==================== uart_ctrl_param
### I/O pins on the die edge, uart_ctrl_param

(2 px per µm) Pins as bars across the die edge, other pins in gray.
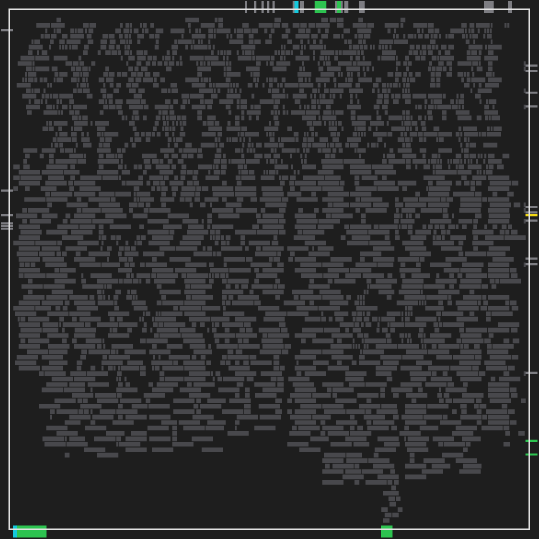
### Signal metal coverage by tile, uart_ctrl_param

(1.5 px per µm) 26 x 26 tiles, from dark blue (low) to red (high), scaled to the fullest tile. Values are wire area over tile area, all layers added.
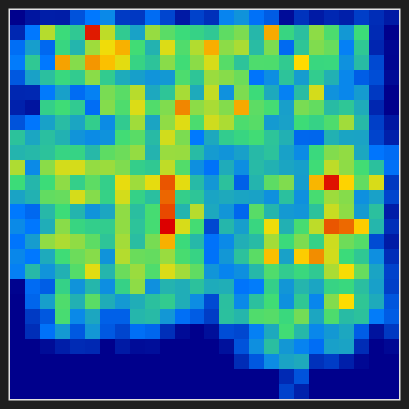
### Metal 2, uart_ctrl_param

(2 px per µm) Cells faint in the background.
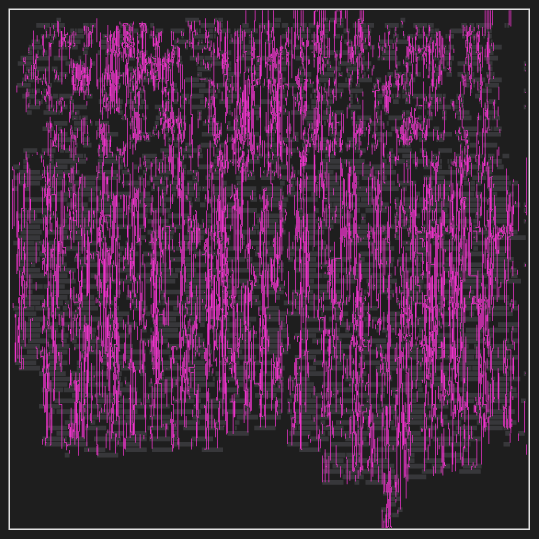
--- config.mk ---
export PLATFORM = sky130hd
export DESIGN_NAME = uart_ctrl_param
export DESIGN_NICKNAME = d
export VERILOG_FILES = /design/src/rtl/uart_ctrl_param_pkg.sv /design/src/rtl/uart_ctrl_param_fifo.sv /design/src/rtl/uart_ctrl_param.sv
export SDC_FILE = /design/constraint.sdc
export NUM_CORES = 1
export LEC_CHECK = 0
export CORE_UTILIZATION = 45
export CTS_BUF_LIST = sky130_fd_sc_hd__clkbuf_4
export DETAILED_ROUTE_END_ITERATION = 16
export PLACE_DENSITY_LB_ADDON = 0.15
export SYNTH_ARGS = -nofsm -noshare
export SYNTH_HDL_FRONTEND = slang
export SYNTH_HIERARCHICAL = 1
export SYNTH_SLANG_ARGS = --single-unit
--- constraint.sdc ---
create_clock -name clk -period 7 [get_ports clk]
set_input_delay 1.4 -clock clk [delete_from_list [all_inputs] [get_ports clk]]
set_output_delay 1.4 -clock clk [all_outputs]
set_load 0.01 [all_outputs]
--- src/rtl/uart_ctrl_param_pkg.sv ---
// uart_ctrl_param_pkg: register map, CTRL bit positions, parity encodings and FSM states.
package uart_ctrl_param_pkg;
    localparam logic [1:0] REG_DATA = 2'd0, REG_STATUS = 2'd1, REG_CTRL = 2'd2, REG_DIV = 2'd3;
    localparam int CT_TX_EN = 0, CT_RX_EN = 1, CT_PAR = 2, CT_STOP2 = 4, CT_RX_IRQ = 5, CT_TX_IRQ = 6;
    localparam logic [1:0] PAR_EVEN = 2'b01, PAR_ODD = 2'b10;
    localparam logic [6:0] CTRL_RESET = 7'h03;
    typedef enum logic [2:0] {S_IDLE, S_START, S_DATA, S_PARITY, S_STOP, S_WAIT} uart_state_t;
    function automatic logic parity_on(input logic [1:0] mode);
        return mode == PAR_EVEN || mode == PAR_ODD;
    endfunction
endpackage

--- src/rtl/uart_ctrl_param_fifo.sv ---
// uart_ctrl_param_fifo: synchronous FIFO; push while full is accepted only alongside a pop.
module uart_ctrl_param_fifo #(
    parameter int WIDTH = 8,
    parameter int DEPTH = 32,
    parameter int LOG_DEPTH = 5
) (
    input  logic                 clk,
    input  logic                 rst,
    input  logic                 wen,
    input  logic                 ren,
    input  logic [WIDTH-1:0]     wdata,
    output logic [WIDTH-1:0]     rdata,
    output logic                 empty,
    output logic                 full,
    output logic [LOG_DEPTH:0]   count
);
    logic [WIDTH-1:0] mem [DEPTH];
    logic [LOG_DEPTH-1:0] wptr, rptr;
    logic push, pop;
    assign empty = count == '0;
    assign full = count == (LOG_DEPTH+1)'(DEPTH);
    assign pop = ren && !empty;
    assign push = wen && (!full || pop);
    assign rdata = mem[rptr];
    always_ff @(posedge clk) begin
        if (push) mem[wptr] <= wdata;
    end
    always_ff @(posedge clk) begin
        if (rst) begin
            wptr <= '0;
            rptr <= '0;
            count <= '0;
        end else begin
            wptr <= wptr + LOG_DEPTH'(push);
            rptr <= rptr + LOG_DEPTH'(pop);
            count <= count + (LOG_DEPTH+1)'(push) - (LOG_DEPTH+1)'(pop);
        end
    end
endmodule

--- src/rtl/uart_ctrl_param.sv ---
// uart_ctrl_param: memory-mapped UART with TX/RX FIFOs, runtime divisor, parity, stop bits and level irq.
module uart_ctrl_param
    import uart_ctrl_param_pkg::*;
#(
    parameter int DIV_DEFAULT = 868,
    parameter int FIFO_DEPTH = 32,
    parameter int LOG_DEPTH = 5,
    parameter int DATA_BITS = 8,
    parameter int SYNC_STAGES = 2
) (
    input  logic        clk,
    input  logic        rst,
    input  logic [3:0]  addr,
    input  logic        wen,
    input  logic        ren,
    input  logic [31:0] wdata,
    output logic [31:0] rdata,
    input  logic        uart_in,
    output logic        uart_out,
    output logic        irq
);
    localparam logic [2:0] LAST_BIT = 3'(DATA_BITS - 1);
    logic [6:0] ctrl;
    logic [15:0] div, div_eff;
    logic [3:0] sticky, sticky_set;
    logic [1:0] sel;
    logic wr_data, rd_data, wr_status, tx_busy, unused_bits;
    logic tx_pop, tx_empty, tx_full, rx_push, rx_empty, rx_full;
    logic [DATA_BITS-1:0] tx_head, rx_head;
    logic [LOG_DEPTH:0] unused_tx_count, unused_rx_count;
    logic [31:0] status, rd_mux;
    uart_state_t tx_state, tx_next, rx_state, rx_next;
    logic [15:0] tx_cnt, tx_div, rx_cnt, rx_div;
    logic [DATA_BITS-1:0] tx_sh, rx_sh;
    logic [2:0] tx_bit, rx_bit;
    logic tx_tick, tx_par_en, tx_pbit, tx_two, tx_stop2, tx_line;
    logic [SYNC_STAGES-1:0] sync;
    logic rx_s, rx_prev, rx_tick, rx_par_en, rx_odd, rx_pbit, rx_start, rx_stop;
    logic frame_err_set, par_err_set;

    assign sel = addr[3:2];
    assign unused_bits = ^{addr[1:0], wdata[31:16]};
    assign wr_data = wen && sel == REG_DATA;
    assign rd_data = ren && sel == REG_DATA;
    assign wr_status = wen && sel == REG_STATUS;
    assign div_eff = div < 16'd2 ? 16'd2 : div;
    assign tx_busy = tx_state != S_IDLE;
    assign sticky_set = {wr_data && tx_full && !tx_pop, par_err_set, frame_err_set, rx_push && rx_full && !rd_data};
    assign status = {23'b0, tx_busy, sticky, rx_full, !rx_empty, tx_full, tx_empty};
    assign rd_mux = sel == REG_DATA ? {23'b0, !rx_empty, rx_empty ? 8'h00 : 8'(rx_head)} :
                    sel == REG_STATUS ? status :
                    sel == REG_CTRL ? {25'b0, ctrl} : {16'b0, div};

    uart_ctrl_param_fifo #(.WIDTH(DATA_BITS), .DEPTH(FIFO_DEPTH), .LOG_DEPTH(LOG_DEPTH)) tx_fifo (
        .clk(clk), .rst(rst), .wen(wr_data), .ren(tx_pop), .wdata(wdata[DATA_BITS-1:0]),
        .rdata(tx_head), .empty(tx_empty), .full(tx_full), .count(unused_tx_count));
    uart_ctrl_param_fifo #(.WIDTH(DATA_BITS), .DEPTH(FIFO_DEPTH), .LOG_DEPTH(LOG_DEPTH)) rx_fifo (
        .clk(clk), .rst(rst), .wen(rx_push), .ren(rd_data), .wdata(rx_sh),
        .rdata(rx_head), .empty(rx_empty), .full(rx_full), .count(unused_rx_count));

    // Sticky set is OR-ed after the W1C mask so a simultaneous set survives the clear.
    always_ff @(posedge clk) begin
        if (rst) begin
            ctrl <= CTRL_RESET;
            div <= 16'(DIV_DEFAULT);
            sticky <= '0;
            rdata <= '0;
            irq <= 1'b0;
        end else begin
            if (wen && sel == REG_CTRL) ctrl <= wdata[6:0];
            if (wen && sel == REG_DIV) div <= wdata[15:0];
            sticky <= (sticky & ~(wr_status ? wdata[7:4] : 4'b0)) | sticky_set;
            if (ren) rdata <= rd_mux;
            irq <= (ctrl[CT_RX_IRQ] && !rx_empty) || (ctrl[CT_TX_IRQ] && tx_empty && !tx_busy);
        end
    end

    assign tx_tick = tx_cnt == tx_div - 16'd1;
    always_ff @(posedge clk) begin
        if (rst) begin
            tx_state <= S_IDLE;
            uart_out <= 1'b1;
            tx_cnt <= '0;
            {tx_div, tx_sh, tx_bit, tx_par_en, tx_pbit, tx_two, tx_stop2} <= '0;
        end else begin
            tx_state <= tx_next;
            uart_out <= tx_line;
            tx_cnt <= (tx_state == S_IDLE || tx_tick) ? '0 : tx_cnt + 16'd1;
            if (tx_pop) begin
                tx_sh <= tx_head;
                tx_div <= div_eff;
                tx_par_en <= parity_on(ctrl[CT_PAR+1:CT_PAR]);
                tx_pbit <= ^tx_head ^ (ctrl[CT_PAR+1:CT_PAR] == PAR_ODD);
                tx_two <= ctrl[CT_STOP2];
                tx_bit <= '0;
                tx_stop2 <= 1'b0;
            end
            if (tx_tick && tx_state == S_DATA) begin
                tx_sh <= tx_sh >> 1;
                tx_bit <= tx_bit + 3'd1;
            end
            if (tx_tick && tx_state == S_STOP) tx_stop2 <= 1'b1;
        end
    end
    always_comb begin
        tx_next = tx_state;
        case (tx_state)
            S_IDLE:   if (ctrl[CT_TX_EN] && !tx_empty) tx_next = S_START;
            S_START:  if (tx_tick) tx_next = S_DATA;
            S_DATA:   if (tx_tick && tx_bit == LAST_BIT) tx_next = tx_par_en ? S_PARITY : S_STOP;
            S_PARITY: if (tx_tick) tx_next = S_STOP;
            S_STOP:   if (tx_tick && (!tx_two || tx_stop2)) tx_next = S_IDLE;
            default:  tx_next = S_IDLE;
        endcase
    end
    always_comb begin
        tx_pop = tx_state == S_IDLE && ctrl[CT_TX_EN] && !tx_empty;
        tx_line = tx_state == S_START ? 1'b0 : tx_state == S_DATA ? tx_sh[0] :
                  tx_state == S_PARITY ? tx_pbit : 1'b1;
    end

    assign rx_s = sync[SYNC_STAGES-1];
    assign rx_tick = rx_cnt == (rx_state == S_START ? {1'b0, rx_div[15:1]} : rx_div) - 16'd1;
    always_ff @(posedge clk) begin
        if (rst) begin
            sync <= '1;
            rx_prev <= 1'b1;
            rx_state <= S_IDLE;
            rx_cnt <= '0;
            {rx_div, rx_sh, rx_bit, rx_par_en, rx_odd, rx_pbit} <= '0;
        end else begin
            sync <= {sync[SYNC_STAGES-2:0], uart_in};
            rx_prev <= rx_s;
            rx_state <= rx_next;
            rx_cnt <= (rx_state == S_IDLE || rx_state == S_WAIT || rx_tick) ? '0 : rx_cnt + 16'd1;
            if (rx_start) begin
                rx_div <= div_eff;
                rx_par_en <= parity_on(ctrl[CT_PAR+1:CT_PAR]);
                rx_odd <= ctrl[CT_PAR+1:CT_PAR] == PAR_ODD;
                rx_bit <= '0;
            end
            if (rx_tick && rx_state == S_DATA) begin
                rx_sh <= {rx_s, rx_sh[DATA_BITS-1:1]};
                rx_bit <= rx_bit + 3'd1;
            end
            if (rx_tick && rx_state == S_PARITY) rx_pbit <= rx_s;
        end
    end
    always_comb begin
        rx_next = rx_state;
        case (rx_state)
            S_IDLE:   if (rx_prev && !rx_s) rx_next = S_START;
            S_START:  if (rx_tick) rx_next = rx_s ? S_IDLE : S_DATA;
            S_DATA:   if (rx_tick && rx_bit == LAST_BIT) rx_next = rx_par_en ? S_PARITY : S_STOP;
            S_PARITY: if (rx_tick) rx_next = S_STOP;
            S_STOP:   if (rx_tick) rx_next = rx_s ? S_IDLE : S_WAIT;
            default:  if (rx_s) rx_next = S_IDLE;
        endcase
        if (!ctrl[CT_RX_EN]) rx_next = S_IDLE;
    end
    always_comb begin
        rx_start = rx_state == S_IDLE && ctrl[CT_RX_EN] && rx_prev && !rx_s;
        rx_stop = ctrl[CT_RX_EN] && rx_state == S_STOP && rx_tick;
        rx_push = rx_stop && rx_s;
        frame_err_set = rx_stop && !rx_s;
        par_err_set = rx_push && rx_par_en && (rx_pbit != (^rx_sh ^ rx_odd));
    end
endmodule
==> impl_metrics.toml <==
# yosys + openroad results
[yosys]
ys_sh_simple_pct = 10.5
yosysChipArea_um2 = 29800
common_cells = "edfxtp_1, nor2_1, dfxtp_1"
synth.largest_area_cell = "edfxtp_1"
yosys_cells = 2133
synthCells = 2133
top_area_share_pct = 51.6

[worst_hold_path]
hold_path.class = "reg2reg"

[route]
ant_nets = 0
dr.pass1.iters = 6

[critical_path]
reg2reg_slack_ns = 0.84
r2r-end = "rx_fifo/mem[4][0]$_DFFE_PP_"
slowest_delay_ns = 0.65
worstSetupPathType = "reg2reg"
critPathMaxFanout = 19
crit_cells = 14

[floorplanning]
fp.dieArea_um2 = 67200

[clock_network]
numCtsBuffers = 178

[cells_and_area]
final_util_pct = 51.5

[final_timing]
worstMarginPinSlew_ns = 1.10

[run_status]
status = "finished clean"

[grt]
grt_pass1_wl_um = 104000
About 'I/O pins on the die edge' of uart_ctrl_param:
- green: wdata (pins 32; direction input; edge 22 bottom, 8 top, 2 right)
- yellow: uart_out (pins 1; direction output; edge right)
- cyan: addr (pins 4; direction input; edge 2 bottom, 2 top)
Die Ht: 259 µm
DIE WIDTH: 259 µm
buffers added on ports: 40

About 'Signal metal coverage by tile' of uart_ctrl_param:
- nearly empty tiles: 13%
- tiles over half the peak: 28%
- fullest tile: 0.43
- mean over tiles: 0.16
- emptiest ninth of the die: bottom left

About 'Metal 2' of uart_ctrl_param:
- wire length on this layer: 32.4 mm
- share of all routed wire: 48%

==> power breakdown <==
| part | internal [W] | total (W) | switching (W) |
|---|---|---|---|
| registers | 0.00446 | 0.00462 | 0.000157 |
| clock network | 0.00187 | 0.00348 | 0.00161 |
| logic | 0.000670 | 0.00144 | 0.000771 |
| total | 0.00700 | 0.00954 | 0.00254 |
==> cell type report <==
type                       count  area [µm²]  area share (%)
tap                          855        1070            3.20
inverter                      43         161           0.483
clock inverter                40         238           0.712
timing repair buffer         112         938            2.81
sequential                   691       19000            56.8
multi-input combinational   1270        9950            29.8
antenna                        1        2.50         0.00749
clock buffer                 277        2080            6.22
==> metal layers <==
metal / vias to the layer above / track usage [%] / wire [µm]
met5: - / 0 / 0
met3: 97 / 3.94 / 3160
met1: 9012 / 27.5 / 30200
met4: 0 / 8.02 / 1390
li1: 8559 / - / -
met2: 486 / 32.7 / 32400
==> through the flow <==
step	hold WS (ns)	power, W
after floorplan	0.389	0.00583
after global placement	0.391	0.00612
after detailed placement	0.398	0.00615
after CTS	0.415	0.00968
after global routing	0.449	0.0100
final	0.410	0.00954

==================== factorial_dma_master
### Routing congestion map, factorial_dma_master

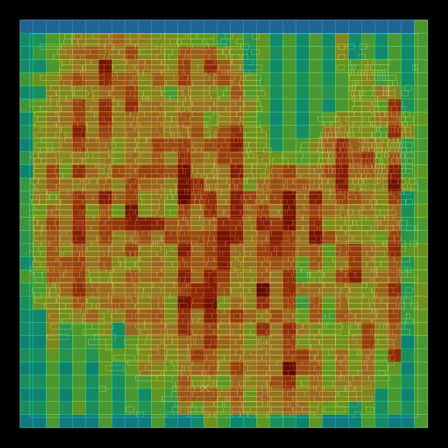
### Signal wires on met3, factorial_dma_master

(2 px per µm) Cells faint in the background.
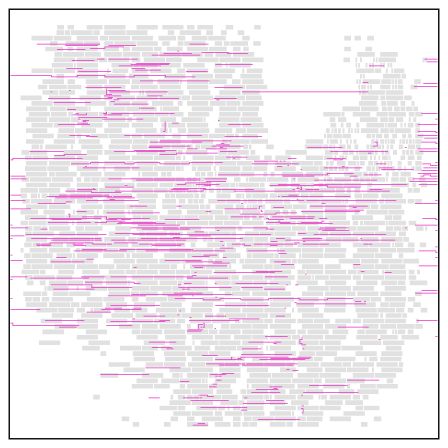
File: config.mk
export PLATFORM = sky130hd
export DESIGN_NAME = factorial_dma_master
export DESIGN_NICKNAME = d
export VERILOG_FILES = /design/src/rtl/factorial_pkg.sv /design/src/rtl/facdma_res_buf.sv /design/src/rtl/factorial_dma_master.sv
export SDC_FILE = /design/constraint.sdc
export NUM_CORES = 1
export LEC_CHECK = 0
export CAP_MARGIN = 10
export CORE_MARGIN = 5
export CORE_UTILIZATION = 55
export DETAILED_ROUTE_END_ITERATION = 6
export PLACE_DENSITY = 0.83
export RECOVER_POWER = 25
export SLEW_MARGIN = 20
export SYNTH_ARGS = -nofsm -noshare
export SYNTH_HDL_FRONTEND = slang
export SYNTH_HIERARCHICAL = 1
export SYNTH_SLANG_ARGS = --single-unit
File: constraint.sdc
create_clock -name clk -period 3.15 [get_ports clk]
set_input_delay 0.63 -clock clk [delete_from_list [all_inputs] [get_ports clk]]
set_output_delay 0.63 -clock clk [all_outputs]
set_load 0.02 [all_outputs]
File: src/rtl/factorial_pkg.sv
// Shared constants for the factorial DMA master: slave register map, address nibbles,
// job size limit and the DMA controller state encoding.
package factorial_pkg;

   localparam int unsigned FACDMA_MAX_N = 8;
   localparam logic [3:0]  SLV_NIBBLE   = 4'h1;
   localparam logic [3:0]  MEM_NIBBLE   = 4'h0;

   // Factorial slave register offsets
   localparam logic [3:0] OFS_OP_CLEAR = 4'h0;
   localparam logic [3:0] OFS_INT_EN   = 4'h1;
   localparam logic [3:0] OFS_OP_START = 4'h2;
   localparam logic [3:0] OFS_N_PUSH   = 4'h3;
   localparam logic [3:0] OFS_RES_POP  = 4'h4;
   localparam logic [3:0] OFS_OP_DONE  = 4'h9;

   typedef enum logic [3:0] {
      StIdle  = 4'd0,
      StReq   = 4'd1,
      StSetIe = 4'd2,
      StRdOp  = 4'd3,
      StWrN   = 4'd4,
      StStart = 4'd5,
      StWait  = 4'd6,
      StPop   = 4'd7,
      StWrRes = 4'd8,
      StClear = 4'd9,
      StFin   = 4'd10
   } dma_state_e;

   // Limit a requested operand count to the slave FIFO depth
   function automatic logic [3:0] clamp_count(logic [3:0] req, logic [3:0] max_cnt);
      return (req > max_cnt) ? max_cnt : req;
   endfunction

endpackage

File: src/rtl/facdma_res_buf.sv
// Result buffer for the factorial DMA master: DEPTH x WIDTH register file filled in
// arrival order and drained in the same order. Pointers restart on clr.
module facdma_res_buf
   import factorial_pkg::*;
#(
   parameter int unsigned DEPTH = 2 * FACDMA_MAX_N,
   parameter int unsigned WIDTH = 32
) (
   input  logic             clk,
   input  logic             reset_n,
   input  logic             clr,
   input  logic             wr_en,
   input  logic [WIDTH-1:0] wr_data,
   input  logic             rd_en,
   output logic [WIDTH-1:0] rd_data
);

   localparam int unsigned PTR_W = $clog2(DEPTH);

   logic [WIDTH-1:0] mem_q [DEPTH];
   logic [PTR_W-1:0] wr_ptr_q;
   logic [PTR_W-1:0] rd_ptr_q;

   // Pointer bookkeeping; clr restarts both for a new job
   always_ff @(posedge clk or negedge reset_n) begin
      if (!reset_n) begin
         wr_ptr_q <= '0;
         rd_ptr_q <= '0;
      end else if (clr) begin
         wr_ptr_q <= '0;
         rd_ptr_q <= '0;
      end else begin
         if (wr_en) wr_ptr_q <= wr_ptr_q + 1'b1;
         if (rd_en) rd_ptr_q <= rd_ptr_q + 1'b1;
      end
   end

   // Storage array; contents are only meaningful below wr_ptr_q, so no reset
   always_ff @(posedge clk) begin
      if (wr_en) mem_q[wr_ptr_q] <= wr_data;
   end

   assign rd_data = mem_q[rd_ptr_q];

endmodule

File: src/rtl/factorial_dma_master.sv
// Bus master feeding the factorial slave: reads operands from memory, pushes them into the
// slave, starts it, drains the 64-bit results (hi word then lo word) into a local buffer,
// writes them back to memory and clears the slave.
// Build option FACDMA_POLL_EN: completion is detected by polling the slave op_done register
// every 4th cycle instead of using the interrupt input, and int_en is never written.
module factorial_dma_master
   import factorial_pkg::*;
#(
   parameter int unsigned MAX_N    = FACDMA_MAX_N,
   parameter logic [3:0]  SLV_BASE = SLV_NIBBLE,
   parameter logic [3:0]  MEM_BASE = MEM_NIBBLE
) (
   input  logic        clk,
   input  logic        reset_n,
   input  logic        cfg_start,
   input  logic [3:0]  cfg_src,
   input  logic [3:0]  cfg_dst,
   input  logic [3:0]  cfg_count,
   output logic        M_req,
   input  logic        M_grant,
   output logic        M_sel,
   output logic        M_wr,
   output logic [7:0]  M_address,
   output logic [31:0] M_dout,
   input  logic [31:0] M_din,
   input  logic        interrupt,
   output logic        busy,
   output logic        done
);

   localparam logic [3:0] MAX_CNT = 4'(MAX_N);

   dma_state_e  state_q, state_d;
   logic [3:0]  src_q, dst_q, cnt_q;
   logic [4:0]  idx_q, idx_d;     // operand index, pop phase or write-back index
   logic [31:0] op_q, op_d;
   logic [4:0]  words;            // result words for this job
   logic        start_job;
   logic        buf_clr, buf_we, buf_re;
   logic [31:0] buf_rdata;

   assign words = {cnt_q, 1'b0};

`ifdef FACDMA_POLL_EN
   logic [1:0] poll_q;
   logic       unused_irq;
   assign unused_irq = interrupt;

   // Poll phase counter, restarted each time WAIT is left
   always_ff @(posedge clk or negedge reset_n) begin
      if (!reset_n)                poll_q <= '0;
      else if (state_q == StWait)  poll_q <= poll_q + 2'd1;
      else                         poll_q <= '0;
   end
`endif

   // State, index and job configuration registers
   always_ff @(posedge clk or negedge reset_n) begin
      if (!reset_n) begin
         state_q <= StIdle;
         idx_q   <= '0;
         op_q    <= '0;
         src_q   <= '0;
         dst_q   <= '0;
         cnt_q   <= '0;
      end else begin
         state_q <= state_d;
         idx_q   <= idx_d;
         op_q    <= op_d;
         if (start_job) begin
            src_q <= cfg_src;
            dst_q <= cfg_dst;
            cnt_q <= clamp_count(cfg_count, MAX_CNT);
         end
      end
   end

   // Next-state and bus outputs; every bus step advances only on a granted cycle
   always_comb begin
      state_d   = state_q;
      idx_d     = idx_q;
      op_d      = op_q;
      start_job = 1'b0;
      buf_clr   = 1'b0;
      buf_we    = 1'b0;
      buf_re    = 1'b0;
      M_req     = 1'b0;
      M_sel     = 1'b0;
      M_wr      = 1'b0;
      M_address = '0;
      M_dout    = '0;
      busy      = 1'b0;
      done      = 1'b0;

      unique case (state_q)
         StIdle: begin
            if (cfg_start) begin
               start_job = 1'b1;
               buf_clr   = 1'b1;
               idx_d     = '0;
               state_d   = (cfg_count == 4'd0) ? StFin : StReq;
            end
         end
         StReq: begin
            busy  = 1'b1;
            M_req = 1'b1;
`ifdef FACDMA_POLL_EN
            if (M_grant) state_d = StRdOp;
`else
            if (M_grant) state_d = StSetIe;
`endif
         end
         StSetIe: begin
            busy      = 1'b1;
            M_req     = 1'b1;
            M_sel     = 1'b1;
            M_wr      = 1'b1;
            M_address = {SLV_BASE, OFS_INT_EN};
            M_dout    = 32'd1;
            if (M_grant) state_d = StRdOp;
         end
         StRdOp: begin
            busy      = 1'b1;
            M_req     = 1'b1;
            M_sel     = 1'b1;
            M_address = {MEM_BASE, src_q + idx_q[3:0]};
            if (M_grant) begin
               op_d    = M_din;
               state_d = StWrN;
            end
         end
         StWrN: begin
            busy      = 1'b1;
            M_req     = 1'b1;
            M_sel     = 1'b1;
            M_wr      = 1'b1;
            M_address = {SLV_BASE, OFS_N_PUSH};
            M_dout    = op_q;
            if (M_grant) begin
               if (idx_q + 5'd1 < {1'b0, cnt_q}) begin
                  idx_d   = idx_q + 5'd1;
                  state_d = StRdOp;
               end else begin
                  idx_d   = '0;
                  state_d = StStart;
               end
            end
         end
         StStart: begin
            busy      = 1'b1;
            M_req     = 1'b1;
            M_sel     = 1'b1;
            M_wr      = 1'b1;
            M_address = {SLV_BASE, OFS_OP_START};
            M_dout    = 32'd1;
            if (M_grant) state_d = StWait;
         end
         StWait: begin
            busy  = 1'b1;
            M_req = 1'b1;
`ifdef FACDMA_POLL_EN
            if (poll_q == 2'd3) begin
               M_sel     = 1'b1;
               M_address = {SLV_BASE, OFS_OP_DONE};
               if (M_grant && M_din[0]) state_d = StPop;
            end
`else
            if (interrupt) state_d = StPop;
`endif
         end
         StPop: begin
            // Phase 0 is address only; each later phase captures the word addressed one
            // granted cycle earlier. The final phase captures without a new address.
            busy      = 1'b1;
            M_req     = 1'b1;
            M_sel     = (idx_q < words);
            M_address = {SLV_BASE, OFS_RES_POP};
            if (M_grant) begin
               buf_we = (idx_q != 5'd0);
               if (idx_q == words) begin
                  idx_d   = '0;
                  state_d = StWrRes;
               end else begin
                  idx_d = idx_q + 5'd1;
               end
            end
         end
         StWrRes: begin
            busy      = 1'b1;
            M_req     = 1'b1;
            M_sel     = 1'b1;
            M_wr      = 1'b1;
            M_address = {MEM_BASE, dst_q + idx_q[3:0]};
            M_dout    = buf_rdata;
            if (M_grant) begin
               buf_re = 1'b1;
               if (idx_q == words - 5'd1) begin
                  idx_d   = '0;
                  state_d = StClear;
               end else begin
                  idx_d = idx_q + 5'd1;
               end
            end
         end
         StClear: begin
            busy      = 1'b1;
            M_req     = 1'b1;
            M_sel     = 1'b1;
            M_wr      = 1'b1;
            M_address = {SLV_BASE, OFS_OP_CLEAR};
            M_dout    = 32'd1;
            if (M_grant) state_d = StFin;
         end
         StFin: begin
            done    = 1'b1;
            state_d = StIdle;
         end
         default: state_d = StIdle;
      endcase
   end

   facdma_res_buf #(
      .DEPTH (2 * MAX_N),
      .WIDTH (32)
   ) u_res_buf (
      .clk     (clk),
      .reset_n (reset_n),
      .clr     (buf_clr),
      .wr_en   (buf_we),
      .wr_data (M_din),
      .rd_en   (buf_re),
      .rd_data (buf_rdata)
   );

endmodule

==> impl_metrics.toml <==
# yosys + openroad results
[route]
drc_errors = 2
via_per_inst = 6.47

[critical_path]
worstPathRequired_ns = 2.52
cp-start-kind = "flip-flop"

[run_status]
failed_checks = "DRC, capacitance limit, slew limit, setup timing"
status = "finished, violations left"

[final_timing]
slew_viol_final = 50
max_freq_ghz = 0.289
setup_tns_ns = -6.07
rsz0062_at_grt = "true"
layout_setup_ws_ns = -0.314
max-slew-margin-rel_pct = -10.7
final.period_utilization_pct = 110
final-setup-viol-count = 35

[cells_and_area]
lay_top_count = "edfxtp_1"

[yosys]
synthCells = 1166
yosys_cells = 1166
ys_sh_aoi_pct = 4.63

[flow_run]
cap_violations = 1

[power_and_ir_drop]
p_sw_w = 0.00545
power_leader = "registers"

[grt]
grtUsageMet2_pct = 42.4
grt_max_degree = 50
track_usage_pct = 24.9
grt_antenna_before_repair = 3
## Picture notes: 'Routing congestion map' of factorial_dma_master
met1 usage: 32.5%
GR peak layer: met2
Routed wire per std cell: 29.6 µm

## Picture notes: 'Signal wires on met3' of factorial_dma_master
- wire length on this layer: 5,640 µm
- nets with wire on the layer: 210
- longest straight run: 77.7 µm
GRT met3 Usage: 5.41%
via count: 12,600
routed wire length: 57,900 µm

[cells in the mapped netlist (6+ instances only)]
cell,number
and2_1,20
dfrtp_1,61
inv_1,9
nand2_1,75
clkbuf_1,46
buf_1,6
mux4_2,128
xor2_1,7
a21o_1,6
ha_1,18
mux2_2,37
buf_4,10
a21oi_1,9
nor2_1,28
nor2b_1,8
xnor2_1,8
a22oi_1,64
a22o_1,31
edfxtp_1,512
o21ai_0,12
[repair_timing]
action / in CTS / in global routing
gates cloned: 6 / 4
resized: 271 / 78
setup endpoints to repair: 37 / 39
pin swaps: 42 / 63
setup buffers: 25 / 15
[worst max path at each step]
stage                                      start           end  slack (ns)  depth (start not counted)
after global routing      state_q[2]$_DFFE_PN0P_  M_address[3]       -0.40                         10
after detailed placement  state_q[2]$_DFFE_PN0P_  M_address[3]       -0.23                         10
after global placement    state_q[2]$_DFFE_PN0P_  M_address[3]       -0.23                         10
after CTS                 state_q[2]$_DFFE_PN0P_  M_address[3]       -0.32                         10
after floorplan           state_q[2]$_DFFE_PN0P_  M_address[3]        0.03                         11
final                     state_q[2]$_DFFE_PN0P_  M_address[3]       -0.31                         10

==================== mod_exp_engine
<file path="src/rtl/mod_exp_pkg.sv">
// Shared types and width helpers for the modular exponentiation engine.
package mod_exp_pkg;

  typedef enum logic [2:0] {
    IDLE   = 3'd0,
    PRERED = 3'd1,
    SQUARE = 3'd2,
    MULT   = 3'd3,
    DONE   = 3'd4
  } state_t;

  function automatic int prod_width(input int n_w);
    return 2 * n_w;
  endfunction

endpackage

</file>
<file path="src/rtl/mod_exp_reduce.sv">
// Sequential restoring remainder: captures a P_W-bit value, then folds in one bit per cycle.
module mod_reduce
  import mod_exp_pkg::*;
#(
  parameter int N_W = 6
) (
  input  logic                       clk,
  input  logic                       rst,
  input  logic                       go,
  input  logic [prod_width(N_W)-1:0] num,
  input  logic [N_W-1:0]             N,
  output logic [N_W-1:0]             rem,
  output logic                       done
);

  localparam int P_W   = prod_width(N_W);
  localparam int CNT_W = $clog2(P_W + 1);

  logic [P_W-1:0]   num_q, num_d;
  logic [P_W-1:0]   r_q, r_d;
  logic [CNT_W-1:0] cnt_q, cnt_d;
  logic             busy_q, busy_d;
  logic [P_W:0]     r_sh;
  logic [P_W:0]     n_ext;

  assign n_ext = {{(P_W + 1 - N_W){1'b0}}, N};

  always_comb begin
    num_d  = num_q;
    r_d    = r_q;
    cnt_d  = cnt_q;
    busy_d = busy_q;
    r_sh   = {r_q, num_q[P_W-1]};
    if (go) begin
      num_d  = num;
      r_d    = '0;
      cnt_d  = CNT_W'(P_W);
      busy_d = 1'b1;
    end else if (busy_q && cnt_q != '0) begin
      // r stays below N, so the shifted value fits in P_W+1 bits
      r_d   = (r_sh >= n_ext) ? P_W'(r_sh - n_ext) : r_sh[P_W-1:0];
      num_d = num_q << 1;
      cnt_d = cnt_q - CNT_W'(1);
    end else begin
      busy_d = 1'b0;
    end
  end

  always_ff @(posedge clk or posedge rst) begin
    if (rst) begin
      num_q  <= '0;
      r_q    <= '0;
      cnt_q  <= '0;
      busy_q <= 1'b0;
    end else begin
      num_q  <= num_d;
      r_q    <= r_d;
      cnt_q  <= cnt_d;
      busy_q <= busy_d;
    end
  end

  assign done = busy_q && (cnt_q == '0);
  assign rem  = r_q[N_W-1:0];

endmodule

</file>
<file path="src/rtl/mod_exp_engine.sv">
// Constant-time left-to-right square-and-multiply engine computing base^expo mod N.
module mod_exp_engine
  import mod_exp_pkg::*;
#(
  parameter int BASE_W = 6,
  parameter int EXP_W  = 6,
  parameter int N_W    = 6
) (
  input  logic              clk,
  input  logic              rst,
  input  logic              start,
  input  logic [BASE_W-1:0] base,
  input  logic [EXP_W-1:0]  expo,
  input  logic [N_W-1:0]    N,
  output logic              ready,
  output logic [N_W-1:0]    result,
  output logic              valid,
  output logic              error
);

  localparam int P_W   = prod_width(N_W);
  localparam int IDX_W = (EXP_W > 1) ? $clog2(EXP_W) : 1;

  state_t            state_q, state_d;
  logic [BASE_W-1:0] base_q, base_d;
  logic [EXP_W-1:0]  expo_q, expo_d;
  logic [N_W-1:0]    n_q, n_d;
  logic [N_W-1:0]    acc_q, acc_d;
  logic [N_W-1:0]    b_red_q, b_red_d;
  logic [IDX_W-1:0]  idx_q, idx_d;
  logic              error_q, error_d;
  logic              kick_q, kick_d;

  logic              red_go;
  logic              red_from_base;
  logic              red_done;
  logic [N_W-1:0]    red_rem;
  logic [N_W-1:0]    mul_b;
  logic [P_W-1:0]    prod;
  logic [P_W-1:0]    red_num;

  always_comb begin
    state_d       = state_q;
    base_d        = base_q;
    expo_d        = expo_q;
    n_d           = n_q;
    acc_d         = acc_q;
    b_red_d       = b_red_q;
    idx_d         = idx_q;
    error_d       = error_q;
    kick_d        = kick_q;
    red_go        = 1'b0;
    red_from_base = 1'b0;
    case (state_q)
      IDLE, DONE: begin
        if (start) begin
          base_d  = base;
          expo_d  = expo;
          n_d     = N;
          error_d = (N == '0);
          idx_d   = IDX_W'(EXP_W - 1);
          b_red_d = '0;
          kick_d  = (N != '0);
          acc_d   = (N == '0 || N == N_W'(1)) ? '0 : N_W'(1);
          state_d = (N == '0) ? DONE : PRERED;
        end
      end
      PRERED: begin
        if (kick_q) begin
          red_go        = 1'b1;
          red_from_base = 1'b1;
          kick_d        = 1'b0;
        end else if (red_done) begin
          b_red_d = red_rem;
          state_d = SQUARE;
          red_go  = 1'b1;
        end
      end
      SQUARE: begin
        if (red_done) begin
          acc_d   = red_rem;
          state_d = MULT;
          red_go  = 1'b1;
        end
      end
      MULT: begin
        // The multiply is always reduced; only the writeback depends on the key bit
        if (red_done) begin
          if (expo_q[idx_q]) acc_d = red_rem;
          if (idx_q == '0) begin
            state_d = DONE;
          end else begin
            idx_d   = idx_q - IDX_W'(1);
            state_d = SQUARE;
            red_go  = 1'b1;
          end
        end
      end
      default: state_d = IDLE;
    endcase
  end

  // Operands come from next-state values so the next reduction launches without a gap
  always_comb begin
    mul_b   = (state_d == MULT) ? b_red_q : acc_d;
    prod    = {{N_W{1'b0}}, acc_d} * {{N_W{1'b0}}, mul_b};
    red_num = red_from_base ? P_W'(base_q) : prod;
  end

  mod_reduce #(.N_W(N_W)) u_reduce (
    .clk  (clk),
    .rst  (rst),
    .go   (red_go),
    .num  (red_num),
    .N    (n_q),
    .rem  (red_rem),
    .done (red_done)
  );

  always_ff @(posedge clk or posedge rst) begin
    if (rst) begin
      state_q <= IDLE;
      base_q  <= '0;
      expo_q  <= '0;
      n_q     <= '0;
      acc_q   <= '0;
      b_red_q <= '0;
      idx_q   <= '0;
      error_q <= 1'b0;
      kick_q  <= 1'b0;
    end else begin
      state_q <= state_d;
      base_q  <= base_d;
      expo_q  <= expo_d;
      n_q     <= n_d;
      acc_q   <= acc_d;
      b_red_q <= b_red_d;
      idx_q   <= idx_d;
      error_q <= error_d;
      kick_q  <= kick_d;
    end
  end

  assign ready  = (state_q == IDLE) || (state_q == DONE);
  assign valid  = (state_q == DONE);
  assign result = valid ? acc_q : '0;
  assign error  = error_q;

endmodule
</file>
<file path="config.mk">
export PLATFORM = sky130hd
export DESIGN_NAME = mod_exp_engine
export DESIGN_NICKNAME = d
export VERILOG_FILES = /design/src/rtl/mod_exp_pkg.sv /design/src/rtl/mod_exp_reduce.sv /design/src/rtl/mod_exp_engine.sv
export SDC_FILE = /design/constraint.sdc
export NUM_CORES = 1
export LEC_CHECK = 0
export ABC_CLOCK_PERIOD_IN_PS = 13200
export CAP_MARGIN = 20
export CORE_ASPECT_RATIO = 1.1
export CORE_MARGIN = 5
export CORE_UTILIZATION = 60
export CTS_BUF_LIST = sky130_fd_sc_hd__clkbuf_4 sky130_fd_sc_hd__clkbuf_8
export DETAILED_ROUTE_END_ITERATION = 8
export PLACE_DENSITY = 0.82
export SKIP_LAST_GASP = 1
export SYNTH_ARGS = -nofsm -noshare
export SYNTH_HDL_FRONTEND = slang
export SYNTH_SLANG_ARGS = --single-unit
export TNS_END_PERCENT = 30
</file>
<file path="constraint.sdc">
create_clock -name clk -period 13.2 [get_ports clk]
set_clock_uncertainty 0.1 [all_clocks]
set_input_delay 2.64 -clock clk [delete_from_list [all_inputs] [get_ports clk]]
set_output_delay 2.64 -clock clk [all_outputs]
set_load 0.03 [all_outputs]
</file>
==> impl_metrics.toml <==
# yosys + openroad results
[critical_path]
worstRegToRegCells = 17
timing.rr.start = "state_q[1]$_DFF_PP0_"
worstSetupPathType = "in2reg"

[clock_network]
clkTransAtPathRegs_ns = 0.08

[route]
post_drt_wl_per_cell_um = 16.5
ant_nets = 0

[flow_run]
cap_violations = 0
warnings = 28

[run_status]
status = "finished clean"

[yosys]
synthCells = 506
synth.yosys.warnings = 0
synth_cell_type_count = 59
ys_seq_share_pct = 36.3
flop_cell = "dfrtp_1"

[grt]
grt_pass1_wl_um = 18300

[cells_and_area]
top_area_cell_class = "combinational gates"
top_regs = "u_reduce.num_q: 12 flops, u_reduce.r_q: 12 flops"
seq_cells = 67

[power_and_ir_drop]
power.leakage_nw = 2.41
vdd_ir_drop_max_mv = 0.207

[final_timing]
max-slew-margin-rel_pct = 37.5
-- synthesized netlist by cell type (5+ instances only) --
master / n
a21oi_1: 19
a221o_1: 6
and2_1: 8
and3_1: 10
clkbuf_1: 13
dfrtp_1: 67
fa_1: 18
ha_1: 30
inv_1: 42
mux2i_1: 7
nand2_1: 97
nand2b_1: 11
nand3_1: 10
nor2_1: 25
nor2b_1: 12
nor3_1: 6
nor4_1: 5
o21ai_0: 33
xnor2_1: 9
-- per-layer routing --
metal	share of wire [%]	track usage, %
met5	0	0
met2	49	41.7
met4	2.9	10.0
met1	43	30.9
met3	4.7	3.90
-- tightest hold or removal path: stages, from the launching register on --
cell and delay (ns):
dfrtp_1 0.35, nand2_1 0.05, nand2_1 0.05
-- stage by stage --
step	setup WS [ns]	power, W	instances
final	5.12	0.00118	643
after global routing	4.75	0.00128	643
after CTS	5.14	0.00117	642
after detailed placement	4.87	0.000974	626
after global placement	5.00	0.000947	626
after floorplan	6.44	0.000825	506
-- power by group --
part | internal [W] | switching [W] | total (W)
combinational | 0.000253 | 0.000347 | 0.000600
clock | 0.000115 | 0.0000805 | 0.000195
sequential | 0.000294 | 0.0000887 | 0.000383
### I/O pins on the die edge, mod_exp_engine

(4 px per µm) Pins as bars across the die edge, other pins in gray.
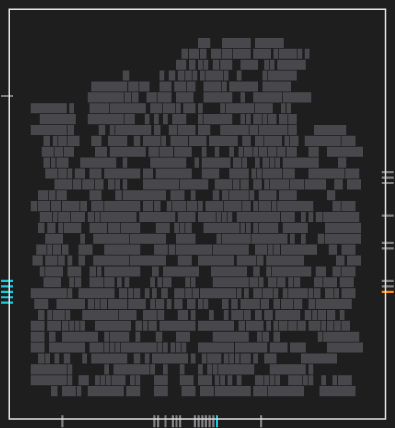
- orange: valid (pins 1; direction output; edge right)
- cyan: N (pins 6; direction input; edge 5 left, 1 bottom)
- all pins by edge: 15 bottom, 9 right, 6 left

### Signal metal coverage by tile, mod_exp_engine

(4 px per µm) 19 x 20 tiles, from dark blue (low) to red (high), scaled to the fullest tile. Values are wire area over tile area, all layers added.
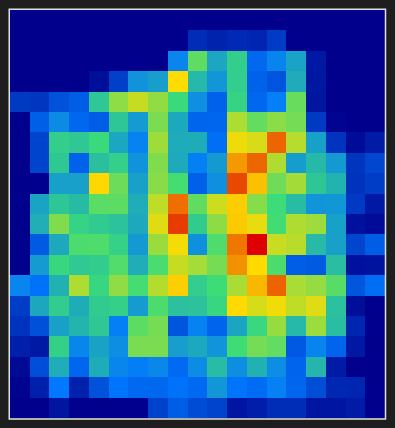
- densest ninth of the die: middle
- mean over tiles: 0.18
- emptiest ninth of the die: top left
- tiles over half the peak: 23%
routed wire length: 10,600 µm
Total Routing Usage GR: 24.4%

### Metal 2, mod_exp_engine

(4 px per µm) Cells faint in the background.
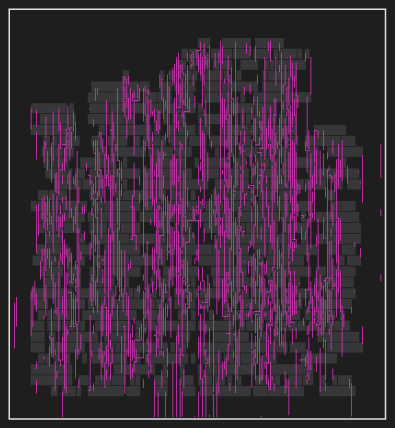
- main direction: vertical
- longest straight run: 40.5 µm
- nets with wire on the layer: 506
via count: 3,768
GRT met2 Usage: 41.7%


==================== mem_stage_ctrl
$ cat config.mk
export PLATFORM = sky130hd
export DESIGN_NAME = mem_stage_ctrl
export DESIGN_NICKNAME = d
export VERILOG_FILES = /design/src/rtl/mem_stage_ctrl_pkg.sv /design/src/rtl/reg16.sv /design/src/rtl/wait_counter.sv /design/src/rtl/mem_stage_ctrl.sv
export SDC_FILE = /design/constraint.sdc
export NUM_CORES = 1
export LEC_CHECK = 0
export ABC_AREA = 1
export CAP_MARGIN = 20
export CORE_ASPECT_RATIO = 0.75
export CORE_MARGIN = 8
export CORE_UTILIZATION = 40
export DETAILED_ROUTE_END_ITERATION = 6
export HOLD_SLACK_MARGIN = 0.1
export PLACE_DENSITY_LB_ADDON = 0.2
export SLEW_MARGIN = 10
export SYNTH_ARGS = -nofsm -noshare
export SYNTH_HDL_FRONTEND = slang
export SYNTH_HIERARCHICAL = 1
export SYNTH_SLANG_ARGS = --single-unit
$ cat constraint.sdc
create_clock -name clk -period 2.79 [get_ports clk]
set_input_delay 0.558 -clock clk [delete_from_list [all_inputs] [get_ports clk]]
set_output_delay 0.558 -clock clk [all_outputs]
set_load 0.005 [all_outputs]
$ cat src/rtl/mem_stage_ctrl_pkg.sv
// Shared pipeline definitions for the MEM-stage data-memory controller.
// Holds the 2-bit FSM state encoding, datapath widths and the default
// read-data pattern returned by a failed load.
package mem_stage_ctrl_pkg;

  localparam int unsigned DATA_W = 16;
  localparam int unsigned CNT_W  = 4;

  // FSM state encoding kept as plain constants so older blocks can share it
  localparam logic [1:0] ST_IDLE = 2'd0;
  localparam logic [1:0] ST_REQ  = 2'd1;
  localparam logic [1:0] ST_RESP = 2'd2;
  localparam logic [1:0] ST_ERR  = 2'd3;

  localparam logic [DATA_W-1:0] ERR_DATA_DEFAULT = 16'hFFFF;

endpackage

$ cat src/rtl/reg16.sv
// Generic 16-bit enabled register cell with async active-low clear.
// Ports: clk, rst_n, en_i (load enable), d_i (next value), q_o (held value).
module reg16 (
  input  logic        clk,
  input  logic        rst_n,
  input  logic        en_i,
  input  logic [15:0] d_i,
  output logic [15:0] q_o
);

  always_ff @(posedge clk or negedge rst_n) begin
    if (!rst_n) begin
      q_o <= '0;
    end else if (en_i) begin
      q_o <= d_i;
    end
  end

endmodule

$ cat src/rtl/wait_counter.sv
// Counts cycles spent waiting for a memory acknowledge.
// Ports: clk, rst_n, clr_i (synchronous clear, wins over enable),
//        en_i (increment), tc_c_o (count has reached LIMIT-1, combinational).
module wait_counter
  import mem_stage_ctrl_pkg::*;
#(
  parameter int unsigned LIMIT = 15
) (
  input  logic clk,
  input  logic rst_n,
  input  logic clr_i,
  input  logic en_i,
  output logic tc_c_o
);

  logic [CNT_W-1:0] cnt_q;
  logic [CNT_W-1:0] cnt_d;

  // Next count: clear has priority over increment
  always_comb begin
    cnt_d = cnt_q;
    if (clr_i) begin
      cnt_d = '0;
    end else if (en_i) begin
      cnt_d = cnt_q + CNT_W'(1);
    end
  end

  always_ff @(posedge clk or negedge rst_n) begin
    if (!rst_n) begin
      cnt_q <= '0;
    end else begin
      cnt_q <= cnt_d;
    end
  end

  assign tc_c_o = (cnt_q == CNT_W'(LIMIT - 32'd1));

endmodule

$ cat src/rtl/mem_stage_ctrl.sv
// MEM-stage controller: turns an EX/MEM load/store into a req/ack SRAM
// transaction, stalls the pipeline while it is outstanding, flags unaligned
// accesses and timeouts, and forwards dump requests.
// Ports: clk, rst (async active-low); EXMem_* pipeline inputs; mem_* SRAM
// handshake; EXMem_read_data load result; Stall (combinational), Done, Err,
// DumpOut single-cycle pulses.
module mem_stage_ctrl
  import mem_stage_ctrl_pkg::*;
#(
  parameter int unsigned       TIMEOUT  = 15,
  parameter logic [DATA_W-1:0] ERR_DATA = ERR_DATA_DEFAULT
) (
  input  logic              clk,
  input  logic              rst,
  input  logic              EXMem_DMemEn,
  input  logic              EXMem_MemWrite,
  input  logic [DATA_W-1:0] EXMem_alu_out,
  input  logic [DATA_W-1:0] EXMem_write_data,
  input  logic              EXMem_DMemDump,
  output logic              mem_req,
  output logic              mem_we,
  output logic [DATA_W-1:0] mem_addr,
  output logic [DATA_W-1:0] mem_wdata,
  input  logic              mem_ack,
  input  logic [DATA_W-1:0] mem_rdata,
  output logic [DATA_W-1:0] EXMem_read_data,
  output logic              Stall,
  output logic              Done,
  output logic              Err,
  output logic              DumpOut
);

  logic [1:0]        state_q, state_d;
  logic              mem_req_q, mem_we_q, mem_we_d;
  logic              done_q, done_d, err_q, err_d, dump_q, dump_d;
  logic              latch_en, rdata_en, stall_busy;
  logic [DATA_W-1:0] rdata_d;
  logic              cnt_clr, cnt_en, cnt_tc;

  wait_counter #(.LIMIT(TIMEOUT)) u_wait_cnt (
    .clk    (clk),
    .rst_n  (rst),
    .clr_i  (cnt_clr),
    .en_i   (cnt_en),
    .tc_c_o (cnt_tc)
  );

  // Address and store data captured once at issue, held for the whole access
  reg16 u_addr_reg (
    .clk(clk), .rst_n(rst), .en_i(latch_en), .d_i(EXMem_alu_out), .q_o(mem_addr)
  );
  reg16 u_wdata_reg (
    .clk(clk), .rst_n(rst), .en_i(latch_en), .d_i(EXMem_write_data), .q_o(mem_wdata)
  );
  reg16 u_rdata_reg (
    .clk(clk), .rst_n(rst), .en_i(rdata_en), .d_i(rdata_d), .q_o(EXMem_read_data)
  );

  // Next-state and pulse decode
  always_comb begin
    state_d    = state_q;
    latch_en   = 1'b0;
    rdata_en   = 1'b0;
    rdata_d    = mem_rdata;
    cnt_clr    = 1'b1;
    cnt_en     = 1'b0;
    done_d     = 1'b0;
    err_d      = 1'b0;
    dump_d     = 1'b0;
    stall_busy = 1'b0;
    mem_we_d   = 1'b0;

    case (state_q)
      ST_IDLE: begin
        // Dump outranks any access in the same instruction
        if (EXMem_DMemDump) begin
          dump_d = 1'b1;
        end else if (EXMem_DMemEn) begin
          stall_busy = 1'b1;
          if (EXMem_alu_out[0]) begin
            state_d = ST_ERR;
            err_d   = 1'b1;
            if (!EXMem_MemWrite) begin
              rdata_en = 1'b1;
              rdata_d  = ERR_DATA;
            end
          end else begin
            state_d  = ST_REQ;
            latch_en = 1'b1;
          end
        end
      end
      ST_REQ: begin
        stall_busy = 1'b1;
        cnt_clr    = 1'b0;
        // Ack wins over a timeout landing in the same cycle
        if (mem_ack) begin
          state_d  = ST_RESP;
          done_d   = 1'b1;
          rdata_en = !mem_we_q;
        end else if (cnt_tc) begin
          state_d = ST_ERR;
          err_d   = 1'b1;
          if (!mem_we_q) begin
            rdata_en = 1'b1;
            rdata_d  = ERR_DATA;
          end
        end else begin
          cnt_en = 1'b1;
        end
      end
      ST_RESP: state_d = ST_IDLE;
      ST_ERR:  state_d = ST_IDLE;
      default: state_d = ST_IDLE;
    endcase

    // Write strobe only lives while the request is outstanding
    if (latch_en) begin
      mem_we_d = EXMem_MemWrite;
    end else if (state_d == ST_REQ) begin
      mem_we_d = mem_we_q;
    end
  end

  always_ff @(posedge clk or negedge rst) begin
    if (!rst) begin
      state_q   <= ST_IDLE;
      mem_req_q <= 1'b0;
      mem_we_q  <= 1'b0;
      done_q    <= 1'b0;
      err_q     <= 1'b0;
      dump_q    <= 1'b0;
    end else begin
      state_q   <= state_d;
      mem_req_q <= (state_d == ST_REQ);
      mem_we_q  <= mem_we_d;
      done_q    <= done_d;
      err_q     <= err_d;
      dump_q    <= dump_d;
    end
  end

  assign mem_req = mem_req_q;
  assign mem_we  = mem_we_q;
  assign Done    = done_q;
  assign Err     = err_q;
  assign DumpOut = dump_q;
  // Stall must drop as soon as reset asserts, even with a request pending
  assign Stall   = rst & stall_busy;

endmodule

### Signal wires on met3, mem_stage_ctrl

(4 px per µm) Cells faint in the background.
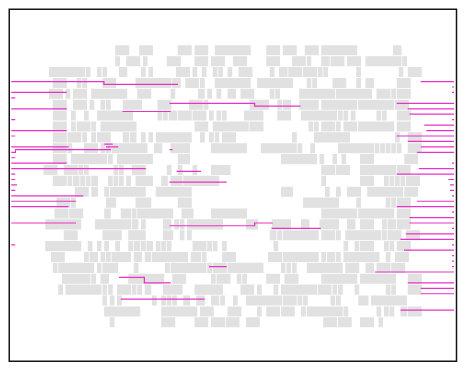
- main direction: horizontal
- wire length on this layer: 655 µm
via count: 2,274
GRT met3 Usage: 7.87%
routed wire length: 6980 µm

### Metal 2, mem_stage_ctrl

(4 px per µm) Cells faint in the background.
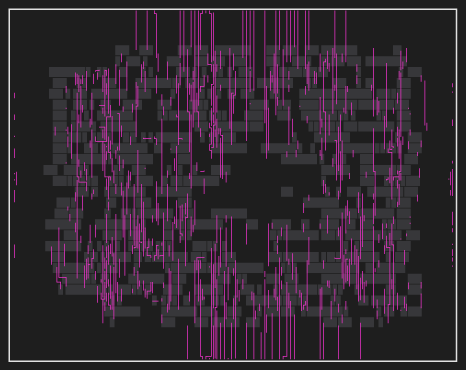
- share of all routed wire: 43%
- main direction: vertical
- nets with wire on the layer: 373
- wire length on this layer: 2,980 µm
- longest straight run: 32.5 µm
GRT met2 Usage: 22.1%

==> impl_metrics.toml <==
# yosys + openroad results
[run_status]
status = "finished clean"

[critical_path]
cp-endpoint = "Stall"
r2r-end = "u_rdata_reg/q_o[12]$_DFFE_PN0P_"
timing.rr.start = "u_wait_cnt/cnt_q[0]$_DFFE_PN0P_"
reg2reg_slack_ns = 0.97

[yosys]
ys_sh_simple_pct = 33.6
ys_sh_aoi_pct = 1.33
ys_seq_share_pct = 54.0
async_flop_share_pct = 100
synthCells = 308
common_cells = "nand2_1, dfrtp_1, inv_1"

[power_and_ir_drop]
vdd_ir_drop_max_mv = 0.364
power.leakage_nw = 2.06
combPwrFrac_pct = 33.3
p_comb_w = 0.000972
cellPowerDensity_nw_per_um2 = 735

[cells_and_area]
drive_gt1_share_pct = 14.2
final-nonclk-buf-share_pct = 27.9
fill_cells = 612
stdcell_area_um2 = 3980

[flow_run]
cap_violations = 0

[worst_hold_path]
hold_path.class = "in2async"

[placed_design]
place_area_um2 = 3800

[final_timing]
slew_viol_final = 0

[clock_network]
cts_tree = "built"

[route]
drc_errors = 0
==> worst max-delay path: stages <==
cell and delay (ns):
clkdlybuf4s50_1 0.45, inv_1 0.11, nand3_1 0.12, a21boi_1 0.16, clkdlybuf4s50_1 0.52
==> state kept, by name (all words and copies together) (netlist names) <==
register	count
Done	1
DumpOut	1
Err	1
mem_req	1
mem_we	1
state_q	2
u_addr_reg/q_o	16
u_rdata_reg/q_o	16
u_wait_cnt/cnt_q	4
u_wdata_reg/q_o	16
==> per-layer routing <==
metal  global-route usage, %  vias up  share of wire (%)
met4                    3.98        0               0.95
met3                    7.87        8                9.4
li1                        -     1147                  -
met5                       0        -                  0
met1                    19.0     1042                 47
met2                    22.1       77                 43
==> cells by family (layout without fill, tap and decap cells) <==
| family | Yosys count | in the layout |
|---|---|---|
| AND/OR/NAND/NOR | 200 | 200 |
| flip-flops | 59 | 59 |
| buffers and inverters | 41 | 156 |
| AND-OR/OR-AND | 6 | 6 |
| adder cells (fa/ha/maj) | 2 | 2 |

==================== countdown_timer_flat
File: src/rtl/countdown_timer_if.sv
// Control/status bundle for countdown_timer: load/start controls in, count and flags out.
// master = controller driving load/start; slave = the timer itself.
// All signals are synchronous to the timer clock.
interface countdown_timer_if #(
  parameter int WIDTH = 8
);
  logic             load;
  logic [WIDTH-1:0] load_value;
  logic             start;
  logic [WIDTH-1:0] timer_time;
  logic             running;
  logic             done;
  logic             expired;

  modport master (
    output load, load_value, start,
    input  timer_time, running, done, expired
  );

  modport slave (
    input  load, load_value, start,
    output timer_time, running, done, expired
  );
endinterface

File: src/rtl/countdown_timer.sv
// Down-counter with preset load, level start/pause, optional prescaler and auto-reload.
// Latency: outputs registered; load visible one edge later, first decrement PRESCALE edges after entering COUNT.
// No backpressure: load always wins over counting, start is a plain run/pause level.
module countdown_timer #(
  parameter int WIDTH       = 8,
  parameter int PRESCALE    = 1,
  parameter bit AUTO_RELOAD = 1'b0
) (
  input  logic               clk,
  input  logic               reset,
  countdown_timer_if.slave   bus
);

  localparam int PW = (PRESCALE > 1) ? $clog2(PRESCALE) : 1;
  localparam logic [PW-1:0] PRE_LAST = PW'(PRESCALE - 1);

  typedef enum logic [1:0] {
    IDLE    = 2'd0,
    ARMED   = 2'd1,
    COUNT   = 2'd2,
    EXPIRED = 2'd3
  } state_t;

  state_t           state_q;
  logic [WIDTH-1:0] time_q;
  logic [WIDTH-1:0] reload_q;
  logic [PW-1:0]    pre_q;
  logic             running_q;
  logic             done_q;
  logic             expired_q;

  assign bus.timer_time = time_q;
  assign bus.running    = running_q;
  assign bus.done       = done_q;
  assign bus.expired    = expired_q;

  // Single FSM: reset > load > run/pause/tick; all outputs registered alongside state.
  always_ff @(posedge clk) begin
    done_q <= 1'b0;
    if (reset) begin
      state_q   <= IDLE;
      time_q    <= '0;
      reload_q  <= '0;
      pre_q     <= '0;
      running_q <= 1'b0;
      expired_q <= 1'b0;
    end else if (bus.load) begin
      // A tick landing on the same edge as load is simply dropped.
      time_q    <= bus.load_value;
      reload_q  <= bus.load_value;
      pre_q     <= '0;
      running_q <= 1'b0;
      if (bus.load_value == '0) begin
        state_q   <= EXPIRED;
        expired_q <= 1'b1;
      end else begin
        state_q   <= ARMED;
        expired_q <= 1'b0;
      end
    end else begin
      case (state_q)
        ARMED: begin
          // Entering COUNT never decrements; prescaler keeps any partial progress.
          if (bus.start) begin
            state_q   <= COUNT;
            running_q <= 1'b1;
          end
        end
        COUNT: begin
          if (!bus.start) begin
            state_q   <= ARMED;
            running_q <= 1'b0;
          end else if (pre_q == PRE_LAST) begin
            pre_q <= '0;
            if (time_q > WIDTH'(1)) begin
              time_q <= time_q - WIDTH'(1);
            end else if (time_q == WIDTH'(1)) begin
              done_q <= 1'b1;
              if (AUTO_RELOAD) begin
                // Zero is never shown in reload mode; period is reload_q ticks.
                time_q <= reload_q;
              end else begin
                time_q    <= '0;
                expired_q <= 1'b1;
                running_q <= 1'b0;
                state_q   <= EXPIRED;
              end
            end
          end else begin
            pre_q <= pre_q + PW'(1);
          end
        end
        default: begin
          // IDLE and EXPIRED ignore start; only load or reset leaves them.
        end
      endcase
    end
  end

endmodule

File: src/flat_wrapper.sv
// flat-port wrapper written by rule: the top's interface ports become plain ports
module countdown_timer_flat 
#(
  parameter int WIDTH       = 8,
  parameter int PRESCALE    = 1,
  parameter bit AUTO_RELOAD = 1'b0
)
  (clk, reset, bus_load, bus_load_value, bus_start, bus_timer_time, bus_running, bus_done, bus_expired);
  countdown_timer_if #(.WIDTH(WIDTH)) bus_i ();
  input  logic clk;
  input  logic reset;
  input wire logic [$bits(bus_i.load)-1:0] bus_load;
  input wire logic [$bits(bus_i.load_value)-1:0] bus_load_value;
  input wire logic [$bits(bus_i.start)-1:0] bus_start;
  output wire logic [$bits(bus_i.timer_time)-1:0] bus_timer_time;
  output wire logic [$bits(bus_i.running)-1:0] bus_running;
  output wire logic [$bits(bus_i.done)-1:0] bus_done;
  output wire logic [$bits(bus_i.expired)-1:0] bus_expired;
  assign bus_i.load = bus_load;
  assign bus_i.load_value = bus_load_value;
  assign bus_i.start = bus_start;
  assign bus_timer_time = bus_i.timer_time;
  assign bus_running = bus_i.running;
  assign bus_done = bus_i.done;
  assign bus_expired = bus_i.expired;
  countdown_timer #(.WIDTH(WIDTH), .PRESCALE(PRESCALE), .AUTO_RELOAD(AUTO_RELOAD)) u_core (.clk(clk), .reset(reset), .bus(bus_i));
endmodule
File: config.mk
export PLATFORM = sky130hd
export DESIGN_NAME = countdown_timer_flat
export DESIGN_NICKNAME = d
export VERILOG_FILES = /design/src/rtl/countdown_timer_if.sv /design/src/rtl/countdown_timer.sv /design/src/flat_wrapper.sv
export SDC_FILE = /design/constraint.sdc
export NUM_CORES = 1
export LEC_CHECK = 0
export ABC_AREA = 1
export CAP_MARGIN = 20
export CORE_ASPECT_RATIO = 0.8
export CORE_MARGIN = 3
export CORE_UTILIZATION = 50
export CTS_BUF_LIST = sky130_fd_sc_hd__clkbuf_4
export DETAILED_ROUTE_END_ITERATION = 16
export PLACE_DENSITY = 0.83
export SLEW_MARGIN = 20
export SYNTH_ARGS = -nofsm -noshare
export SYNTH_HDL_FRONTEND = slang
export SYNTH_SLANG_ARGS = --single-unit
File: constraint.sdc
create_clock -name clk -period 1.6 [get_ports clk]
set_input_delay 0.24 -clock clk [delete_from_list [all_inputs] [get_ports clk]]
set_output_delay 0.24 -clock clk [all_outputs]
set_load 0.05 [all_outputs]
### Routing congestion map, countdown_timer_flat

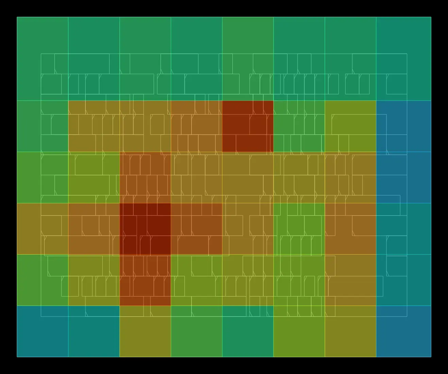
Total Routing Usage GR: 21.9%
met1 usage: 29.3%
Final Util: 74.0%
Routed wire per std cell: 11.6 µm
GRT met2 Usage: 34.2%

==> impl_metrics.toml <==
# yosys + openroad results
[route]
dr.pass1.iters = 4
wl_met2_um = 1080

[final_timing]
final-setup-viol-count = 0
min_period_ns = 1.47
max-slew-margin-rel_pct = 75.1
worst_hold_slack_ns = 0.469

[clock_network]
post_cts_buffers = 0
numCtsBuffers = 3
clock-root-buffer = "clkbuf_4"

[yosys]
top_area_share_pct = 26.4
fa_ha_area_share_pct = 5.07
syn_avg_cell_area_um2 = 5.98
synthCells = 165
synth.most_common_cell = "nand2_1"
logic_family = "simple AND/OR/NAND/NOR gates"
synth_cell_type_count = 20

[power_and_ir_drop]
combPwrFrac_pct = 47.1

[critical_path]
crit_slowest_cell = "dfxtp_4"
cp-end-kind = "flip-flop"
critPathArrivalTime_ns = 1.69
worstSetupPathType = "reg2reg"

[flow_run]
warnings = 28

[floorplanning]
ios = 23

[run_status]
status = "finished clean"

[cells_and_area]
fin_cells = 215
drive_gt1_share_pct = 20.7
final timing paths:
check / from / to / slack [ns] / cells after the start
max: u_core.bus.timer_time[0]$_SDFFE_PP0P_ / u_core.bus.timer_time[1]$_SDFFE_PP0P_ / 0.13 / 9
min: u_core.bus.running$_SDFFE_PP0P_ / u_core.bus.running$_SDFFE_PP0P_ / 0.47 / 2
max reg2reg: u_core.bus.timer_time[0]$_SDFFE_PP0P_ / u_core.bus.timer_time[1]$_SDFFE_PP0P_ / 0.13 / 9
min reg2reg: u_core.bus.running$_SDFFE_PP0P_ / u_core.bus.running$_SDFFE_PP0P_ / 0.47 / 2
registers in the layout, summed over array words and instances (netlist names):
| signal | count |
|---|---|
| u_core.bus.timer_time | 8 |
| u_core.state_q | 2 |
| u_core.bus.expired | 1 |
| u_core.bus.running | 1 |
| u_core.bus.done | 1 |
cell type report:
type                            count  area [µm²]  area share [%]
Multi-Input combinational cell    128         632            49.0
Sequential cell                    13         265            20.6
Timing Repair Buffer               27         255            19.8
Inverter                           21        78.8            6.12
Clock buffer                        4        30.0            2.33
Tap cell                           22        27.5            2.14

==================== wb_reg_bank
### Routing congestion map, wb_reg_bank

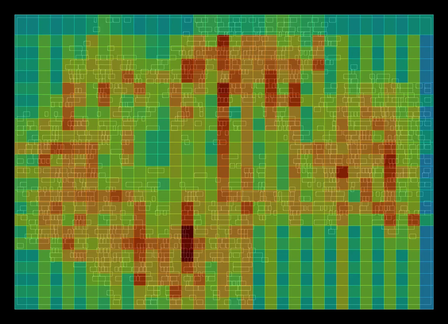
### Signal wires on met3, wb_reg_bank

(2 px per µm) Cells faint in the background.
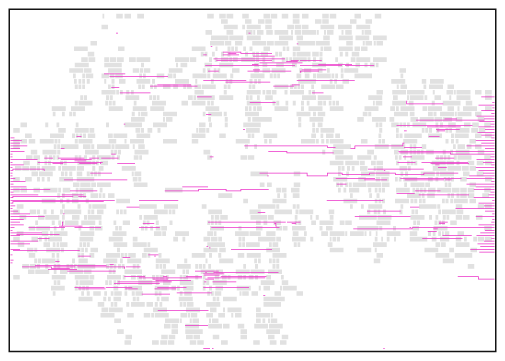
$ cat src/rtl/wb_reg_bank.sv
// Wishbone pipelined slave holding N_REGS control registers. It supports byte-lane writes,
// per-register write strobes, an error response for unmapped addresses, and optional write/read pipeline stages.
module wb_reg_bank #(
  parameter int unsigned               N_REGS    = 4,
  parameter int unsigned               ADDR_W    = 4,
  parameter int unsigned               DATA_W    = 32,
  parameter logic [N_REGS*DATA_W-1:0]  RESET_VAL = '0,
  parameter bit                        WR_PIPE   = 1'b1,
  parameter bit                        RD_PIPE   = 1'b1
) (
  input  logic                       clk_i,
  input  logic                       rst_i,
  input  logic                       wb_cyc_i,
  input  logic                       wb_stb_i,
  input  logic [ADDR_W-1:0]          wb_adr_i,
  input  logic [DATA_W/8-1:0]        wb_sel_i,
  input  logic                       wb_we_i,
  input  logic [DATA_W-1:0]          wb_dat_i,
  output logic                       wb_ack_o,
  output logic                       wb_err_o,
  output logic                       wb_rty_o,
  output logic                       wb_stall_o,
  output logic [DATA_W-1:0]          wb_dat_o,
  output logic [N_REGS*DATA_W-1:0]   regs_o,
  output logic [N_REGS-1:0]          wstb_o
);

  localparam int unsigned SEL_W = DATA_W / 8;

  function automatic logic is_mapped(input logic [ADDR_W-1:0] a);
    return {1'b0, a} < (ADDR_W+1)'(N_REGS);
  endfunction

  logic [DATA_W-1:0] regs_q [N_REGS];
  logic [DATA_W-1:0] regs_d [N_REGS];
  logic [N_REGS-1:0] wstb_q, wstb_d;
  logic              ack_q, ack_d, err_q, err_d;
  logic [DATA_W-1:0] dat_q, dat_d;
  logic              armed_q, armed_d;
  logic              rd_busy_q, rd_busy_d, wr_busy_q, wr_busy_d;

  logic              wv_q;
  logic [ADDR_W-1:0] wadr_q;
  logic [SEL_W-1:0]  wsel_q;
  logic [DATA_W-1:0] wdat_q;
  logic              rv_q, rmap_q;
  logic [DATA_W-1:0] rdat_q;

  logic              en, req_wr, req_rd;
  logic              w_go, r_go, r_map, w_map;
  logic [ADDR_W-1:0] w_adr;
  logic [SEL_W-1:0]  w_sel;
  logic [DATA_W-1:0] w_dat, r_dat, rd_word;

  // armed_q makes a held strobe produce one transaction; en must drop before the next acceptance
  assign en     = wb_cyc_i & wb_stb_i;
  assign req_wr = en & armed_q &  wb_we_i & ~wr_busy_q & ~rd_busy_q;
  assign req_rd = en & armed_q & ~wb_we_i & ~rd_busy_q & ~wr_busy_q;

  assign w_go  = WR_PIPE ? wv_q   : req_wr;
  assign w_adr = WR_PIPE ? wadr_q : wb_adr_i;
  assign w_sel = WR_PIPE ? wsel_q : wb_sel_i;
  assign w_dat = WR_PIPE ? wdat_q : wb_dat_i;
  assign w_map = is_mapped(w_adr);

  always_comb begin
    rd_word = '0;
    for (int k = 0; k < int'(N_REGS); k++)
      if (wb_adr_i == ADDR_W'(k)) rd_word = regs_q[k];
  end

  assign r_go  = RD_PIPE ? rv_q   : req_rd;
  assign r_map = RD_PIPE ? rmap_q : is_mapped(wb_adr_i);
  assign r_dat = RD_PIPE ? rdat_q : rd_word;

  always_comb begin
    for (int k = 0; k < int'(N_REGS); k++) regs_d[k] = regs_q[k];
    wstb_d = '0;
    if (w_go && w_map) begin
      for (int k = 0; k < int'(N_REGS); k++) begin
        if (w_adr == ADDR_W'(k)) begin
          for (int b = 0; b < int'(SEL_W); b++)
            if (w_sel[b]) regs_d[k][8*b +: 8] = w_dat[8*b +: 8];
          wstb_d[k] = |w_sel;
        end
      end
    end
  end

  always_comb begin
    ack_d = (w_go & w_map) | (r_go & r_map);
    err_d = (w_go & ~w_map) | (r_go & ~r_map);
    dat_d = r_go ? r_dat : dat_q;
    armed_d = armed_q;
    if (!en) armed_d = 1'b1;
    else if (req_wr || req_rd) armed_d = 1'b0;
    wr_busy_d = wr_busy_q;
    rd_busy_d = rd_busy_q;
    if (ack_q || err_q) begin
      wr_busy_d = 1'b0;
      rd_busy_d = 1'b0;
    end
    if (req_wr) wr_busy_d = 1'b1;
    if (req_rd) rd_busy_d = 1'b1;
  end

  always_ff @(posedge clk_i) begin
    if (rst_i) begin
      for (int k = 0; k < int'(N_REGS); k++) regs_q[k] <= RESET_VAL[k*DATA_W +: DATA_W];
      wstb_q    <= '0;
      ack_q     <= 1'b0;
      err_q     <= 1'b0;
      dat_q     <= '0;
      armed_q   <= 1'b1;
      rd_busy_q <= 1'b0;
      wr_busy_q <= 1'b0;
      wv_q      <= 1'b0;
      wadr_q    <= '0;
      wsel_q    <= '0;
      wdat_q    <= '0;
      rv_q      <= 1'b0;
      rmap_q    <= 1'b0;
      rdat_q    <= '0;
    end else begin
      for (int k = 0; k < int'(N_REGS); k++) regs_q[k] <= regs_d[k];
      wstb_q    <= wstb_d;
      ack_q     <= ack_d;
      err_q     <= err_d;
      dat_q     <= dat_d;
      armed_q   <= armed_d;
      rd_busy_q <= rd_busy_d;
      wr_busy_q <= wr_busy_d;
      wv_q      <= req_wr;
      if (req_wr) begin
        wadr_q <= wb_adr_i;
        wsel_q <= wb_sel_i;
        wdat_q <= wb_dat_i;
      end
      rv_q <= req_rd;
      if (req_rd) begin
        rmap_q <= is_mapped(wb_adr_i);
        rdat_q <= rd_word;
      end
    end
  end

  always_comb begin
    for (int k = 0; k < int'(N_REGS); k++) regs_o[k*DATA_W +: DATA_W] = regs_q[k];
  end

  assign wstb_o     = wstb_q;
  assign wb_ack_o   = ack_q;
  assign wb_err_o   = err_q;
  assign wb_dat_o   = dat_q;
  assign wb_rty_o   = 1'b0;
  assign wb_stall_o = en & ~(ack_q | err_q);

endmodule

$ cat config.mk
export PLATFORM = sky130hd
export DESIGN_NAME = wb_reg_bank
export DESIGN_NICKNAME = d
export VERILOG_FILES = /design/src/rtl/wb_reg_bank.sv
export SDC_FILE = /design/constraint.sdc
export NUM_CORES = 1
export LEC_CHECK = 0
export CAP_MARGIN = 10
export CORE_ASPECT_RATIO = 0.7
export CORE_MARGIN = 1
export CORE_UTILIZATION = 25
export DETAILED_ROUTE_END_ITERATION = 8
export HOLD_SLACK_MARGIN = 0.12
export SETUP_SLACK_MARGIN = 0.05
export SYNTH_ARGS = -nofsm -noshare
export SYNTH_HDL_FRONTEND = slang
export SYNTH_SLANG_ARGS = --single-unit
$ cat constraint.sdc
create_clock -name clk_i -period 3.9 [get_ports clk_i]
set_input_delay 0.78 -clock clk_i [delete_from_list [all_inputs] [get_ports clk_i]]
set_output_delay 0.78 -clock clk_i [all_outputs]
set_load 0.05 [all_outputs]
==> impl_metrics.toml <==
# yosys + openroad results
[floorplanning]
rows = 61
fp_util_pct = 25.4

[final_timing]
setup_tns_ns = 0
finalHoldViolCount = 0
worstMarginPinSlew_ns = 1.26

[placed_design]
place_area_um2 = 12700

[critical_path]
timing.rr.start = "w_adr[0]$_SDFFE_PP0P_"

[cells_and_area]
ff_latch_area_um2 = 4890
n_all_inverters = 0

[clock_network]
clock_sinks = 244
cts_resized = 0

[power_and_ir_drop]
combPwrFrac_pct = 6.2
cellPowerDensity_nw_per_um2 = 408
clockPowerShare_pct = 47.7

[yosys]
top_area_share_pct = 48.3
async_flop_share_pct = 0

[grt]
grt.overflow.total = 0

[run_status]
status = "finished clean"
## Picture notes: 'Routing congestion map' of wb_reg_bank
GRT met3 Usage: 3.44%
Total Routing Usage GR: 18.9%
GRT met2 Usage: 29.4%
GR peak layer: met2

## Picture notes: 'Signal wires on met3' of wb_reg_bank
- longest straight run: 51.8 µm
- nets with wire on the layer: 184
- wire length on this layer: 3,190 µm
- share of all routed wire: 8.0%
via count: 9,738
routed wire length: 40,100 µm

[worst max-delay path, cell delays in order]
cell and delay [ns]:
clkdlybuf4s50_1 0.55, and3_1 0.18, clkdlybuf4s50_1 0.79
[layer usage]
layer	track usage (%)	up-vias	share of wire [%]
met5	0	-	0
met4	4.95	0	2.2
met3	3.44	53	7.9
met2	29.4	428	44
met1	26.7	4770	45
li1	-	4487	-
[through the flow]
stage	total power, W	hold slack (ns)
3_3_place_gp	0.00296	0.464
5_1_grt	0.00577	0.443
6_report	0.00558	0.413
2_1_floorplan	0.00281	0.434
3_5_place_dp	0.00296	0.454
4_1_cts	0.00562	0.411
[registers in the layout, indices dropped and copies added, names as in the netlist]
name / count
r_go: 1
wb_err_o: 1
rd_busy_q: 1
w_go: 1
wb_ack_o: 1
wr_busy_q: 1
wstb_o: 4
w_adr: 4
regs_q: 128
wb_dat_o: 32
armed_q: 1
r_map: 1
r_dat: 32
w_sel: 4
w_dat: 32

==================== conv_window_loader
### Routing congestion map, conv_window_loader

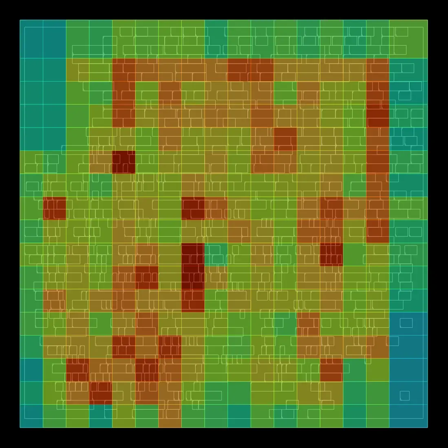
### Signal metal coverage by tile, conv_window_loader

(3 px per µm) 24 x 24 tiles, from dark blue (low) to red (high), scaled to the fullest tile. Values are wire area over tile area, all layers added.
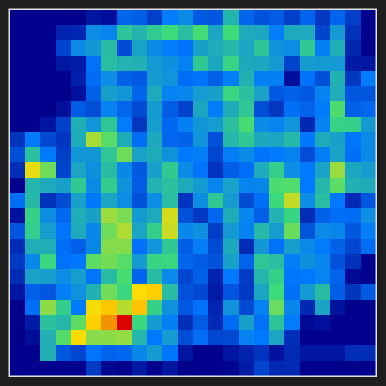
File: config.mk
export PLATFORM = sky130hd
export DESIGN_NAME = conv_window_loader
export DESIGN_NICKNAME = d
export VERILOG_FILES = /design/src/rtl/conv_pkg.sv /design/src/rtl/conv_pos_counter.sv /design/src/rtl/conv_window_loader.sv
export SDC_FILE = /design/constraint.sdc
export NUM_CORES = 1
export LEC_CHECK = 0
export CAP_MARGIN = 0
export CORE_UTILIZATION = 45
export CTS_CLUSTER_SIZE = 14
export DETAILED_ROUTE_END_ITERATION = 10
export MAX_ROUTING_LAYER = met4
export PLACE_DENSITY_LB_ADDON = 0.15
export SKIP_LAST_GASP = 1
export SLEW_MARGIN = 20
export SYNTH_ARGS = -nofsm -noshare
export SYNTH_HDL_FRONTEND = slang
export SYNTH_SLANG_ARGS = --single-unit
export TNS_END_PERCENT = 20
File: constraint.sdc
create_clock -name clk -period 5.6 [get_ports clk]
set_clock_uncertainty 0.1 [all_clocks]
set_input_delay 0.56 -clock clk [delete_from_list [all_inputs] [get_ports clk]]
set_output_delay 0.56 -clock clk [all_outputs]
set_load 0.02 [all_outputs]
File: src/rtl/conv_pkg.sv
// Shared constants for the convolution window loader: kernel size, fetch FSM
// encodings and the output-dimension helper.
package conv_pkg;

    localparam int unsigned K     = 3;
    localparam int unsigned TAP_W = 2;  // width of a window row/column index

    localparam logic [1:0] ST_IDLE  = 2'd0;
    localparam logic [1:0] ST_FETCH = 2'd1;
    localparam logic [1:0] ST_DRAIN = 2'd2;
    localparam logic [1:0] ST_LDONE = 2'd3;

    // Number of valid output positions along one axis (stride 1, no padding).
    function automatic int unsigned out_dim(input int unsigned n);
        return n - K + 1;
    endfunction

endpackage

File: src/rtl/conv_pos_counter.sv
// Output-pixel position tracker: row/col walk in raster order, sticky done
// after the last position, and the combinational store address.
module conv_pos_counter
    import conv_pkg::*;
#(
    parameter int unsigned IMG_W  = 8,
    parameter int unsigned IMG_H  = 8,
    parameter int unsigned ADDR_W = 12
) (
    input  logic              clk,
    input  logic              rst_n,
    input  logic              start,
    input  logic              counter_enable,
    output logic [ADDR_W-1:0] row,
    output logic [ADDR_W-1:0] col,
    output logic              done,
    output logic [ADDR_W-1:0] out_addr
);

    localparam int unsigned OW = out_dim(IMG_W);
    localparam int unsigned OH = out_dim(IMG_H);
    localparam logic [ADDR_W-1:0] LAST_COL = ADDR_W'(OW - 1);
    localparam logic [ADDR_W-1:0] LAST_ROW = ADDR_W'(OH - 1);

    always_ff @(posedge clk or negedge rst_n) begin
        if (!rst_n) begin
            row  <= '0;
            col  <= '0;
            done <= 1'b0;
        end else if (start) begin
            row  <= '0;
            col  <= '0;
            done <= 1'b0;
        end else if (counter_enable && !done) begin
            if (col != LAST_COL) begin
                col <= col + 1'b1;
            end else if (row != LAST_ROW) begin
                col <= '0;
                row <= row + 1'b1;
            end else begin
                // Final position: hold row/col so out_addr stays on the last pixel.
                done <= 1'b1;
            end
        end
    end

    assign out_addr = row * ADDR_W'(OW) + col;

endmodule

File: src/rtl/conv_window_loader.sv
// Fetches a 3x3 window from synchronous-read memory into row registers for the MAC.
// Optional column reuse on single-column advances: define CONV_WINDOW_REUSE_EN.
module conv_window_loader
    import conv_pkg::*;
#(
    parameter int unsigned IMG_W  = 8,
    parameter int unsigned IMG_H  = 8,
    parameter int unsigned DATA_W = 8,
    parameter int unsigned ADDR_W = 12
) (
    input  logic                clk,
    input  logic                rst_n,
    input  logic                start,
    input  logic                addr_gen,
    input  logic                load,
    input  logic                counter_enable,
    output logic                load_done,
    output logic                done,
    output logic                mem_rd_en,
    output logic [ADDR_W-1:0]   mem_addr,
    input  logic [DATA_W-1:0]   mem_rd_data,
    output logic [3*DATA_W-1:0] win_row0,
    output logic [3*DATA_W-1:0] win_row1,
    output logic [3*DATA_W-1:0] win_row2,
    output logic [ADDR_W-1:0]   out_addr
);

    localparam logic [TAP_W-1:0] LAST_TAP = TAP_W'(K - 1);

    logic [ADDR_W-1:0] row, col;
    logic [1:0]        state_q, state_d;
    logic [TAP_W-1:0]  r_q, c_q, cap_r_q, cap_c_q;
    logic              cap_q, partial_q;
    logic [ADDR_W-1:0] base_q;
    logic [DATA_W-1:0] win_q [K][K];
    logic              accept, abort, last_tap, use_reuse, in_fetch;

    conv_pos_counter #(
        .IMG_W  (IMG_W),
        .IMG_H  (IMG_H),
        .ADDR_W (ADDR_W)
    ) u_pos (
        .clk            (clk),
        .rst_n          (rst_n),
        .start          (start),
        .counter_enable (counter_enable),
        .row            (row),
        .col            (col),
        .done           (done),
        .out_addr       (out_addr)
    );

    assign in_fetch  = (state_q == ST_FETCH) || (state_q == ST_DRAIN);
    assign accept    = (state_q == ST_IDLE) && load;
    assign abort     = in_fetch && !load;
    assign last_tap  = (r_q == LAST_TAP) && (c_q == LAST_TAP);
    assign mem_rd_en = (state_q == ST_FETCH) && load;
    assign mem_addr  = mem_rd_en ?
                       base_q + ADDR_W'(r_q) * ADDR_W'(IMG_W) + ADDR_W'(c_q) : '0;
    assign load_done = (state_q == ST_LDONE);

    always_comb begin
        state_d = state_q;
        case (state_q)
            ST_IDLE:  if (load) state_d = ST_FETCH;
            ST_FETCH: begin
                if (!load)         state_d = ST_IDLE;
                else if (last_tap) state_d = ST_DRAIN;
            end
            ST_DRAIN: state_d = load ? ST_LDONE : ST_IDLE;
            default:  state_d = ST_IDLE;
        endcase
    end

    always_ff @(posedge clk or negedge rst_n) begin
        if (!rst_n) begin
            state_q   <= ST_IDLE;
            r_q       <= '0;
            c_q       <= '0;
            cap_q     <= 1'b0;
            cap_r_q   <= '0;
            cap_c_q   <= '0;
            partial_q <= 1'b0;
            base_q    <= '0;
        end else begin
            state_q <= state_d;
            // Read data returns one cycle later; remember where it belongs.
            cap_q   <= mem_rd_en;
            cap_r_q <= r_q;
            cap_c_q <= c_q;
            if (addr_gen && state_q == ST_IDLE) begin
                base_q <= row * ADDR_W'(IMG_W) + col;
            end
            if (accept) begin
                r_q       <= '0;
                c_q       <= use_reuse ? LAST_TAP : '0;
                partial_q <= use_reuse;
            end else if (mem_rd_en) begin
                if (c_q == LAST_TAP) begin
                    c_q <= partial_q ? LAST_TAP : '0;
                    r_q <= r_q + 1'b1;
                end else begin
                    c_q <= c_q + 1'b1;
                end
            end
        end
    end

    always_ff @(posedge clk or negedge rst_n) begin
        if (!rst_n) begin
            for (int r = 0; r < K; r++) begin
                for (int c = 0; c < K; c++) begin
                    win_q[r][c] <= '0;
                end
            end
        end else if (accept && use_reuse) begin
            for (int r = 0; r < K; r++) begin
                win_q[r][0] <= win_q[r][1];
                win_q[r][1] <= win_q[r][2];
            end
        end else if (in_fetch && cap_q) begin
            win_q[cap_r_q][cap_c_q] <= mem_rd_data;
        end
    end

`ifdef CONV_WINDOW_REUSE_EN
    localparam logic [ADDR_W-1:0] LAST_COL = ADDR_W'(out_dim(IMG_W) - 1);
    localparam logic [ADDR_W-1:0] LAST_ROW = ADDR_W'(out_dim(IMG_H) - 1);

    logic              reuse_ok_q, row_wrap;
    logic [ADDR_W-1:0] last_row_q, last_col_q;

    assign row_wrap  = counter_enable && !start && !done &&
                       (col == LAST_COL) && (row != LAST_ROW);
    assign use_reuse = reuse_ok_q && (row == last_row_q) && (col == last_col_q + 1'b1);

    always_ff @(posedge clk or negedge rst_n) begin
        if (!rst_n) begin
            reuse_ok_q <= 1'b0;
            last_row_q <= '0;
            last_col_q <= '0;
        end else begin
            if (accept) begin
                last_row_q <= row;
                last_col_q <= col;
            end
            if (start || row_wrap || abort) begin
                reuse_ok_q <= 1'b0;
            end else if (state_q == ST_LDONE && !partial_q) begin
                reuse_ok_q <= 1'b1;
            end
        end
    end
`else
    assign use_reuse = 1'b0;
`endif

    assign win_row0 = {win_q[0][2], win_q[0][1], win_q[0][0]};
    assign win_row1 = {win_q[1][2], win_q[1][1], win_q[1][0]};
    assign win_row2 = {win_q[2][2], win_q[2][1], win_q[2][0]};

endmodule

==> impl_metrics.toml <==
# yosys + openroad results
[yosys]
flop_cell = "dfrtp_1"
yosysChipArea_um2 = 6460

[cells_and_area]
ff_latch_area_um2 = 3000
top_area_cell_class = "combinational gates"
fill_cells = 1137

[floorplanning]
fp.dieArea_um2 = 14800

[grt]
grt_antenna_before_repair = 0

[clock_network]
clock_path_buffers = 2

[flow_run]
cap_violations = 0

[placed_design]
gp_congestion = 0.916

[critical_path]
worstPathRequired_ns = 4.94
cpMostUsedCell = "a21oi_1"

[route]
drc_errors = 0
drt_iter0_drc = 211

[final_timing]
min_period_ns = 4.91
max_freq_ghz = 0.204

[run_status]
status = "finished clean"

[power_and_ir_drop]
clockPowerShare_pct = 34.8

[worst_hold_path]
hold_path.class = "in2async"
About 'Routing congestion map' of conv_window_loader:
Total Routing Usage GR: 22.5%
met1 usage: 27.9%
GR peak layer: met2
Final Util: 60.3%

About 'Signal metal coverage by tile' of conv_window_loader:
- emptiest ninth of the die: top left
- fullest tile: 0.60
- tiles over half the peak: 7.6%
routed wire length: 14,900 µm
Routed wire per std cell: 16.7 µm
via count: 4,781

-- sequential cells by signal, indices dropped and copies added (netlist names) --
register and flops:
u_pos.done 1, cap_c_q 2, win_row0 24, u_pos.row 12, state_q 2, base_q 12, win_row1 24, cap_q 1
c_q 2, u_pos.col 12, cap_r_q 2, win_row2 24, r_q 2
-- Yosys cell counts (9+ instances only) --
master and instances:
dfrtp_1 120, mux2_2 75, nor2_1 47, ha_1 45, nand2_1 36, o21ai_0 35, xnor2_1 30, inv_1 25
a21oi_1 24, xor2_1 15, nand3_1 14, nand2b_1 11, and3_1 9
-- logic make-up (layout without fill, tap and decap cells) --
family,count (synthesis),in the layout
mux,76,76
flops,120,120
buf+inv,36,170
xor+xnor,45,45
compound gates,102,102
fa+ha+maj,49,49
simple gates,150,150
-- metal layers --
| metal | vias to the layer above | GRT usage [%] | wire (µm) |
|---|---|---|---|
| li1 | 2291 | - | - |
| met1 | 2331 | 27.9 | 6530 |
| met2 | 137 | 36.3 | 7380 |
| met3 | 22 | 4.87 | 740 |
| met4 | 0 | 7.87 | 279 |
| met5 | - | - | 0 |

==================== jlc3_run_ctrl
$ cat src/rtl/jlc3_run_ctrl.sv
// jlc3_run_ctrl: run/reset sequencer for the jlc3 SoC.
// Generates a timed power-on core reset, then gates the SoC enable under
// run / halt / single-step control, with a synchronous soft-reset request.
// Optional watchdog: define JLC3_RUN_CTRL_WDT_EN to enable it.
module jlc3_run_ctrl #(
  parameter int unsigned POR_CYCLES  = 100,
  parameter int unsigned STEP_CYCLES = 1,
  parameter int unsigned CNT_W       = 8,
  parameter int unsigned WDT_CYCLES  = 1000,
  parameter int unsigned WDT_W       = 16
) (
  input  logic       clk_i_w,
  input  logic       rst_i_w,
  input  logic       run_req_i_w,
  input  logic       step_req_i_w,
  input  logic       soft_rst_req_i_w,
  input  logic       kick_i_w,
  output logic       core_rst_o_w,
  output logic       core_en_o_w,
  output logic       busy_o_w,
  output logic [1:0] state_o_w,
  output logic       wdt_o_w
);

  typedef enum logic [1:0] {
    ST_POR  = 2'd0,
    ST_HALT = 2'd1,
    ST_RUN  = 2'd2,
    ST_STEP = 2'd3
  } state_t;

  localparam logic [CNT_W-1:0] POR_LAST  = CNT_W'(POR_CYCLES - 1);
  localparam logic [CNT_W-1:0] STEP_LAST = CNT_W'(STEP_CYCLES - 1);

  state_t           state_q, state_d;
  logic [CNT_W-1:0] cnt_q, cnt_d;
  logic             step_prev_q;
  logic             step_edge_c;
  logic             core_rst_d, core_en_d, busy_d;
  logic             wdt_timeout_c;

  assign step_edge_c = step_req_i_w & ~step_prev_q;

`ifdef JLC3_RUN_CTRL_WDT_EN
  localparam logic [WDT_W-1:0] WDT_LAST = WDT_W'(WDT_CYCLES - 1);

  logic [WDT_W-1:0] wdt_cnt_q, wdt_cnt_d;
  logic             wdt_q, wdt_d;

  // Timeout fires in RUN when the count reaches its limit; a kick wins.
  assign wdt_timeout_c = (state_q == ST_RUN) && !kick_i_w && (wdt_cnt_q == WDT_LAST);

  // Watchdog counts only while staying in RUN; kick or leaving RUN clears it.
  always_comb begin
    wdt_cnt_d = '0;
    if ((state_q == ST_RUN) && (state_d == ST_RUN) && !kick_i_w)
      wdt_cnt_d = wdt_cnt_q + WDT_W'(1);
    wdt_d = wdt_q | wdt_timeout_c;
  end

  // Watchdog registers; the expired flag is cleared only by rst_i_w.
  always_ff @(posedge clk_i_w or posedge rst_i_w) begin
    if (rst_i_w) begin
      wdt_cnt_q <= '0;
      wdt_q     <= 1'b0;
    end else begin
      wdt_cnt_q <= wdt_cnt_d;
      wdt_q     <= wdt_d;
    end
  end

  assign wdt_o_w = wdt_q;
`else
  logic unused_wdt_c;

  // Watchdog absent: kick and its parameters have no effect.
  assign unused_wdt_c  = kick_i_w | (WDT_CYCLES == 0) | (WDT_W == 0);
  assign wdt_timeout_c = 1'b0;
  assign wdt_o_w       = 1'b0;
`endif

  // Next-state and next-output logic; soft reset and watchdog timeout dominate.
  always_comb begin
    state_d = state_q;
    cnt_d   = cnt_q;
    if (soft_rst_req_i_w || wdt_timeout_c) begin
      state_d = ST_POR;
      cnt_d   = '0;
    end else begin
      case (state_q)
        ST_POR: begin
          if (cnt_q == POR_LAST) begin
            cnt_d   = '0;
            state_d = run_req_i_w ? ST_RUN : ST_HALT;
          end else begin
            cnt_d = cnt_q + CNT_W'(1);
          end
        end
        ST_HALT: begin
          if (run_req_i_w) begin
            state_d = ST_RUN;
          end else if (step_edge_c) begin
            state_d = ST_STEP;
            cnt_d   = '0;
          end
        end
        ST_RUN: begin
          if (!run_req_i_w) state_d = ST_HALT;
        end
        ST_STEP: begin
          if (cnt_q == STEP_LAST) begin
            state_d = ST_HALT;
            cnt_d   = '0;
          end else begin
            cnt_d = cnt_q + CNT_W'(1);
          end
        end
        default: begin
          state_d = ST_POR;
          cnt_d   = '0;
        end
      endcase
    end
    core_rst_d = (state_d == ST_POR);
    core_en_d  = (state_d == ST_RUN) || (state_d == ST_STEP);
    busy_d     = (state_d == ST_STEP);
  end

  // State, counter, edge detector and registered outputs.
  always_ff @(posedge clk_i_w or posedge rst_i_w) begin
    if (rst_i_w) begin
      state_q      <= ST_POR;
      cnt_q        <= '0;
      step_prev_q  <= 1'b0;
      core_rst_o_w <= 1'b1;
      core_en_o_w  <= 1'b0;
      busy_o_w     <= 1'b0;
      state_o_w    <= 2'd0;
    end else begin
      state_q      <= state_d;
      cnt_q        <= cnt_d;
      step_prev_q  <= step_req_i_w;
      core_rst_o_w <= core_rst_d;
      core_en_o_w  <= core_en_d;
      busy_o_w     <= busy_d;
      state_o_w    <= 2'(state_d);
    end
  end

endmodule

$ cat config.mk
export PLATFORM = sky130hd
export DESIGN_NAME = jlc3_run_ctrl
export DESIGN_NICKNAME = d
export VERILOG_FILES = /design/src/rtl/jlc3_run_ctrl.sv
export SDC_FILE = /design/constraint.sdc
export NUM_CORES = 1
export LEC_CHECK = 0
export ABC_AREA = 1
export CORE_MARGIN = 4
export CORE_UTILIZATION = 50
export DETAILED_ROUTE_END_ITERATION = 10
export PLACE_DENSITY_LB_ADDON = 0.08
export SLEW_MARGIN = 25
export SYNTH_ARGS = -nofsm -noshare
export SYNTH_HDL_FRONTEND = slang
export SYNTH_SLANG_ARGS = --single-unit
$ cat constraint.sdc
create_clock -name clk_i_w -period 2.7 [get_ports clk_i_w]
set_input_delay 0.54 -clock clk_i_w [delete_from_list [all_inputs] [get_ports clk_i_w]]
set_output_delay 0.54 -clock clk_i_w [all_outputs]
set_load 0.005 [all_outputs]
### Signal metal coverage by tile, jlc3_run_ctrl

(8 px per µm) 10 x 10 tiles, from dark blue (low) to red (high), scaled to the fullest tile. Values are wire area over tile area, all layers added.
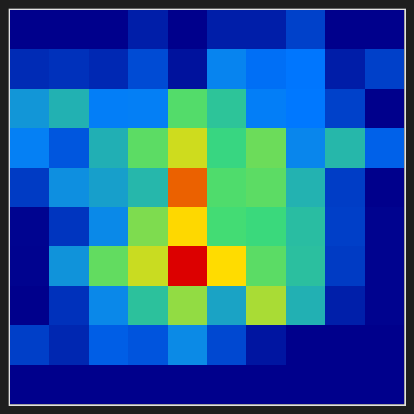
- fullest tile: 0.44
- emptiest ninth of the die: bottom right
- tiles over half the peak: 17%
- mean over tiles: 0.10
- densest ninth of the die: middle
- nearly empty tiles: 27%
Routed wire per std cell: 11.8 µm
routed wire length: 1600 µm
Total Routing Usage GR: 15.2%

==> impl_metrics.toml <==
# yosys + openroad results
[final_timing]
clock_skew_ns = 0.00972
worstMarginPinSlew_ns = 0.544

[grt]
globalRouteMet1Util_pct = 21.9

[cells_and_area]
nNetsFinal = 128
lay_top_cells = "nand2_1, inv_1, dfrtp_1"

[critical_path]
reg2reg_slack_ns = 1.36
worstPathRequired_ns = 2.16

[yosys]
fa_ha_area_share_pct = 2.93

[power_and_ir_drop]
combPwrFrac_pct = 8.6
p_sw_w = 0.0000986

[run_status]
status = "finished clean"

[clock_network]
numCtsBuffers = 3
clock_sinks = 14

[route]
via_per_inst = 5.02

[floorplanning]
chipWidth_um = 49.3
### Metal 2, jlc3_run_ctrl

(10 px per µm) Cells faint in the background.
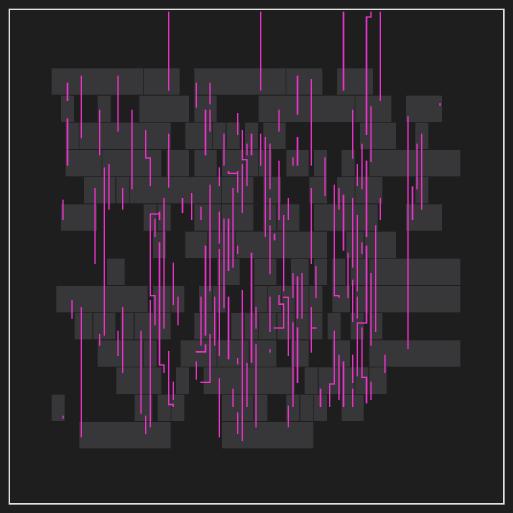
- wire length on this layer: 684 µm
- nets with wire on the layer: 88
- main direction: vertical
- longest straight run: 23.1 µm
- share of all routed wire: 43%

## state kept, by name, summed over array words and instances, names as in the netlist
register and count:
core_rst_o_w 1, core_en_o_w 1, step_prev_q 1, state_q 2, cnt_q 8, busy_o_w 1
## metrics by stage
stage               area (µm²)  cells  worst slack, ns  power [W]  utilization (%)
floorplan                  853    107             1.45   0.000245                -
global placement           956    131            0.881   0.000256             61.3
detailed placement         956    131            0.850   0.000257             61.3
CTS                        992    135            0.844   0.000412             63.6
global route               992    135            0.782   0.000432             63.6
finish                     992    135            0.847   0.000408             63.6
## final cells by class
class / count / area share [%]
sequential: 14 / 35.4
inverter: 22 / 9.84
clock buffer: 4 / 3.66
multi-input combinational: 70 / 40.0
timing repair buffer: 9 / 9.08
tap: 16 / 2.02
## power by group through the flow
stage,Clock [W],Sequential (W),Combinational [W]
detailed placement,0,0.000222,0.0000356
global route,0.000174,0.000219,0.0000403
finish,0.000156,0.000218,0.0000349
global placement,0,0.000222,0.0000343
CTS,0.000158,0.000218,0.0000358
floorplan,0,0.000221,0.0000242

==================== seq_calculator
### Signal wires on met3, seq_calculator

(4 px per µm) Cells faint in the background.
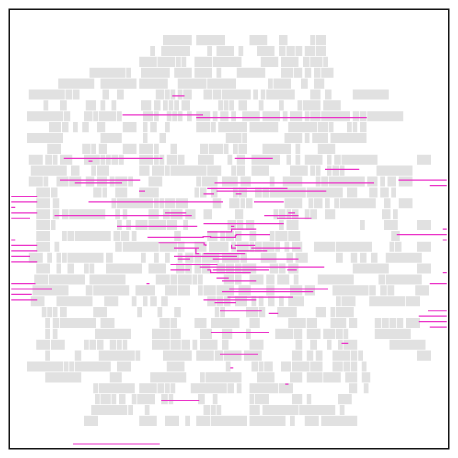
===== src/rtl/calc_pkg.sv =====
// Shared definitions for the sequential calculator:
// op codes, FSM states and the default datapath width.
package calc_pkg;

   localparam int DEF_WIDTH = 6;

   typedef enum logic [2:0] {
      OP_ADD  = 3'd0,
      OP_SUB  = 3'd1,
      OP_MUL  = 3'd2,
      OP_DIV  = 3'd3,
      OP_MOD  = 3'd4,
      OP_POW  = 3'd5,
      OP_FACT = 3'd6,
      OP_BAD  = 3'd7
   } op_e;

   typedef enum logic [1:0] {
      S_IDLE = 2'd0,
      S_CALC = 2'd1,
      S_DONE = 2'd2
   } state_e;

   // Any raw code above factorial collapses to OP_BAD.
   function automatic op_e decode_op(input logic [15:0] code);
      if (code > 16'd6) return OP_BAD;
      return op_e'(code[2:0]);
   endfunction

endpackage


===== src/rtl/seq_divider.sv =====
// Restoring divider: loads on start, then produces one
// quotient bit per cycle for WIDTH cycles.
module seq_divider
   import calc_pkg::*;
#(
   parameter int WIDTH = DEF_WIDTH
) (
   input  logic             clk,
   input  logic             rst,
   input  logic             start,
   input  logic [WIDTH-1:0] dividend,
   input  logic [WIDTH-1:0] divisor,
   output logic             last,
   output logic [WIDTH-1:0] quotient,
   output logic [WIDTH-1:0] remainder,
   output logic             div0
);

   localparam int CW = $clog2(WIDTH + 1);

   logic [WIDTH-1:0] rem_q;
   logic [WIDTH-1:0] quo_q;
   logic [WIDTH-1:0] dvs_q;
   logic [CW-1:0]    cnt_q;
   logic [WIDTH:0]   rem_sh;
   logic [WIDTH-1:0] diff;
   logic             take;

   // One restoring step; outputs show the result of the step
   // taken on the coming edge, so they are final while last=1.
   always_comb begin
      rem_sh    = {rem_q, quo_q[WIDTH-1]};
      take      = rem_sh >= {1'b0, dvs_q};
      diff      = rem_sh[WIDTH-1:0] - dvs_q;
      remainder = take ? diff : rem_sh[WIDTH-1:0];
      quotient  = {quo_q[WIDTH-2:0], take};
   end

   assign last = (cnt_q == CW'(1));
   assign div0 = (dvs_q == '0);

   // Load operands on start, then shift one bit per cycle.
   always_ff @(posedge clk or posedge rst) begin
      if (rst) begin
         rem_q <= '0;
         quo_q <= '0;
         dvs_q <= '0;
         cnt_q <= '0;
      end else if (start) begin
         rem_q <= '0;
         quo_q <= dividend;
         dvs_q <= divisor;
         cnt_q <= CW'(WIDTH);
      end else if (cnt_q != '0) begin
         rem_q <= remainder;
         quo_q <= quotient;
         cnt_q <= cnt_q - CW'(1);
      end
   end

endmodule


===== src/rtl/seq_calculator.sv =====
// Multi-cycle calculator: add/sub/mul in one cycle, div/mod
// via seq_divider, pow and factorial by iterated multiply.
module seq_calculator
   import calc_pkg::*;
#(
   parameter int WIDTH = DEF_WIDTH,
   parameter int OPW   = 4
) (
   input  logic             clk,
   input  logic             rst,
   input  logic             in_valid,
   output logic             in_ready,
   input  logic [WIDTH-1:0] data_a,
   input  logic [WIDTH-1:0] data_b,
   input  logic [OPW-1:0]   operator,
   output logic             out_valid,
   input  logic             out_ready,
   output logic [WIDTH-1:0] data_out,
   output logic             error
);

   localparam int PW = 2 * WIDTH;

   state_e           state;
   op_e              op_q;
   logic [WIDTH-1:0] a_q;
   logic [WIDTH-1:0] b_q;
   logic [WIDTH-1:0] acc_q;
   logic [WIDTH-1:0] idx_q;
   logic             ovf_q;
   logic             accept;

   logic [WIDTH-1:0] mul_x;
   logic [WIDTH-1:0] mul_y;
   logic [PW-1:0]    prod;
   logic [WIDTH:0]   sum;
   logic [WIDTH-1:0] limit;
   logic             ovf_step;
   logic             fin;
   logic [WIDTH-1:0] res;
   logic             err;

   logic             dv_last;
   logic [WIDTH-1:0] dv_quo;
   logic [WIDTH-1:0] dv_rem;
   logic             dv_zero;

   assign in_ready = (state == S_IDLE);
   assign accept   = in_valid && in_ready;

   seq_divider #(.WIDTH(WIDTH)) u_div (
      .clk       (clk),
      .rst       (rst),
      .start     (accept),
      .dividend  (data_a),
      .divisor   (data_b),
      .last      (dv_last),
      .quotient  (dv_quo),
      .remainder (dv_rem),
      .div0      (dv_zero)
   );

   // Shared multiplier: a*b for mul, acc*a for pow, acc*i for fact.
   always_comb begin
      mul_x = (op_q == OP_MUL) ? a_q : acc_q;
      mul_y = (op_q == OP_MUL) ? b_q :
              (op_q == OP_POW) ? a_q : idx_q;
      prod  = PW'(mul_x) * PW'(mul_y);
   end

   // Result and completion for the current CALC cycle.
   always_comb begin
      fin      = 1'b0;
      res      = '0;
      err      = 1'b0;
      sum      = {1'b0, a_q} + {1'b0, b_q};
      limit    = (op_q == OP_POW) ? b_q : a_q;
      ovf_step = ovf_q | (|prod[PW-1:WIDTH]);
      unique case (op_q)
         OP_ADD: begin
            fin = 1'b1;
            res = sum[WIDTH-1:0];
            err = sum[WIDTH];
         end
         OP_SUB: begin
            fin = 1'b1;
            res = a_q - b_q;
            err = a_q < b_q;
         end
         OP_MUL: begin
            fin = 1'b1;
            res = prod[WIDTH-1:0];
            err = |prod[PW-1:WIDTH];
         end
         OP_DIV, OP_MOD: begin
            fin = dv_last;
            res = dv_zero ? '1 :
                  (op_q == OP_DIV) ? dv_quo : dv_rem;
            err = dv_zero;
         end
         OP_POW, OP_FACT: begin
            if (limit == '0) begin
               fin = 1'b1;
               res = WIDTH'(1);
            end else begin
               fin = (idx_q == limit);
               res = prod[WIDTH-1:0];
               err = ovf_step;
            end
         end
         default: begin
            fin = 1'b1;
            err = 1'b1;
         end
      endcase
   end

   // Control FSM with registered result outputs.
   always_ff @(posedge clk or posedge rst) begin
      if (rst) begin
         state     <= S_IDLE;
         op_q      <= OP_ADD;
         a_q       <= '0;
         b_q       <= '0;
         acc_q     <= '0;
         idx_q     <= '0;
         ovf_q     <= 1'b0;
         out_valid <= 1'b0;
         data_out  <= '0;
         error     <= 1'b0;
      end else begin
         unique case (state)
            S_IDLE: begin
               if (accept) begin
                  a_q   <= data_a;
                  b_q   <= data_b;
                  op_q  <= decode_op(16'(operator));
                  acc_q <= WIDTH'(1);
                  idx_q <= WIDTH'(1);
                  ovf_q <= 1'b0;
                  state <= S_CALC;
               end
            end
            S_CALC: begin
               acc_q <= prod[WIDTH-1:0];
               idx_q <= idx_q + WIDTH'(1);
               ovf_q <= ovf_step;
               if (fin) begin
                  state     <= S_DONE;
                  out_valid <= 1'b1;
                  data_out  <= res;
                  error     <= err;
               end
            end
            S_DONE: begin
               if (out_ready) begin
                  state     <= S_IDLE;
                  out_valid <= 1'b0;
                  data_out  <= '0;
                  error     <= 1'b0;
               end
            end
            default: state <= S_IDLE;
         endcase
      end
   end

endmodule


===== config.mk =====
export PLATFORM = sky130hd
export DESIGN_NAME = seq_calculator
export DESIGN_NICKNAME = d
export VERILOG_FILES = /design/src/rtl/calc_pkg.sv /design/src/rtl/seq_divider.sv /design/src/rtl/seq_calculator.sv
export SDC_FILE = /design/constraint.sdc
export NUM_CORES = 1
export LEC_CHECK = 0
export CAP_MARGIN = 15
export CORE_MARGIN = 4
export CORE_UTILIZATION = 47
export CTS_CLUSTER_DIAMETER = 100
export CTS_CLUSTER_SIZE = 25
export DETAILED_ROUTE_END_ITERATION = 8
export PLACE_DENSITY = 0.65
export SLEW_MARGIN = 40
export SYNTH_ARGS = -nofsm -noshare
export SYNTH_HDL_FRONTEND = slang
export SYNTH_SLANG_ARGS = --single-unit

===== constraint.sdc =====
create_clock -name clk -period 6.3 [get_ports clk]
set_clock_uncertainty 0.1 [all_clocks]
set_input_delay 0.945 -clock clk [delete_from_list [all_inputs] [get_ports clk]]
set_output_delay 0.945 -clock clk [all_outputs]
set_load 0.05 [all_outputs]

==> impl_metrics.toml <==
# yosys + openroad results
[critical_path]
critPathMaxFanout = 21
cp-end-kind = "flip-flop"
crit_cells = 17

[power_and_ir_drop]
switching_share_pct = 53.2
p_total_w = 0.00308

[yosys]
ys_seq_share_pct = 27.4
common_cells = "nand2_1, nor2_1, dfrtp_1"
yosys_cells = 581
synth.most_common_cell = "nand2_1"
fa_ha_area_share_pct = 19.1
yosys.area_share.xor_xnor_pct = 2.89

[floorplanning]
ios = 29
die_h_um = 110

[route]
via_per_inst = 5.69

[placed_design]
dp.cells = 725
hpwl_um = 9630
place_ws_ns = 0.773

[final_timing]
max_freq_ghz = 0.177
rsz0062_at_grt = "false"

[run_status]
status = "finished clean"

[clock_network]
clk_latency_ns = 0.32

[grt]
track_usage_pct = 22.6
## Picture notes: 'Signal wires on met3' of seq_calculator
- wire length on this layer: 870 µm
- share of all routed wire: 6.9%
- main direction: horizontal
- longest straight run: 42.3 µm
via count: 4,172
GRT met3 Usage: 2.17%

routing by layer:
| metal | wire length, µm | global-route usage [%] |
|---|---|---|
| met4 | 219 | 6.95 |
| met2 | 5430 | 33.1 |
| met1 | 6070 | 34.9 |
| met5 | 0 | 0 |
| met3 | 870 | 2.17 |
power by group through the flow:
| stage | logic [W] | registers, W | clock network (W) |
|---|---|---|---|
| after floorplan | 0.00160 | 0.000675 | 0 |
| after global placement | 0.00207 | 0.000717 | 0 |
| after detailed placement | 0.00211 | 0.000721 | 0 |
| after CTS | 0.00213 | 0.000715 | 0.000214 |
| after global routing | 0.00240 | 0.000746 | 0.000230 |
| final | 0.00214 | 0.000724 | 0.000208 |
layout make-up:
cell class	count	area [µm²]	area share [%]
repair buffers	35	333	6.23
multi-input cells	457	3250	60.8
well taps	133	166	3.11
clock buffers	5	68.8	1.29
clock inverters	3	26.3	0.491
flip-flops and latches	53	1330	24.8
inverters	47	176	3.30
registers in the layout, summed over array words and instances, names as in the netlist:
signal and count:
u_div.cnt_q 3, error 1, a_q 6, u_div.dvs_q 5, idx_q 6, out_valid 1, b_q 1, data_out 6
acc_q 6, state 2, op_q 3, ovf_q 1, u_div.quo_q 6, u_div.rem_q 6

==================== sort_step_scheduler
### Routing congestion map, sort_step_scheduler

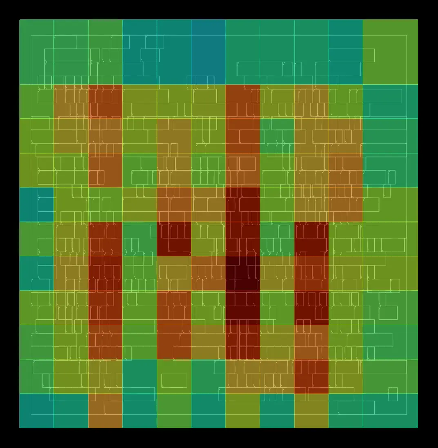
--- src/rtl/sort_step_scheduler.sv ---
// sort_step_scheduler: paces compare/swap steps of a sort engine with load/step handshakes.
// Define SORT_STEP_SINGLE_EN to allow single-stepping with step_pulse while PAUSED.
module sort_step_scheduler #(
  parameter int DELAY_SLOW = 100_000_000,
  parameter int DELAY_FAST = 10_000_000,
  parameter int CNT_W      = 8
) (
  input  logic             clk,
  input  logic             reset_n,
  input  logic             enable,
  input  logic             run,
  input  logic             pause,
  input  logic             step_pulse,
  input  logic             fast,
  output logic             load_req,
  input  logic             load_ack,
  output logic             step_req,
  input  logic             step_ack,
  input  logic             engine_done,
  output logic             busy,
  output logic             sorted,
  output logic [2:0]       state,
  output logic [CNT_W-1:0] step_count
);
  localparam int DMAX = DELAY_SLOW > DELAY_FAST ? DELAY_SLOW : DELAY_FAST;
  localparam int DW = $clog2(DMAX + 1);
  typedef enum logic [2:0] {IDLE, LOAD, READY, WAIT, STEP, PAUSED, DONE} state_t;
  state_t cur, nxt;
  logic [DW-1:0] cnt, cnt_n;
  logic [31:0] lim;
  logic rst_ok, at_lim, clr_sc, inc_sc, single;
`ifdef SORT_STEP_SINGLE_EN
  assign single = step_pulse;
`else
  logic unused_pulse;
  assign unused_pulse = step_pulse;
  assign single = 1'b0;
`endif
  assign state  = cur;
  assign busy   = cur == WAIT || cur == STEP || cur == PAUSED;
  assign sorted = cur == DONE;
  // the limit follows fast immediately, so an overshot count still fires next cycle
  assign lim    = fast ? 32'(DELAY_FAST) : 32'(DELAY_SLOW);
  assign at_lim = 32'(cnt) + 32'd1 >= lim;
  always_comb begin
    nxt = cur;
    cnt_n = cnt;
    clr_sc = 1'b0;
    inc_sc = 1'b0;
    if (!enable) begin
      nxt = IDLE;
      cnt_n = '0;
    end else
      case (cur)
        IDLE:   if (!run) nxt = LOAD;
        LOAD:   if (load_ack) begin nxt = READY; clr_sc = 1'b1; end
        READY:  if (run) begin nxt = WAIT; cnt_n = '0; end
        WAIT:
          if (!run) begin nxt = READY; cnt_n = '0; end
          else if (pause) nxt = PAUSED;
          else if (at_lim) begin nxt = STEP; cnt_n = '0; end
          else cnt_n = cnt + DW'(1);
        PAUSED:
          if (!run) begin nxt = READY; cnt_n = '0; end
          else if (!pause) nxt = WAIT;
          else if (single) begin nxt = STEP; cnt_n = '0; end
        STEP:
          if (step_ack) begin
            inc_sc = 1'b1;
            nxt = engine_done ? DONE : (pause ? PAUSED : WAIT);
          end
        DONE:   if (!run) nxt = LOAD;
        default: nxt = IDLE;
      endcase
  end
  // rst_ok delays the first transition to the second edge after reset release
  always_ff @(posedge clk or negedge reset_n)
    if (!reset_n) begin
      rst_ok     <= 1'b0;
      cur        <= IDLE;
      cnt        <= '0;
      step_count <= '0;
      load_req   <= 1'b0;
      step_req   <= 1'b0;
    end else begin
      rst_ok <= 1'b1;
      if (rst_ok) begin
        cur      <= nxt;
        cnt      <= cnt_n;
        load_req <= nxt == LOAD;
        step_req <= nxt == STEP;
        if (clr_sc) step_count <= '0;
        else if (inc_sc && !(&step_count)) step_count <= step_count + CNT_W'(1);
      end
    end
endmodule

--- config.mk ---
export PLATFORM = sky130hd
export DESIGN_NAME = sort_step_scheduler
export DESIGN_NICKNAME = d
export VERILOG_FILES = /design/src/rtl/sort_step_scheduler.sv
export SDC_FILE = /design/constraint.sdc
export NUM_CORES = 1
export LEC_CHECK = 0
export ABC_AREA = 1
export CORE_AREA = 2 2 78 80
export DETAILED_ROUTE_END_ITERATION = 8
export DIE_AREA = 0 0 80 82
export GPL_TIMING_DRIVEN = 0
export PLACE_DENSITY = 0.76
export SYNTH_ARGS = -nofsm -noshare
export SYNTH_HDL_FRONTEND = slang
export SYNTH_SLANG_ARGS = --single-unit
export TNS_END_PERCENT = 5
--- constraint.sdc ---
create_clock -name clk -period 6.2 [get_ports clk]
set_clock_uncertainty 0.1 [all_clocks]
set_input_delay 0.62 -clock clk [delete_from_list [all_inputs] [get_ports clk]]
set_output_delay 0.62 -clock clk [all_outputs]
set_load 0.03 [all_outputs]
==> impl_metrics.toml <==
# yosys + openroad results
[critical_path]
crit_cells = 25
critPathMaxFanout = 10
worstSetupPathType = "reg2reg"
reg2reg_slack_ns = 2.38

[route]
drt_iter0_drc = 166

[flow_run]
cap_violations = 0

[final_timing]
final.period_utilization_pct = 61.5
finalHoldViolCount = 0
slew_viol_final = 0

[yosys]
yosys.area_share.xor_xnor_pct = 4.46

[power_and_ir_drop]
power.leakage_nw = 1.67
cellPowerDensity_nw_per_um2 = 180

[clock_network]
cts_resized = 0

[grt]
globalRouteMet1Util_pct = 27.9

[cells_and_area]
lay_top_count = "nand2_1"

[run_status]
status = "finished clean"
## Picture notes: 'Routing congestion map' of sort_step_scheduler
GRT met3 Usage: 4.07%
GRT met2 Usage: 41.8%
Routed wire per std cell: 13.1 µm
Total Routing Usage GR: 23.4%
GR peak layer: met2

==> final cells by class <==
class,instances,area (µm²)
sequential,41,1030
tap,75,93.8
multi-input combinational,319,1830
fill,552,2170
clock inverter,1,5.00
inverter,66,248
buffer,6,45.0
clock buffer,7,96.3
timing repair buffer,23,235
==> per-stage QoR <==
| stage | instance area (µm²) | cells | worst slack, ns |
|---|---|---|---|
| finish | 3580 | 538 | 2.38 |
| global route | 3580 | 538 | 1.97 |
| CTS | 3580 | 538 | 2.38 |
| detailed placement | 3470 | 530 | 2.34 |
| global placement | 3460 | 529 | 2.35 |
| floorplan | 3150 | 432 | 2.94 |
==> state kept, by name, indices dropped and copies added, names as in the netlist <==
signal	flops
cnt	27
load_req	1
rst_ok	1
state	3
step_count	8
step_req	1
==> power by group <==
part	switching [W]	internal (W)	total (W)
logic	0.0000942	0.0000549	0.000149
clock network	0.0000966	0.000101	0.000197
registers	0.0000164	0.000281	0.000297

==================== ws2812b_rx_decoder
### Signal metal coverage by tile, ws2812b_rx_decoder

(4 px per µm) 19 x 19 tiles, from dark blue (low) to red (high), scaled to the fullest tile. Values are wire area over tile area, all layers added.
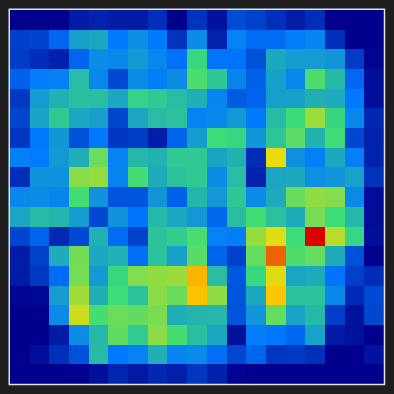
### Routing congestion map, ws2812b_rx_decoder

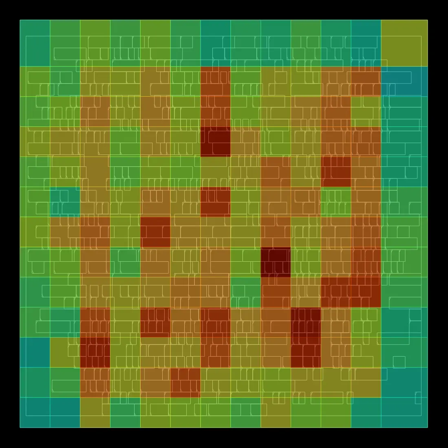
### Metal 2, ws2812b_rx_decoder

(4 px per µm) Cells faint in the background.
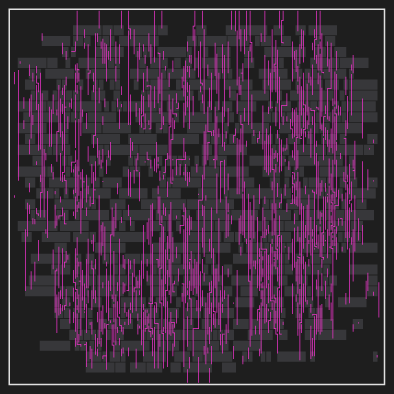
[src/rtl/ws2812b_rx_decoder.sv]
// WS2812B one-wire receiver: pulse-width bit decode into 24-bit GRB pixels.
// Optional cascade forwarding of pixels after the first: WS2812B_RX_FORWARD_EN.
module ws2812b_rx_decoder #(
  parameter int unsigned BIT_THRESHOLD = 7,
  parameter int unsigned HIGH_MAX      = 40,
  parameter int unsigned RESET_CYCLES  = 600
) (
  input  logic        clk_12mhz,
  input  logic        resetn,
  input  logic        din,
  output logic        pixel_valid,
  output logic [23:0] pixel_grb,
  output logic [7:0]  pixel_index,
  output logic        frame_start,
  output logic        frame_end,
  output logic        err,
  output logic        dout
);

  localparam logic [15:0] BIT_TH = 16'(BIT_THRESHOLD);
  localparam logic [15:0] HI_MAX = 16'(HIGH_MAX);
  localparam logic [15:0] RST_C  = 16'(RESET_CYCLES);

  typedef enum logic [1:0] {
    WAIT_LATCH,
    LOW,
    HIGH
  } state_t;

  state_t      state_q, state_d;
  logic        sync1_q;
  logic        din_s_q;
  logic [15:0] cnt_q, cnt_d;
  logic [15:0] cnt_inc;
  logic [4:0]  bit_cnt_q, bit_cnt_d;
  logic [23:0] shift_q, shift_d;
  logic [7:0]  idx_q, idx_d;
  logic        active_q, active_d;
  logic        pixel_valid_q, pixel_valid_d;
  logic [23:0] pixel_grb_q, pixel_grb_d;
  logic [7:0]  pixel_index_q, pixel_index_d;
  logic        frame_start_q, frame_start_d;
  logic        frame_end_q, frame_end_d;
  logic        err_q, err_d;

  assign cnt_inc = (cnt_q == 16'hFFFF) ? cnt_q : cnt_q + 16'd1;

  always_comb begin
    state_d       = state_q;
    cnt_d         = cnt_inc;
    bit_cnt_d     = bit_cnt_q;
    shift_d       = shift_q;
    idx_d         = idx_q;
    active_d      = active_q;
    pixel_valid_d = 1'b0;
    pixel_grb_d   = pixel_grb_q;
    pixel_index_d = pixel_index_q;
    frame_start_d = 1'b0;
    frame_end_d   = 1'b0;
    err_d         = 1'b0;

    // a word completed on the previous edge is published now
    if (bit_cnt_q == 5'd24) begin
      pixel_valid_d = 1'b1;
      pixel_grb_d   = shift_q;
      pixel_index_d = idx_q;
      idx_d         = idx_q + 8'd1;
      bit_cnt_d     = 5'd0;
    end

    case (state_q)
      WAIT_LATCH: begin
        if (din_s_q) begin
          cnt_d = 16'd0;
        end else if (cnt_q == RST_C) begin
          state_d = LOW;
        end
      end
      LOW: begin
        if (din_s_q) begin
          state_d = HIGH;
          cnt_d   = 16'd1;
          if (!active_q) begin
            frame_start_d = 1'b1;
            active_d      = 1'b1;
          end
        end else if (cnt_q == RST_C && active_q) begin
          frame_end_d = 1'b1;
          err_d       = (bit_cnt_q != 5'd0);
          bit_cnt_d   = 5'd0;
          idx_d       = 8'd0;
          active_d    = 1'b0;
        end
      end
      HIGH: begin
        if (cnt_q >= HI_MAX) begin
          err_d     = 1'b1;
          bit_cnt_d = 5'd0;
          idx_d     = 8'd0;
          active_d  = 1'b0;
          cnt_d     = 16'd0;
          state_d   = WAIT_LATCH;
        end else if (!din_s_q) begin
          shift_d   = {shift_q[22:0], (cnt_q >= BIT_TH)};
          bit_cnt_d = bit_cnt_q + 5'd1;
          cnt_d     = 16'd1;
          state_d   = LOW;
        end
      end
      default: begin
        state_d = WAIT_LATCH;
        cnt_d   = 16'd0;
      end
    endcase
  end

  always_ff @(posedge clk_12mhz) begin
    if (!resetn) begin
      state_q       <= WAIT_LATCH;
      sync1_q       <= 1'b0;
      din_s_q       <= 1'b0;
      cnt_q         <= 16'd0;
      bit_cnt_q     <= 5'd0;
      shift_q       <= 24'd0;
      idx_q         <= 8'd0;
      active_q      <= 1'b0;
      pixel_valid_q <= 1'b0;
      pixel_grb_q   <= 24'd0;
      pixel_index_q <= 8'd0;
      frame_start_q <= 1'b0;
      frame_end_q   <= 1'b0;
      err_q         <= 1'b0;
    end else begin
      state_q       <= state_d;
      sync1_q       <= din;
      din_s_q       <= sync1_q;
      cnt_q         <= cnt_d;
      bit_cnt_q     <= bit_cnt_d;
      shift_q       <= shift_d;
      idx_q         <= idx_d;
      active_q      <= active_d;
      pixel_valid_q <= pixel_valid_d;
      pixel_grb_q   <= pixel_grb_d;
      pixel_index_q <= pixel_index_d;
      frame_start_q <= frame_start_d;
      frame_end_q   <= frame_end_d;
      err_q         <= err_d;
    end
  end

  assign pixel_valid = pixel_valid_q;
  assign pixel_grb   = pixel_grb_q;
  assign pixel_index = pixel_index_q;
  assign frame_start = frame_start_q;
  assign frame_end   = frame_end_q;
  assign err         = err_q;

`ifdef WS2812B_RX_FORWARD_EN
  logic fwd_q, fwd_d;
  logic last_bit_px0;

  // 24th falling edge of pixel 0 opens the pass-through
  assign last_bit_px0 = (state_q == HIGH) && !din_s_q && (cnt_q < HI_MAX)
                     && (bit_cnt_q == 5'd23) && (idx_q == 8'd0);

  always_comb begin
    fwd_d = fwd_q;
    if (last_bit_px0) fwd_d = 1'b1;
    if (frame_end_d || err_d) fwd_d = 1'b0;
  end

  always_ff @(posedge clk_12mhz) begin
    if (!resetn) fwd_q <= 1'b0;
    else         fwd_q <= fwd_d;
  end

  assign dout = din_s_q & fwd_q;
`else
  assign dout = 1'b0;
`endif

endmodule

[config.mk]
export PLATFORM = sky130hd
export DESIGN_NAME = ws2812b_rx_decoder
export DESIGN_NICKNAME = d
export VERILOG_FILES = /design/src/rtl/ws2812b_rx_decoder.sv
export SDC_FILE = /design/constraint.sdc
export NUM_CORES = 1
export LEC_CHECK = 0
export ABC_AREA = 1
export CAP_MARGIN = 20
export CORE_UTILIZATION = 51
export DETAILED_ROUTE_END_ITERATION = 8
export PLACE_DENSITY_LB_ADDON = 0.15
export SYNTH_ARGS = -nofsm -noshare
export SYNTH_HDL_FRONTEND = slang
export SYNTH_SLANG_ARGS = --single-unit
[constraint.sdc]
create_clock -name clk_12mhz -period 1.6 [get_ports clk_12mhz]
set_input_delay 0.16 -clock clk_12mhz [delete_from_list [all_inputs] [get_ports clk_12mhz]]
set_output_delay 0.16 -clock clk_12mhz [all_outputs]
set_load 0.05 [all_outputs]
==> impl_metrics.toml <==
# yosys + openroad results
[run_status]
status = "finished clean"

[yosys]
ys_sh_simple_pct = 32.7
synth.yosys.warnings = 0
netlist_area_um2 = 4270
logic_family = "simple AND/OR/NAND/NOR gates"
ys_seq_share_pct = 44.1
mux_share_pct = 0.235
async_flop_share_pct = 0
yosysChipArea_um2 = 4270

[cells_and_area]
lay_top_count = "nand2_1"
top_area_cell_class = "combinational gates"
num_antenna_cells = 0
comb_cells = 410

[clock_network]
numCtsBuffers = 9
postCtsHoldBufs = 0

[grt]
grt_pass1_vias = 3698

[critical_path]
cpMostUsedCell = "nand2_1"
slowest_delay_ns = 0.38

[route]
via_per_inst = 5.18
met1_length_um = 4420
## Picture notes: 'Signal metal coverage by tile' of ws2812b_rx_decoder
- densest ninth of the die: right middle
- tiles over half the peak: 14%
- fullest tile: 0.61
- nearly empty tiles: 9.1%
Routed wire per std cell: 12.8 µm
routed wire length: 9700 µm
Total Routing Usage GR: 23.3%
via count: 3,919

## Picture notes: 'Routing congestion map' of ws2812b_rx_decoder
met1 usage: 28.7%
Final Util: 67.9%
GRT met3 Usage: 4.23%

## Picture notes: 'Metal 2' of ws2812b_rx_decoder
- main direction: vertical
- share of all routed wire: 49%
- longest straight run: 37.1 µm
- nets with wire on the layer: 538
- wire length on this layer: 4,730 µm
GRT met2 Usage: 40.2%

## stage by stage
| stage | cells | utilization (%) | total power (W) | hold slack [ns] |
|---|---|---|---|---|
| 3_5_place_dp | 735 | 62.3 | 0.00254 | 0.400 |
| 4_1_cts | 751 | 65.3 | 0.00435 | 0.310 |
| 6_report | 757 | 67.9 | 0.00432 | 0.318 |
| 5_1_grt | 757 | 67.9 | 0.00446 | 0.345 |
| 2_1_floorplan | 576 | - | 0.00250 | 0.258 |
| 3_3_place_gp | 735 | 62.3 | 0.00254 | 0.396 |
## worst paths after layout
path | start | to | slack [ns] | cells past startpoint
worst min-delay path | din | sync1_q$_SDFF_PN0_ | 0.32 | 3
worst max-delay path | cnt_q[0]$_SDFF_PN0_ | cnt_q[0]$_SDFF_PN0_ | 0.08 | 11
worst max register to register | cnt_q[0]$_SDFF_PN0_ | cnt_q[0]$_SDFF_PN0_ | 0.08 | 11
worst min register to register | sync1_q$_SDFF_PN0_ | din_s_q$_SDFF_PN0_ | 0.42 | 2
## power by group
part           internal [W]  switching, W
Combinational     0.0000523     0.0000890
Clock              0.000914      0.000910
Sequential          0.00235     0.0000102
Total               0.00331       0.00101


## Gallery

Signal metal coverage by tile.
Plate I
(1.5 px per µm) 24 x 17 tiles, from dark blue (low) to red (high), scaled to the fullest tile. Values are wire area over tile area, all layers added.
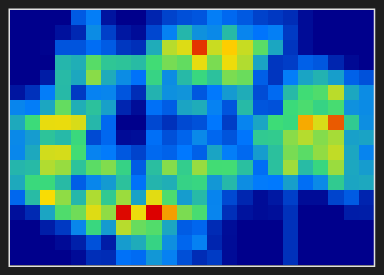
Plate II
(6 px per µm) 11 x 9 tiles, from dark blue (low) to red (high), scaled to the fullest tile. Values are wire area over tile area, all layers added.
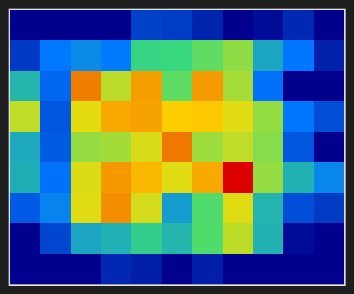
Plate III
(2 px per µm) 21 x 21 tiles, from dark blue (low) to red (high), scaled to the fullest tile. Values are wire area over tile area, all layers added.
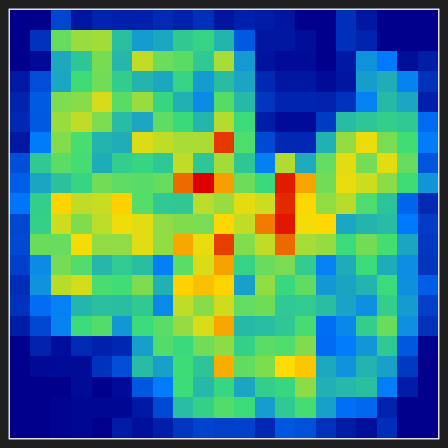
Plate IV
(4 px per µm) 16 x 16 tiles, from dark blue (low) to red (high), scaled to the fullest tile. Values are wire area over tile area, all layers added.
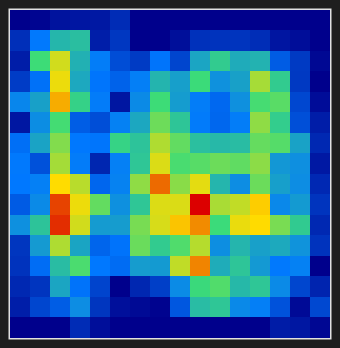
Plate V
(3 px per µm) 22 x 22 tiles, from dark blue (low) to red (high), scaled to the fullest tile. Values are wire area over tile area, all layers added.
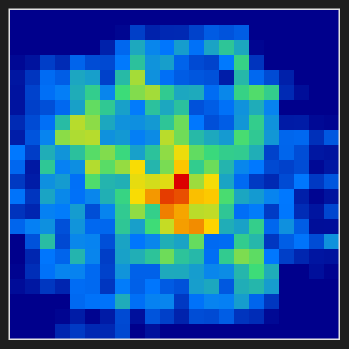
Plate VI
(3 px per µm) 22 x 18 tiles, from dark blue (low) to red (high), scaled to the fullest tile. Values are wire area over tile area, all layers added.
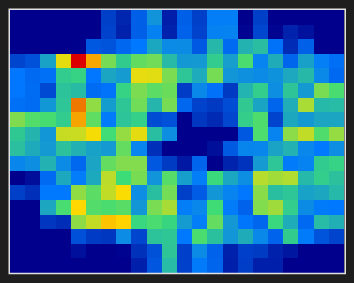
sort_step_scheduler is Plate IV.
factorial_dma_master is Plate III.
mem_stage_ctrl is Plate VI.
countdown_timer_flat is Plate II.
seq_calculator is Plate V.
wb_reg_bank is Plate I.

Key to Plate IV:
- nearly empty tiles: 13%
- mean over tiles: 0.17
- fullest tile: 0.56
- densest ninth of the die: middle
- tiles over half the peak: 22%


==> gallery <==
Metal 2.
shot_01.png
(2 px per µm) Cells faint in the background.
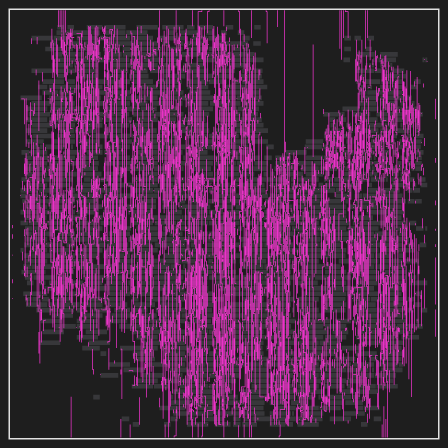
shot_02.png
(6 px per µm) Cells faint in the background.
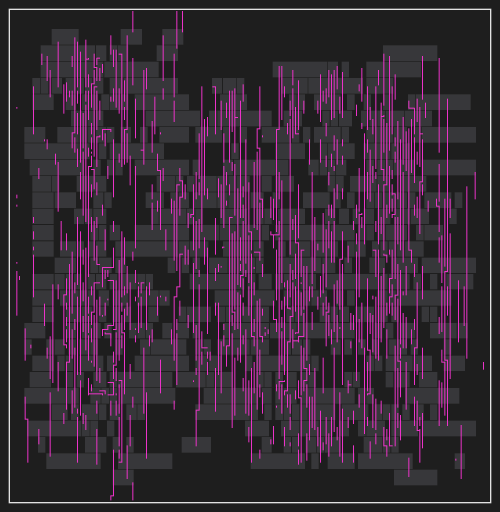
shot_03.png
(4 px per µm) Cells faint in the background.
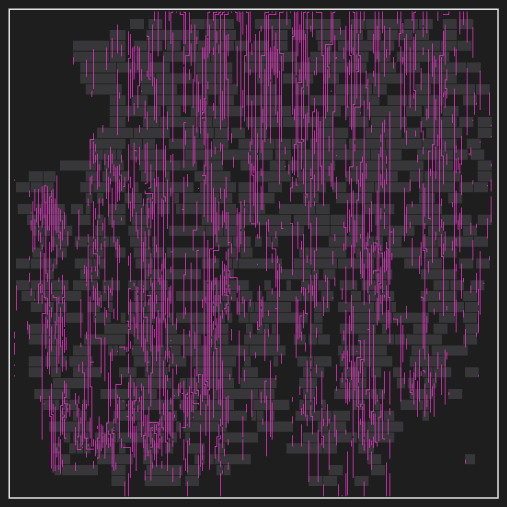
shot_04.png
(2 px per µm) Cells faint in the background.
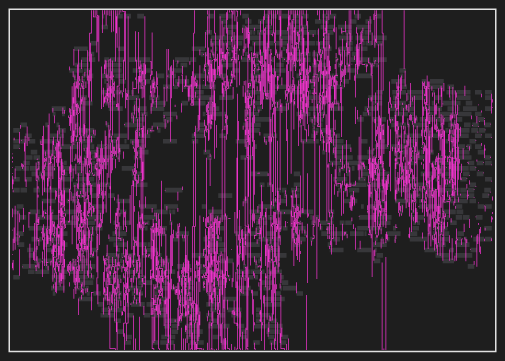
shot_05.png
(4 px per µm) Cells faint in the background.
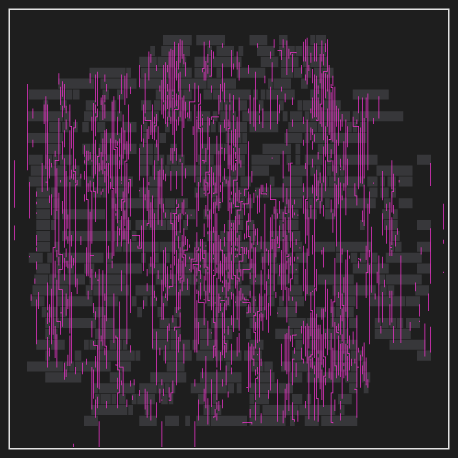
shot_06.png
(8 px per µm) Cells faint in the background.
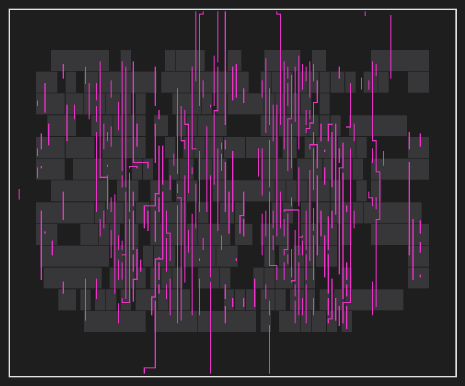
- shot_05.png = seq_calculator
- shot_01.png = factorial_dma_master
- shot_03.png = conv_window_loader
- shot_04.png = wb_reg_bank
- shot_06.png = countdown_timer_flat
- shot_02.png = sort_step_scheduler

Power figures rest on the tool's default switching activity, not on a simulated workload.
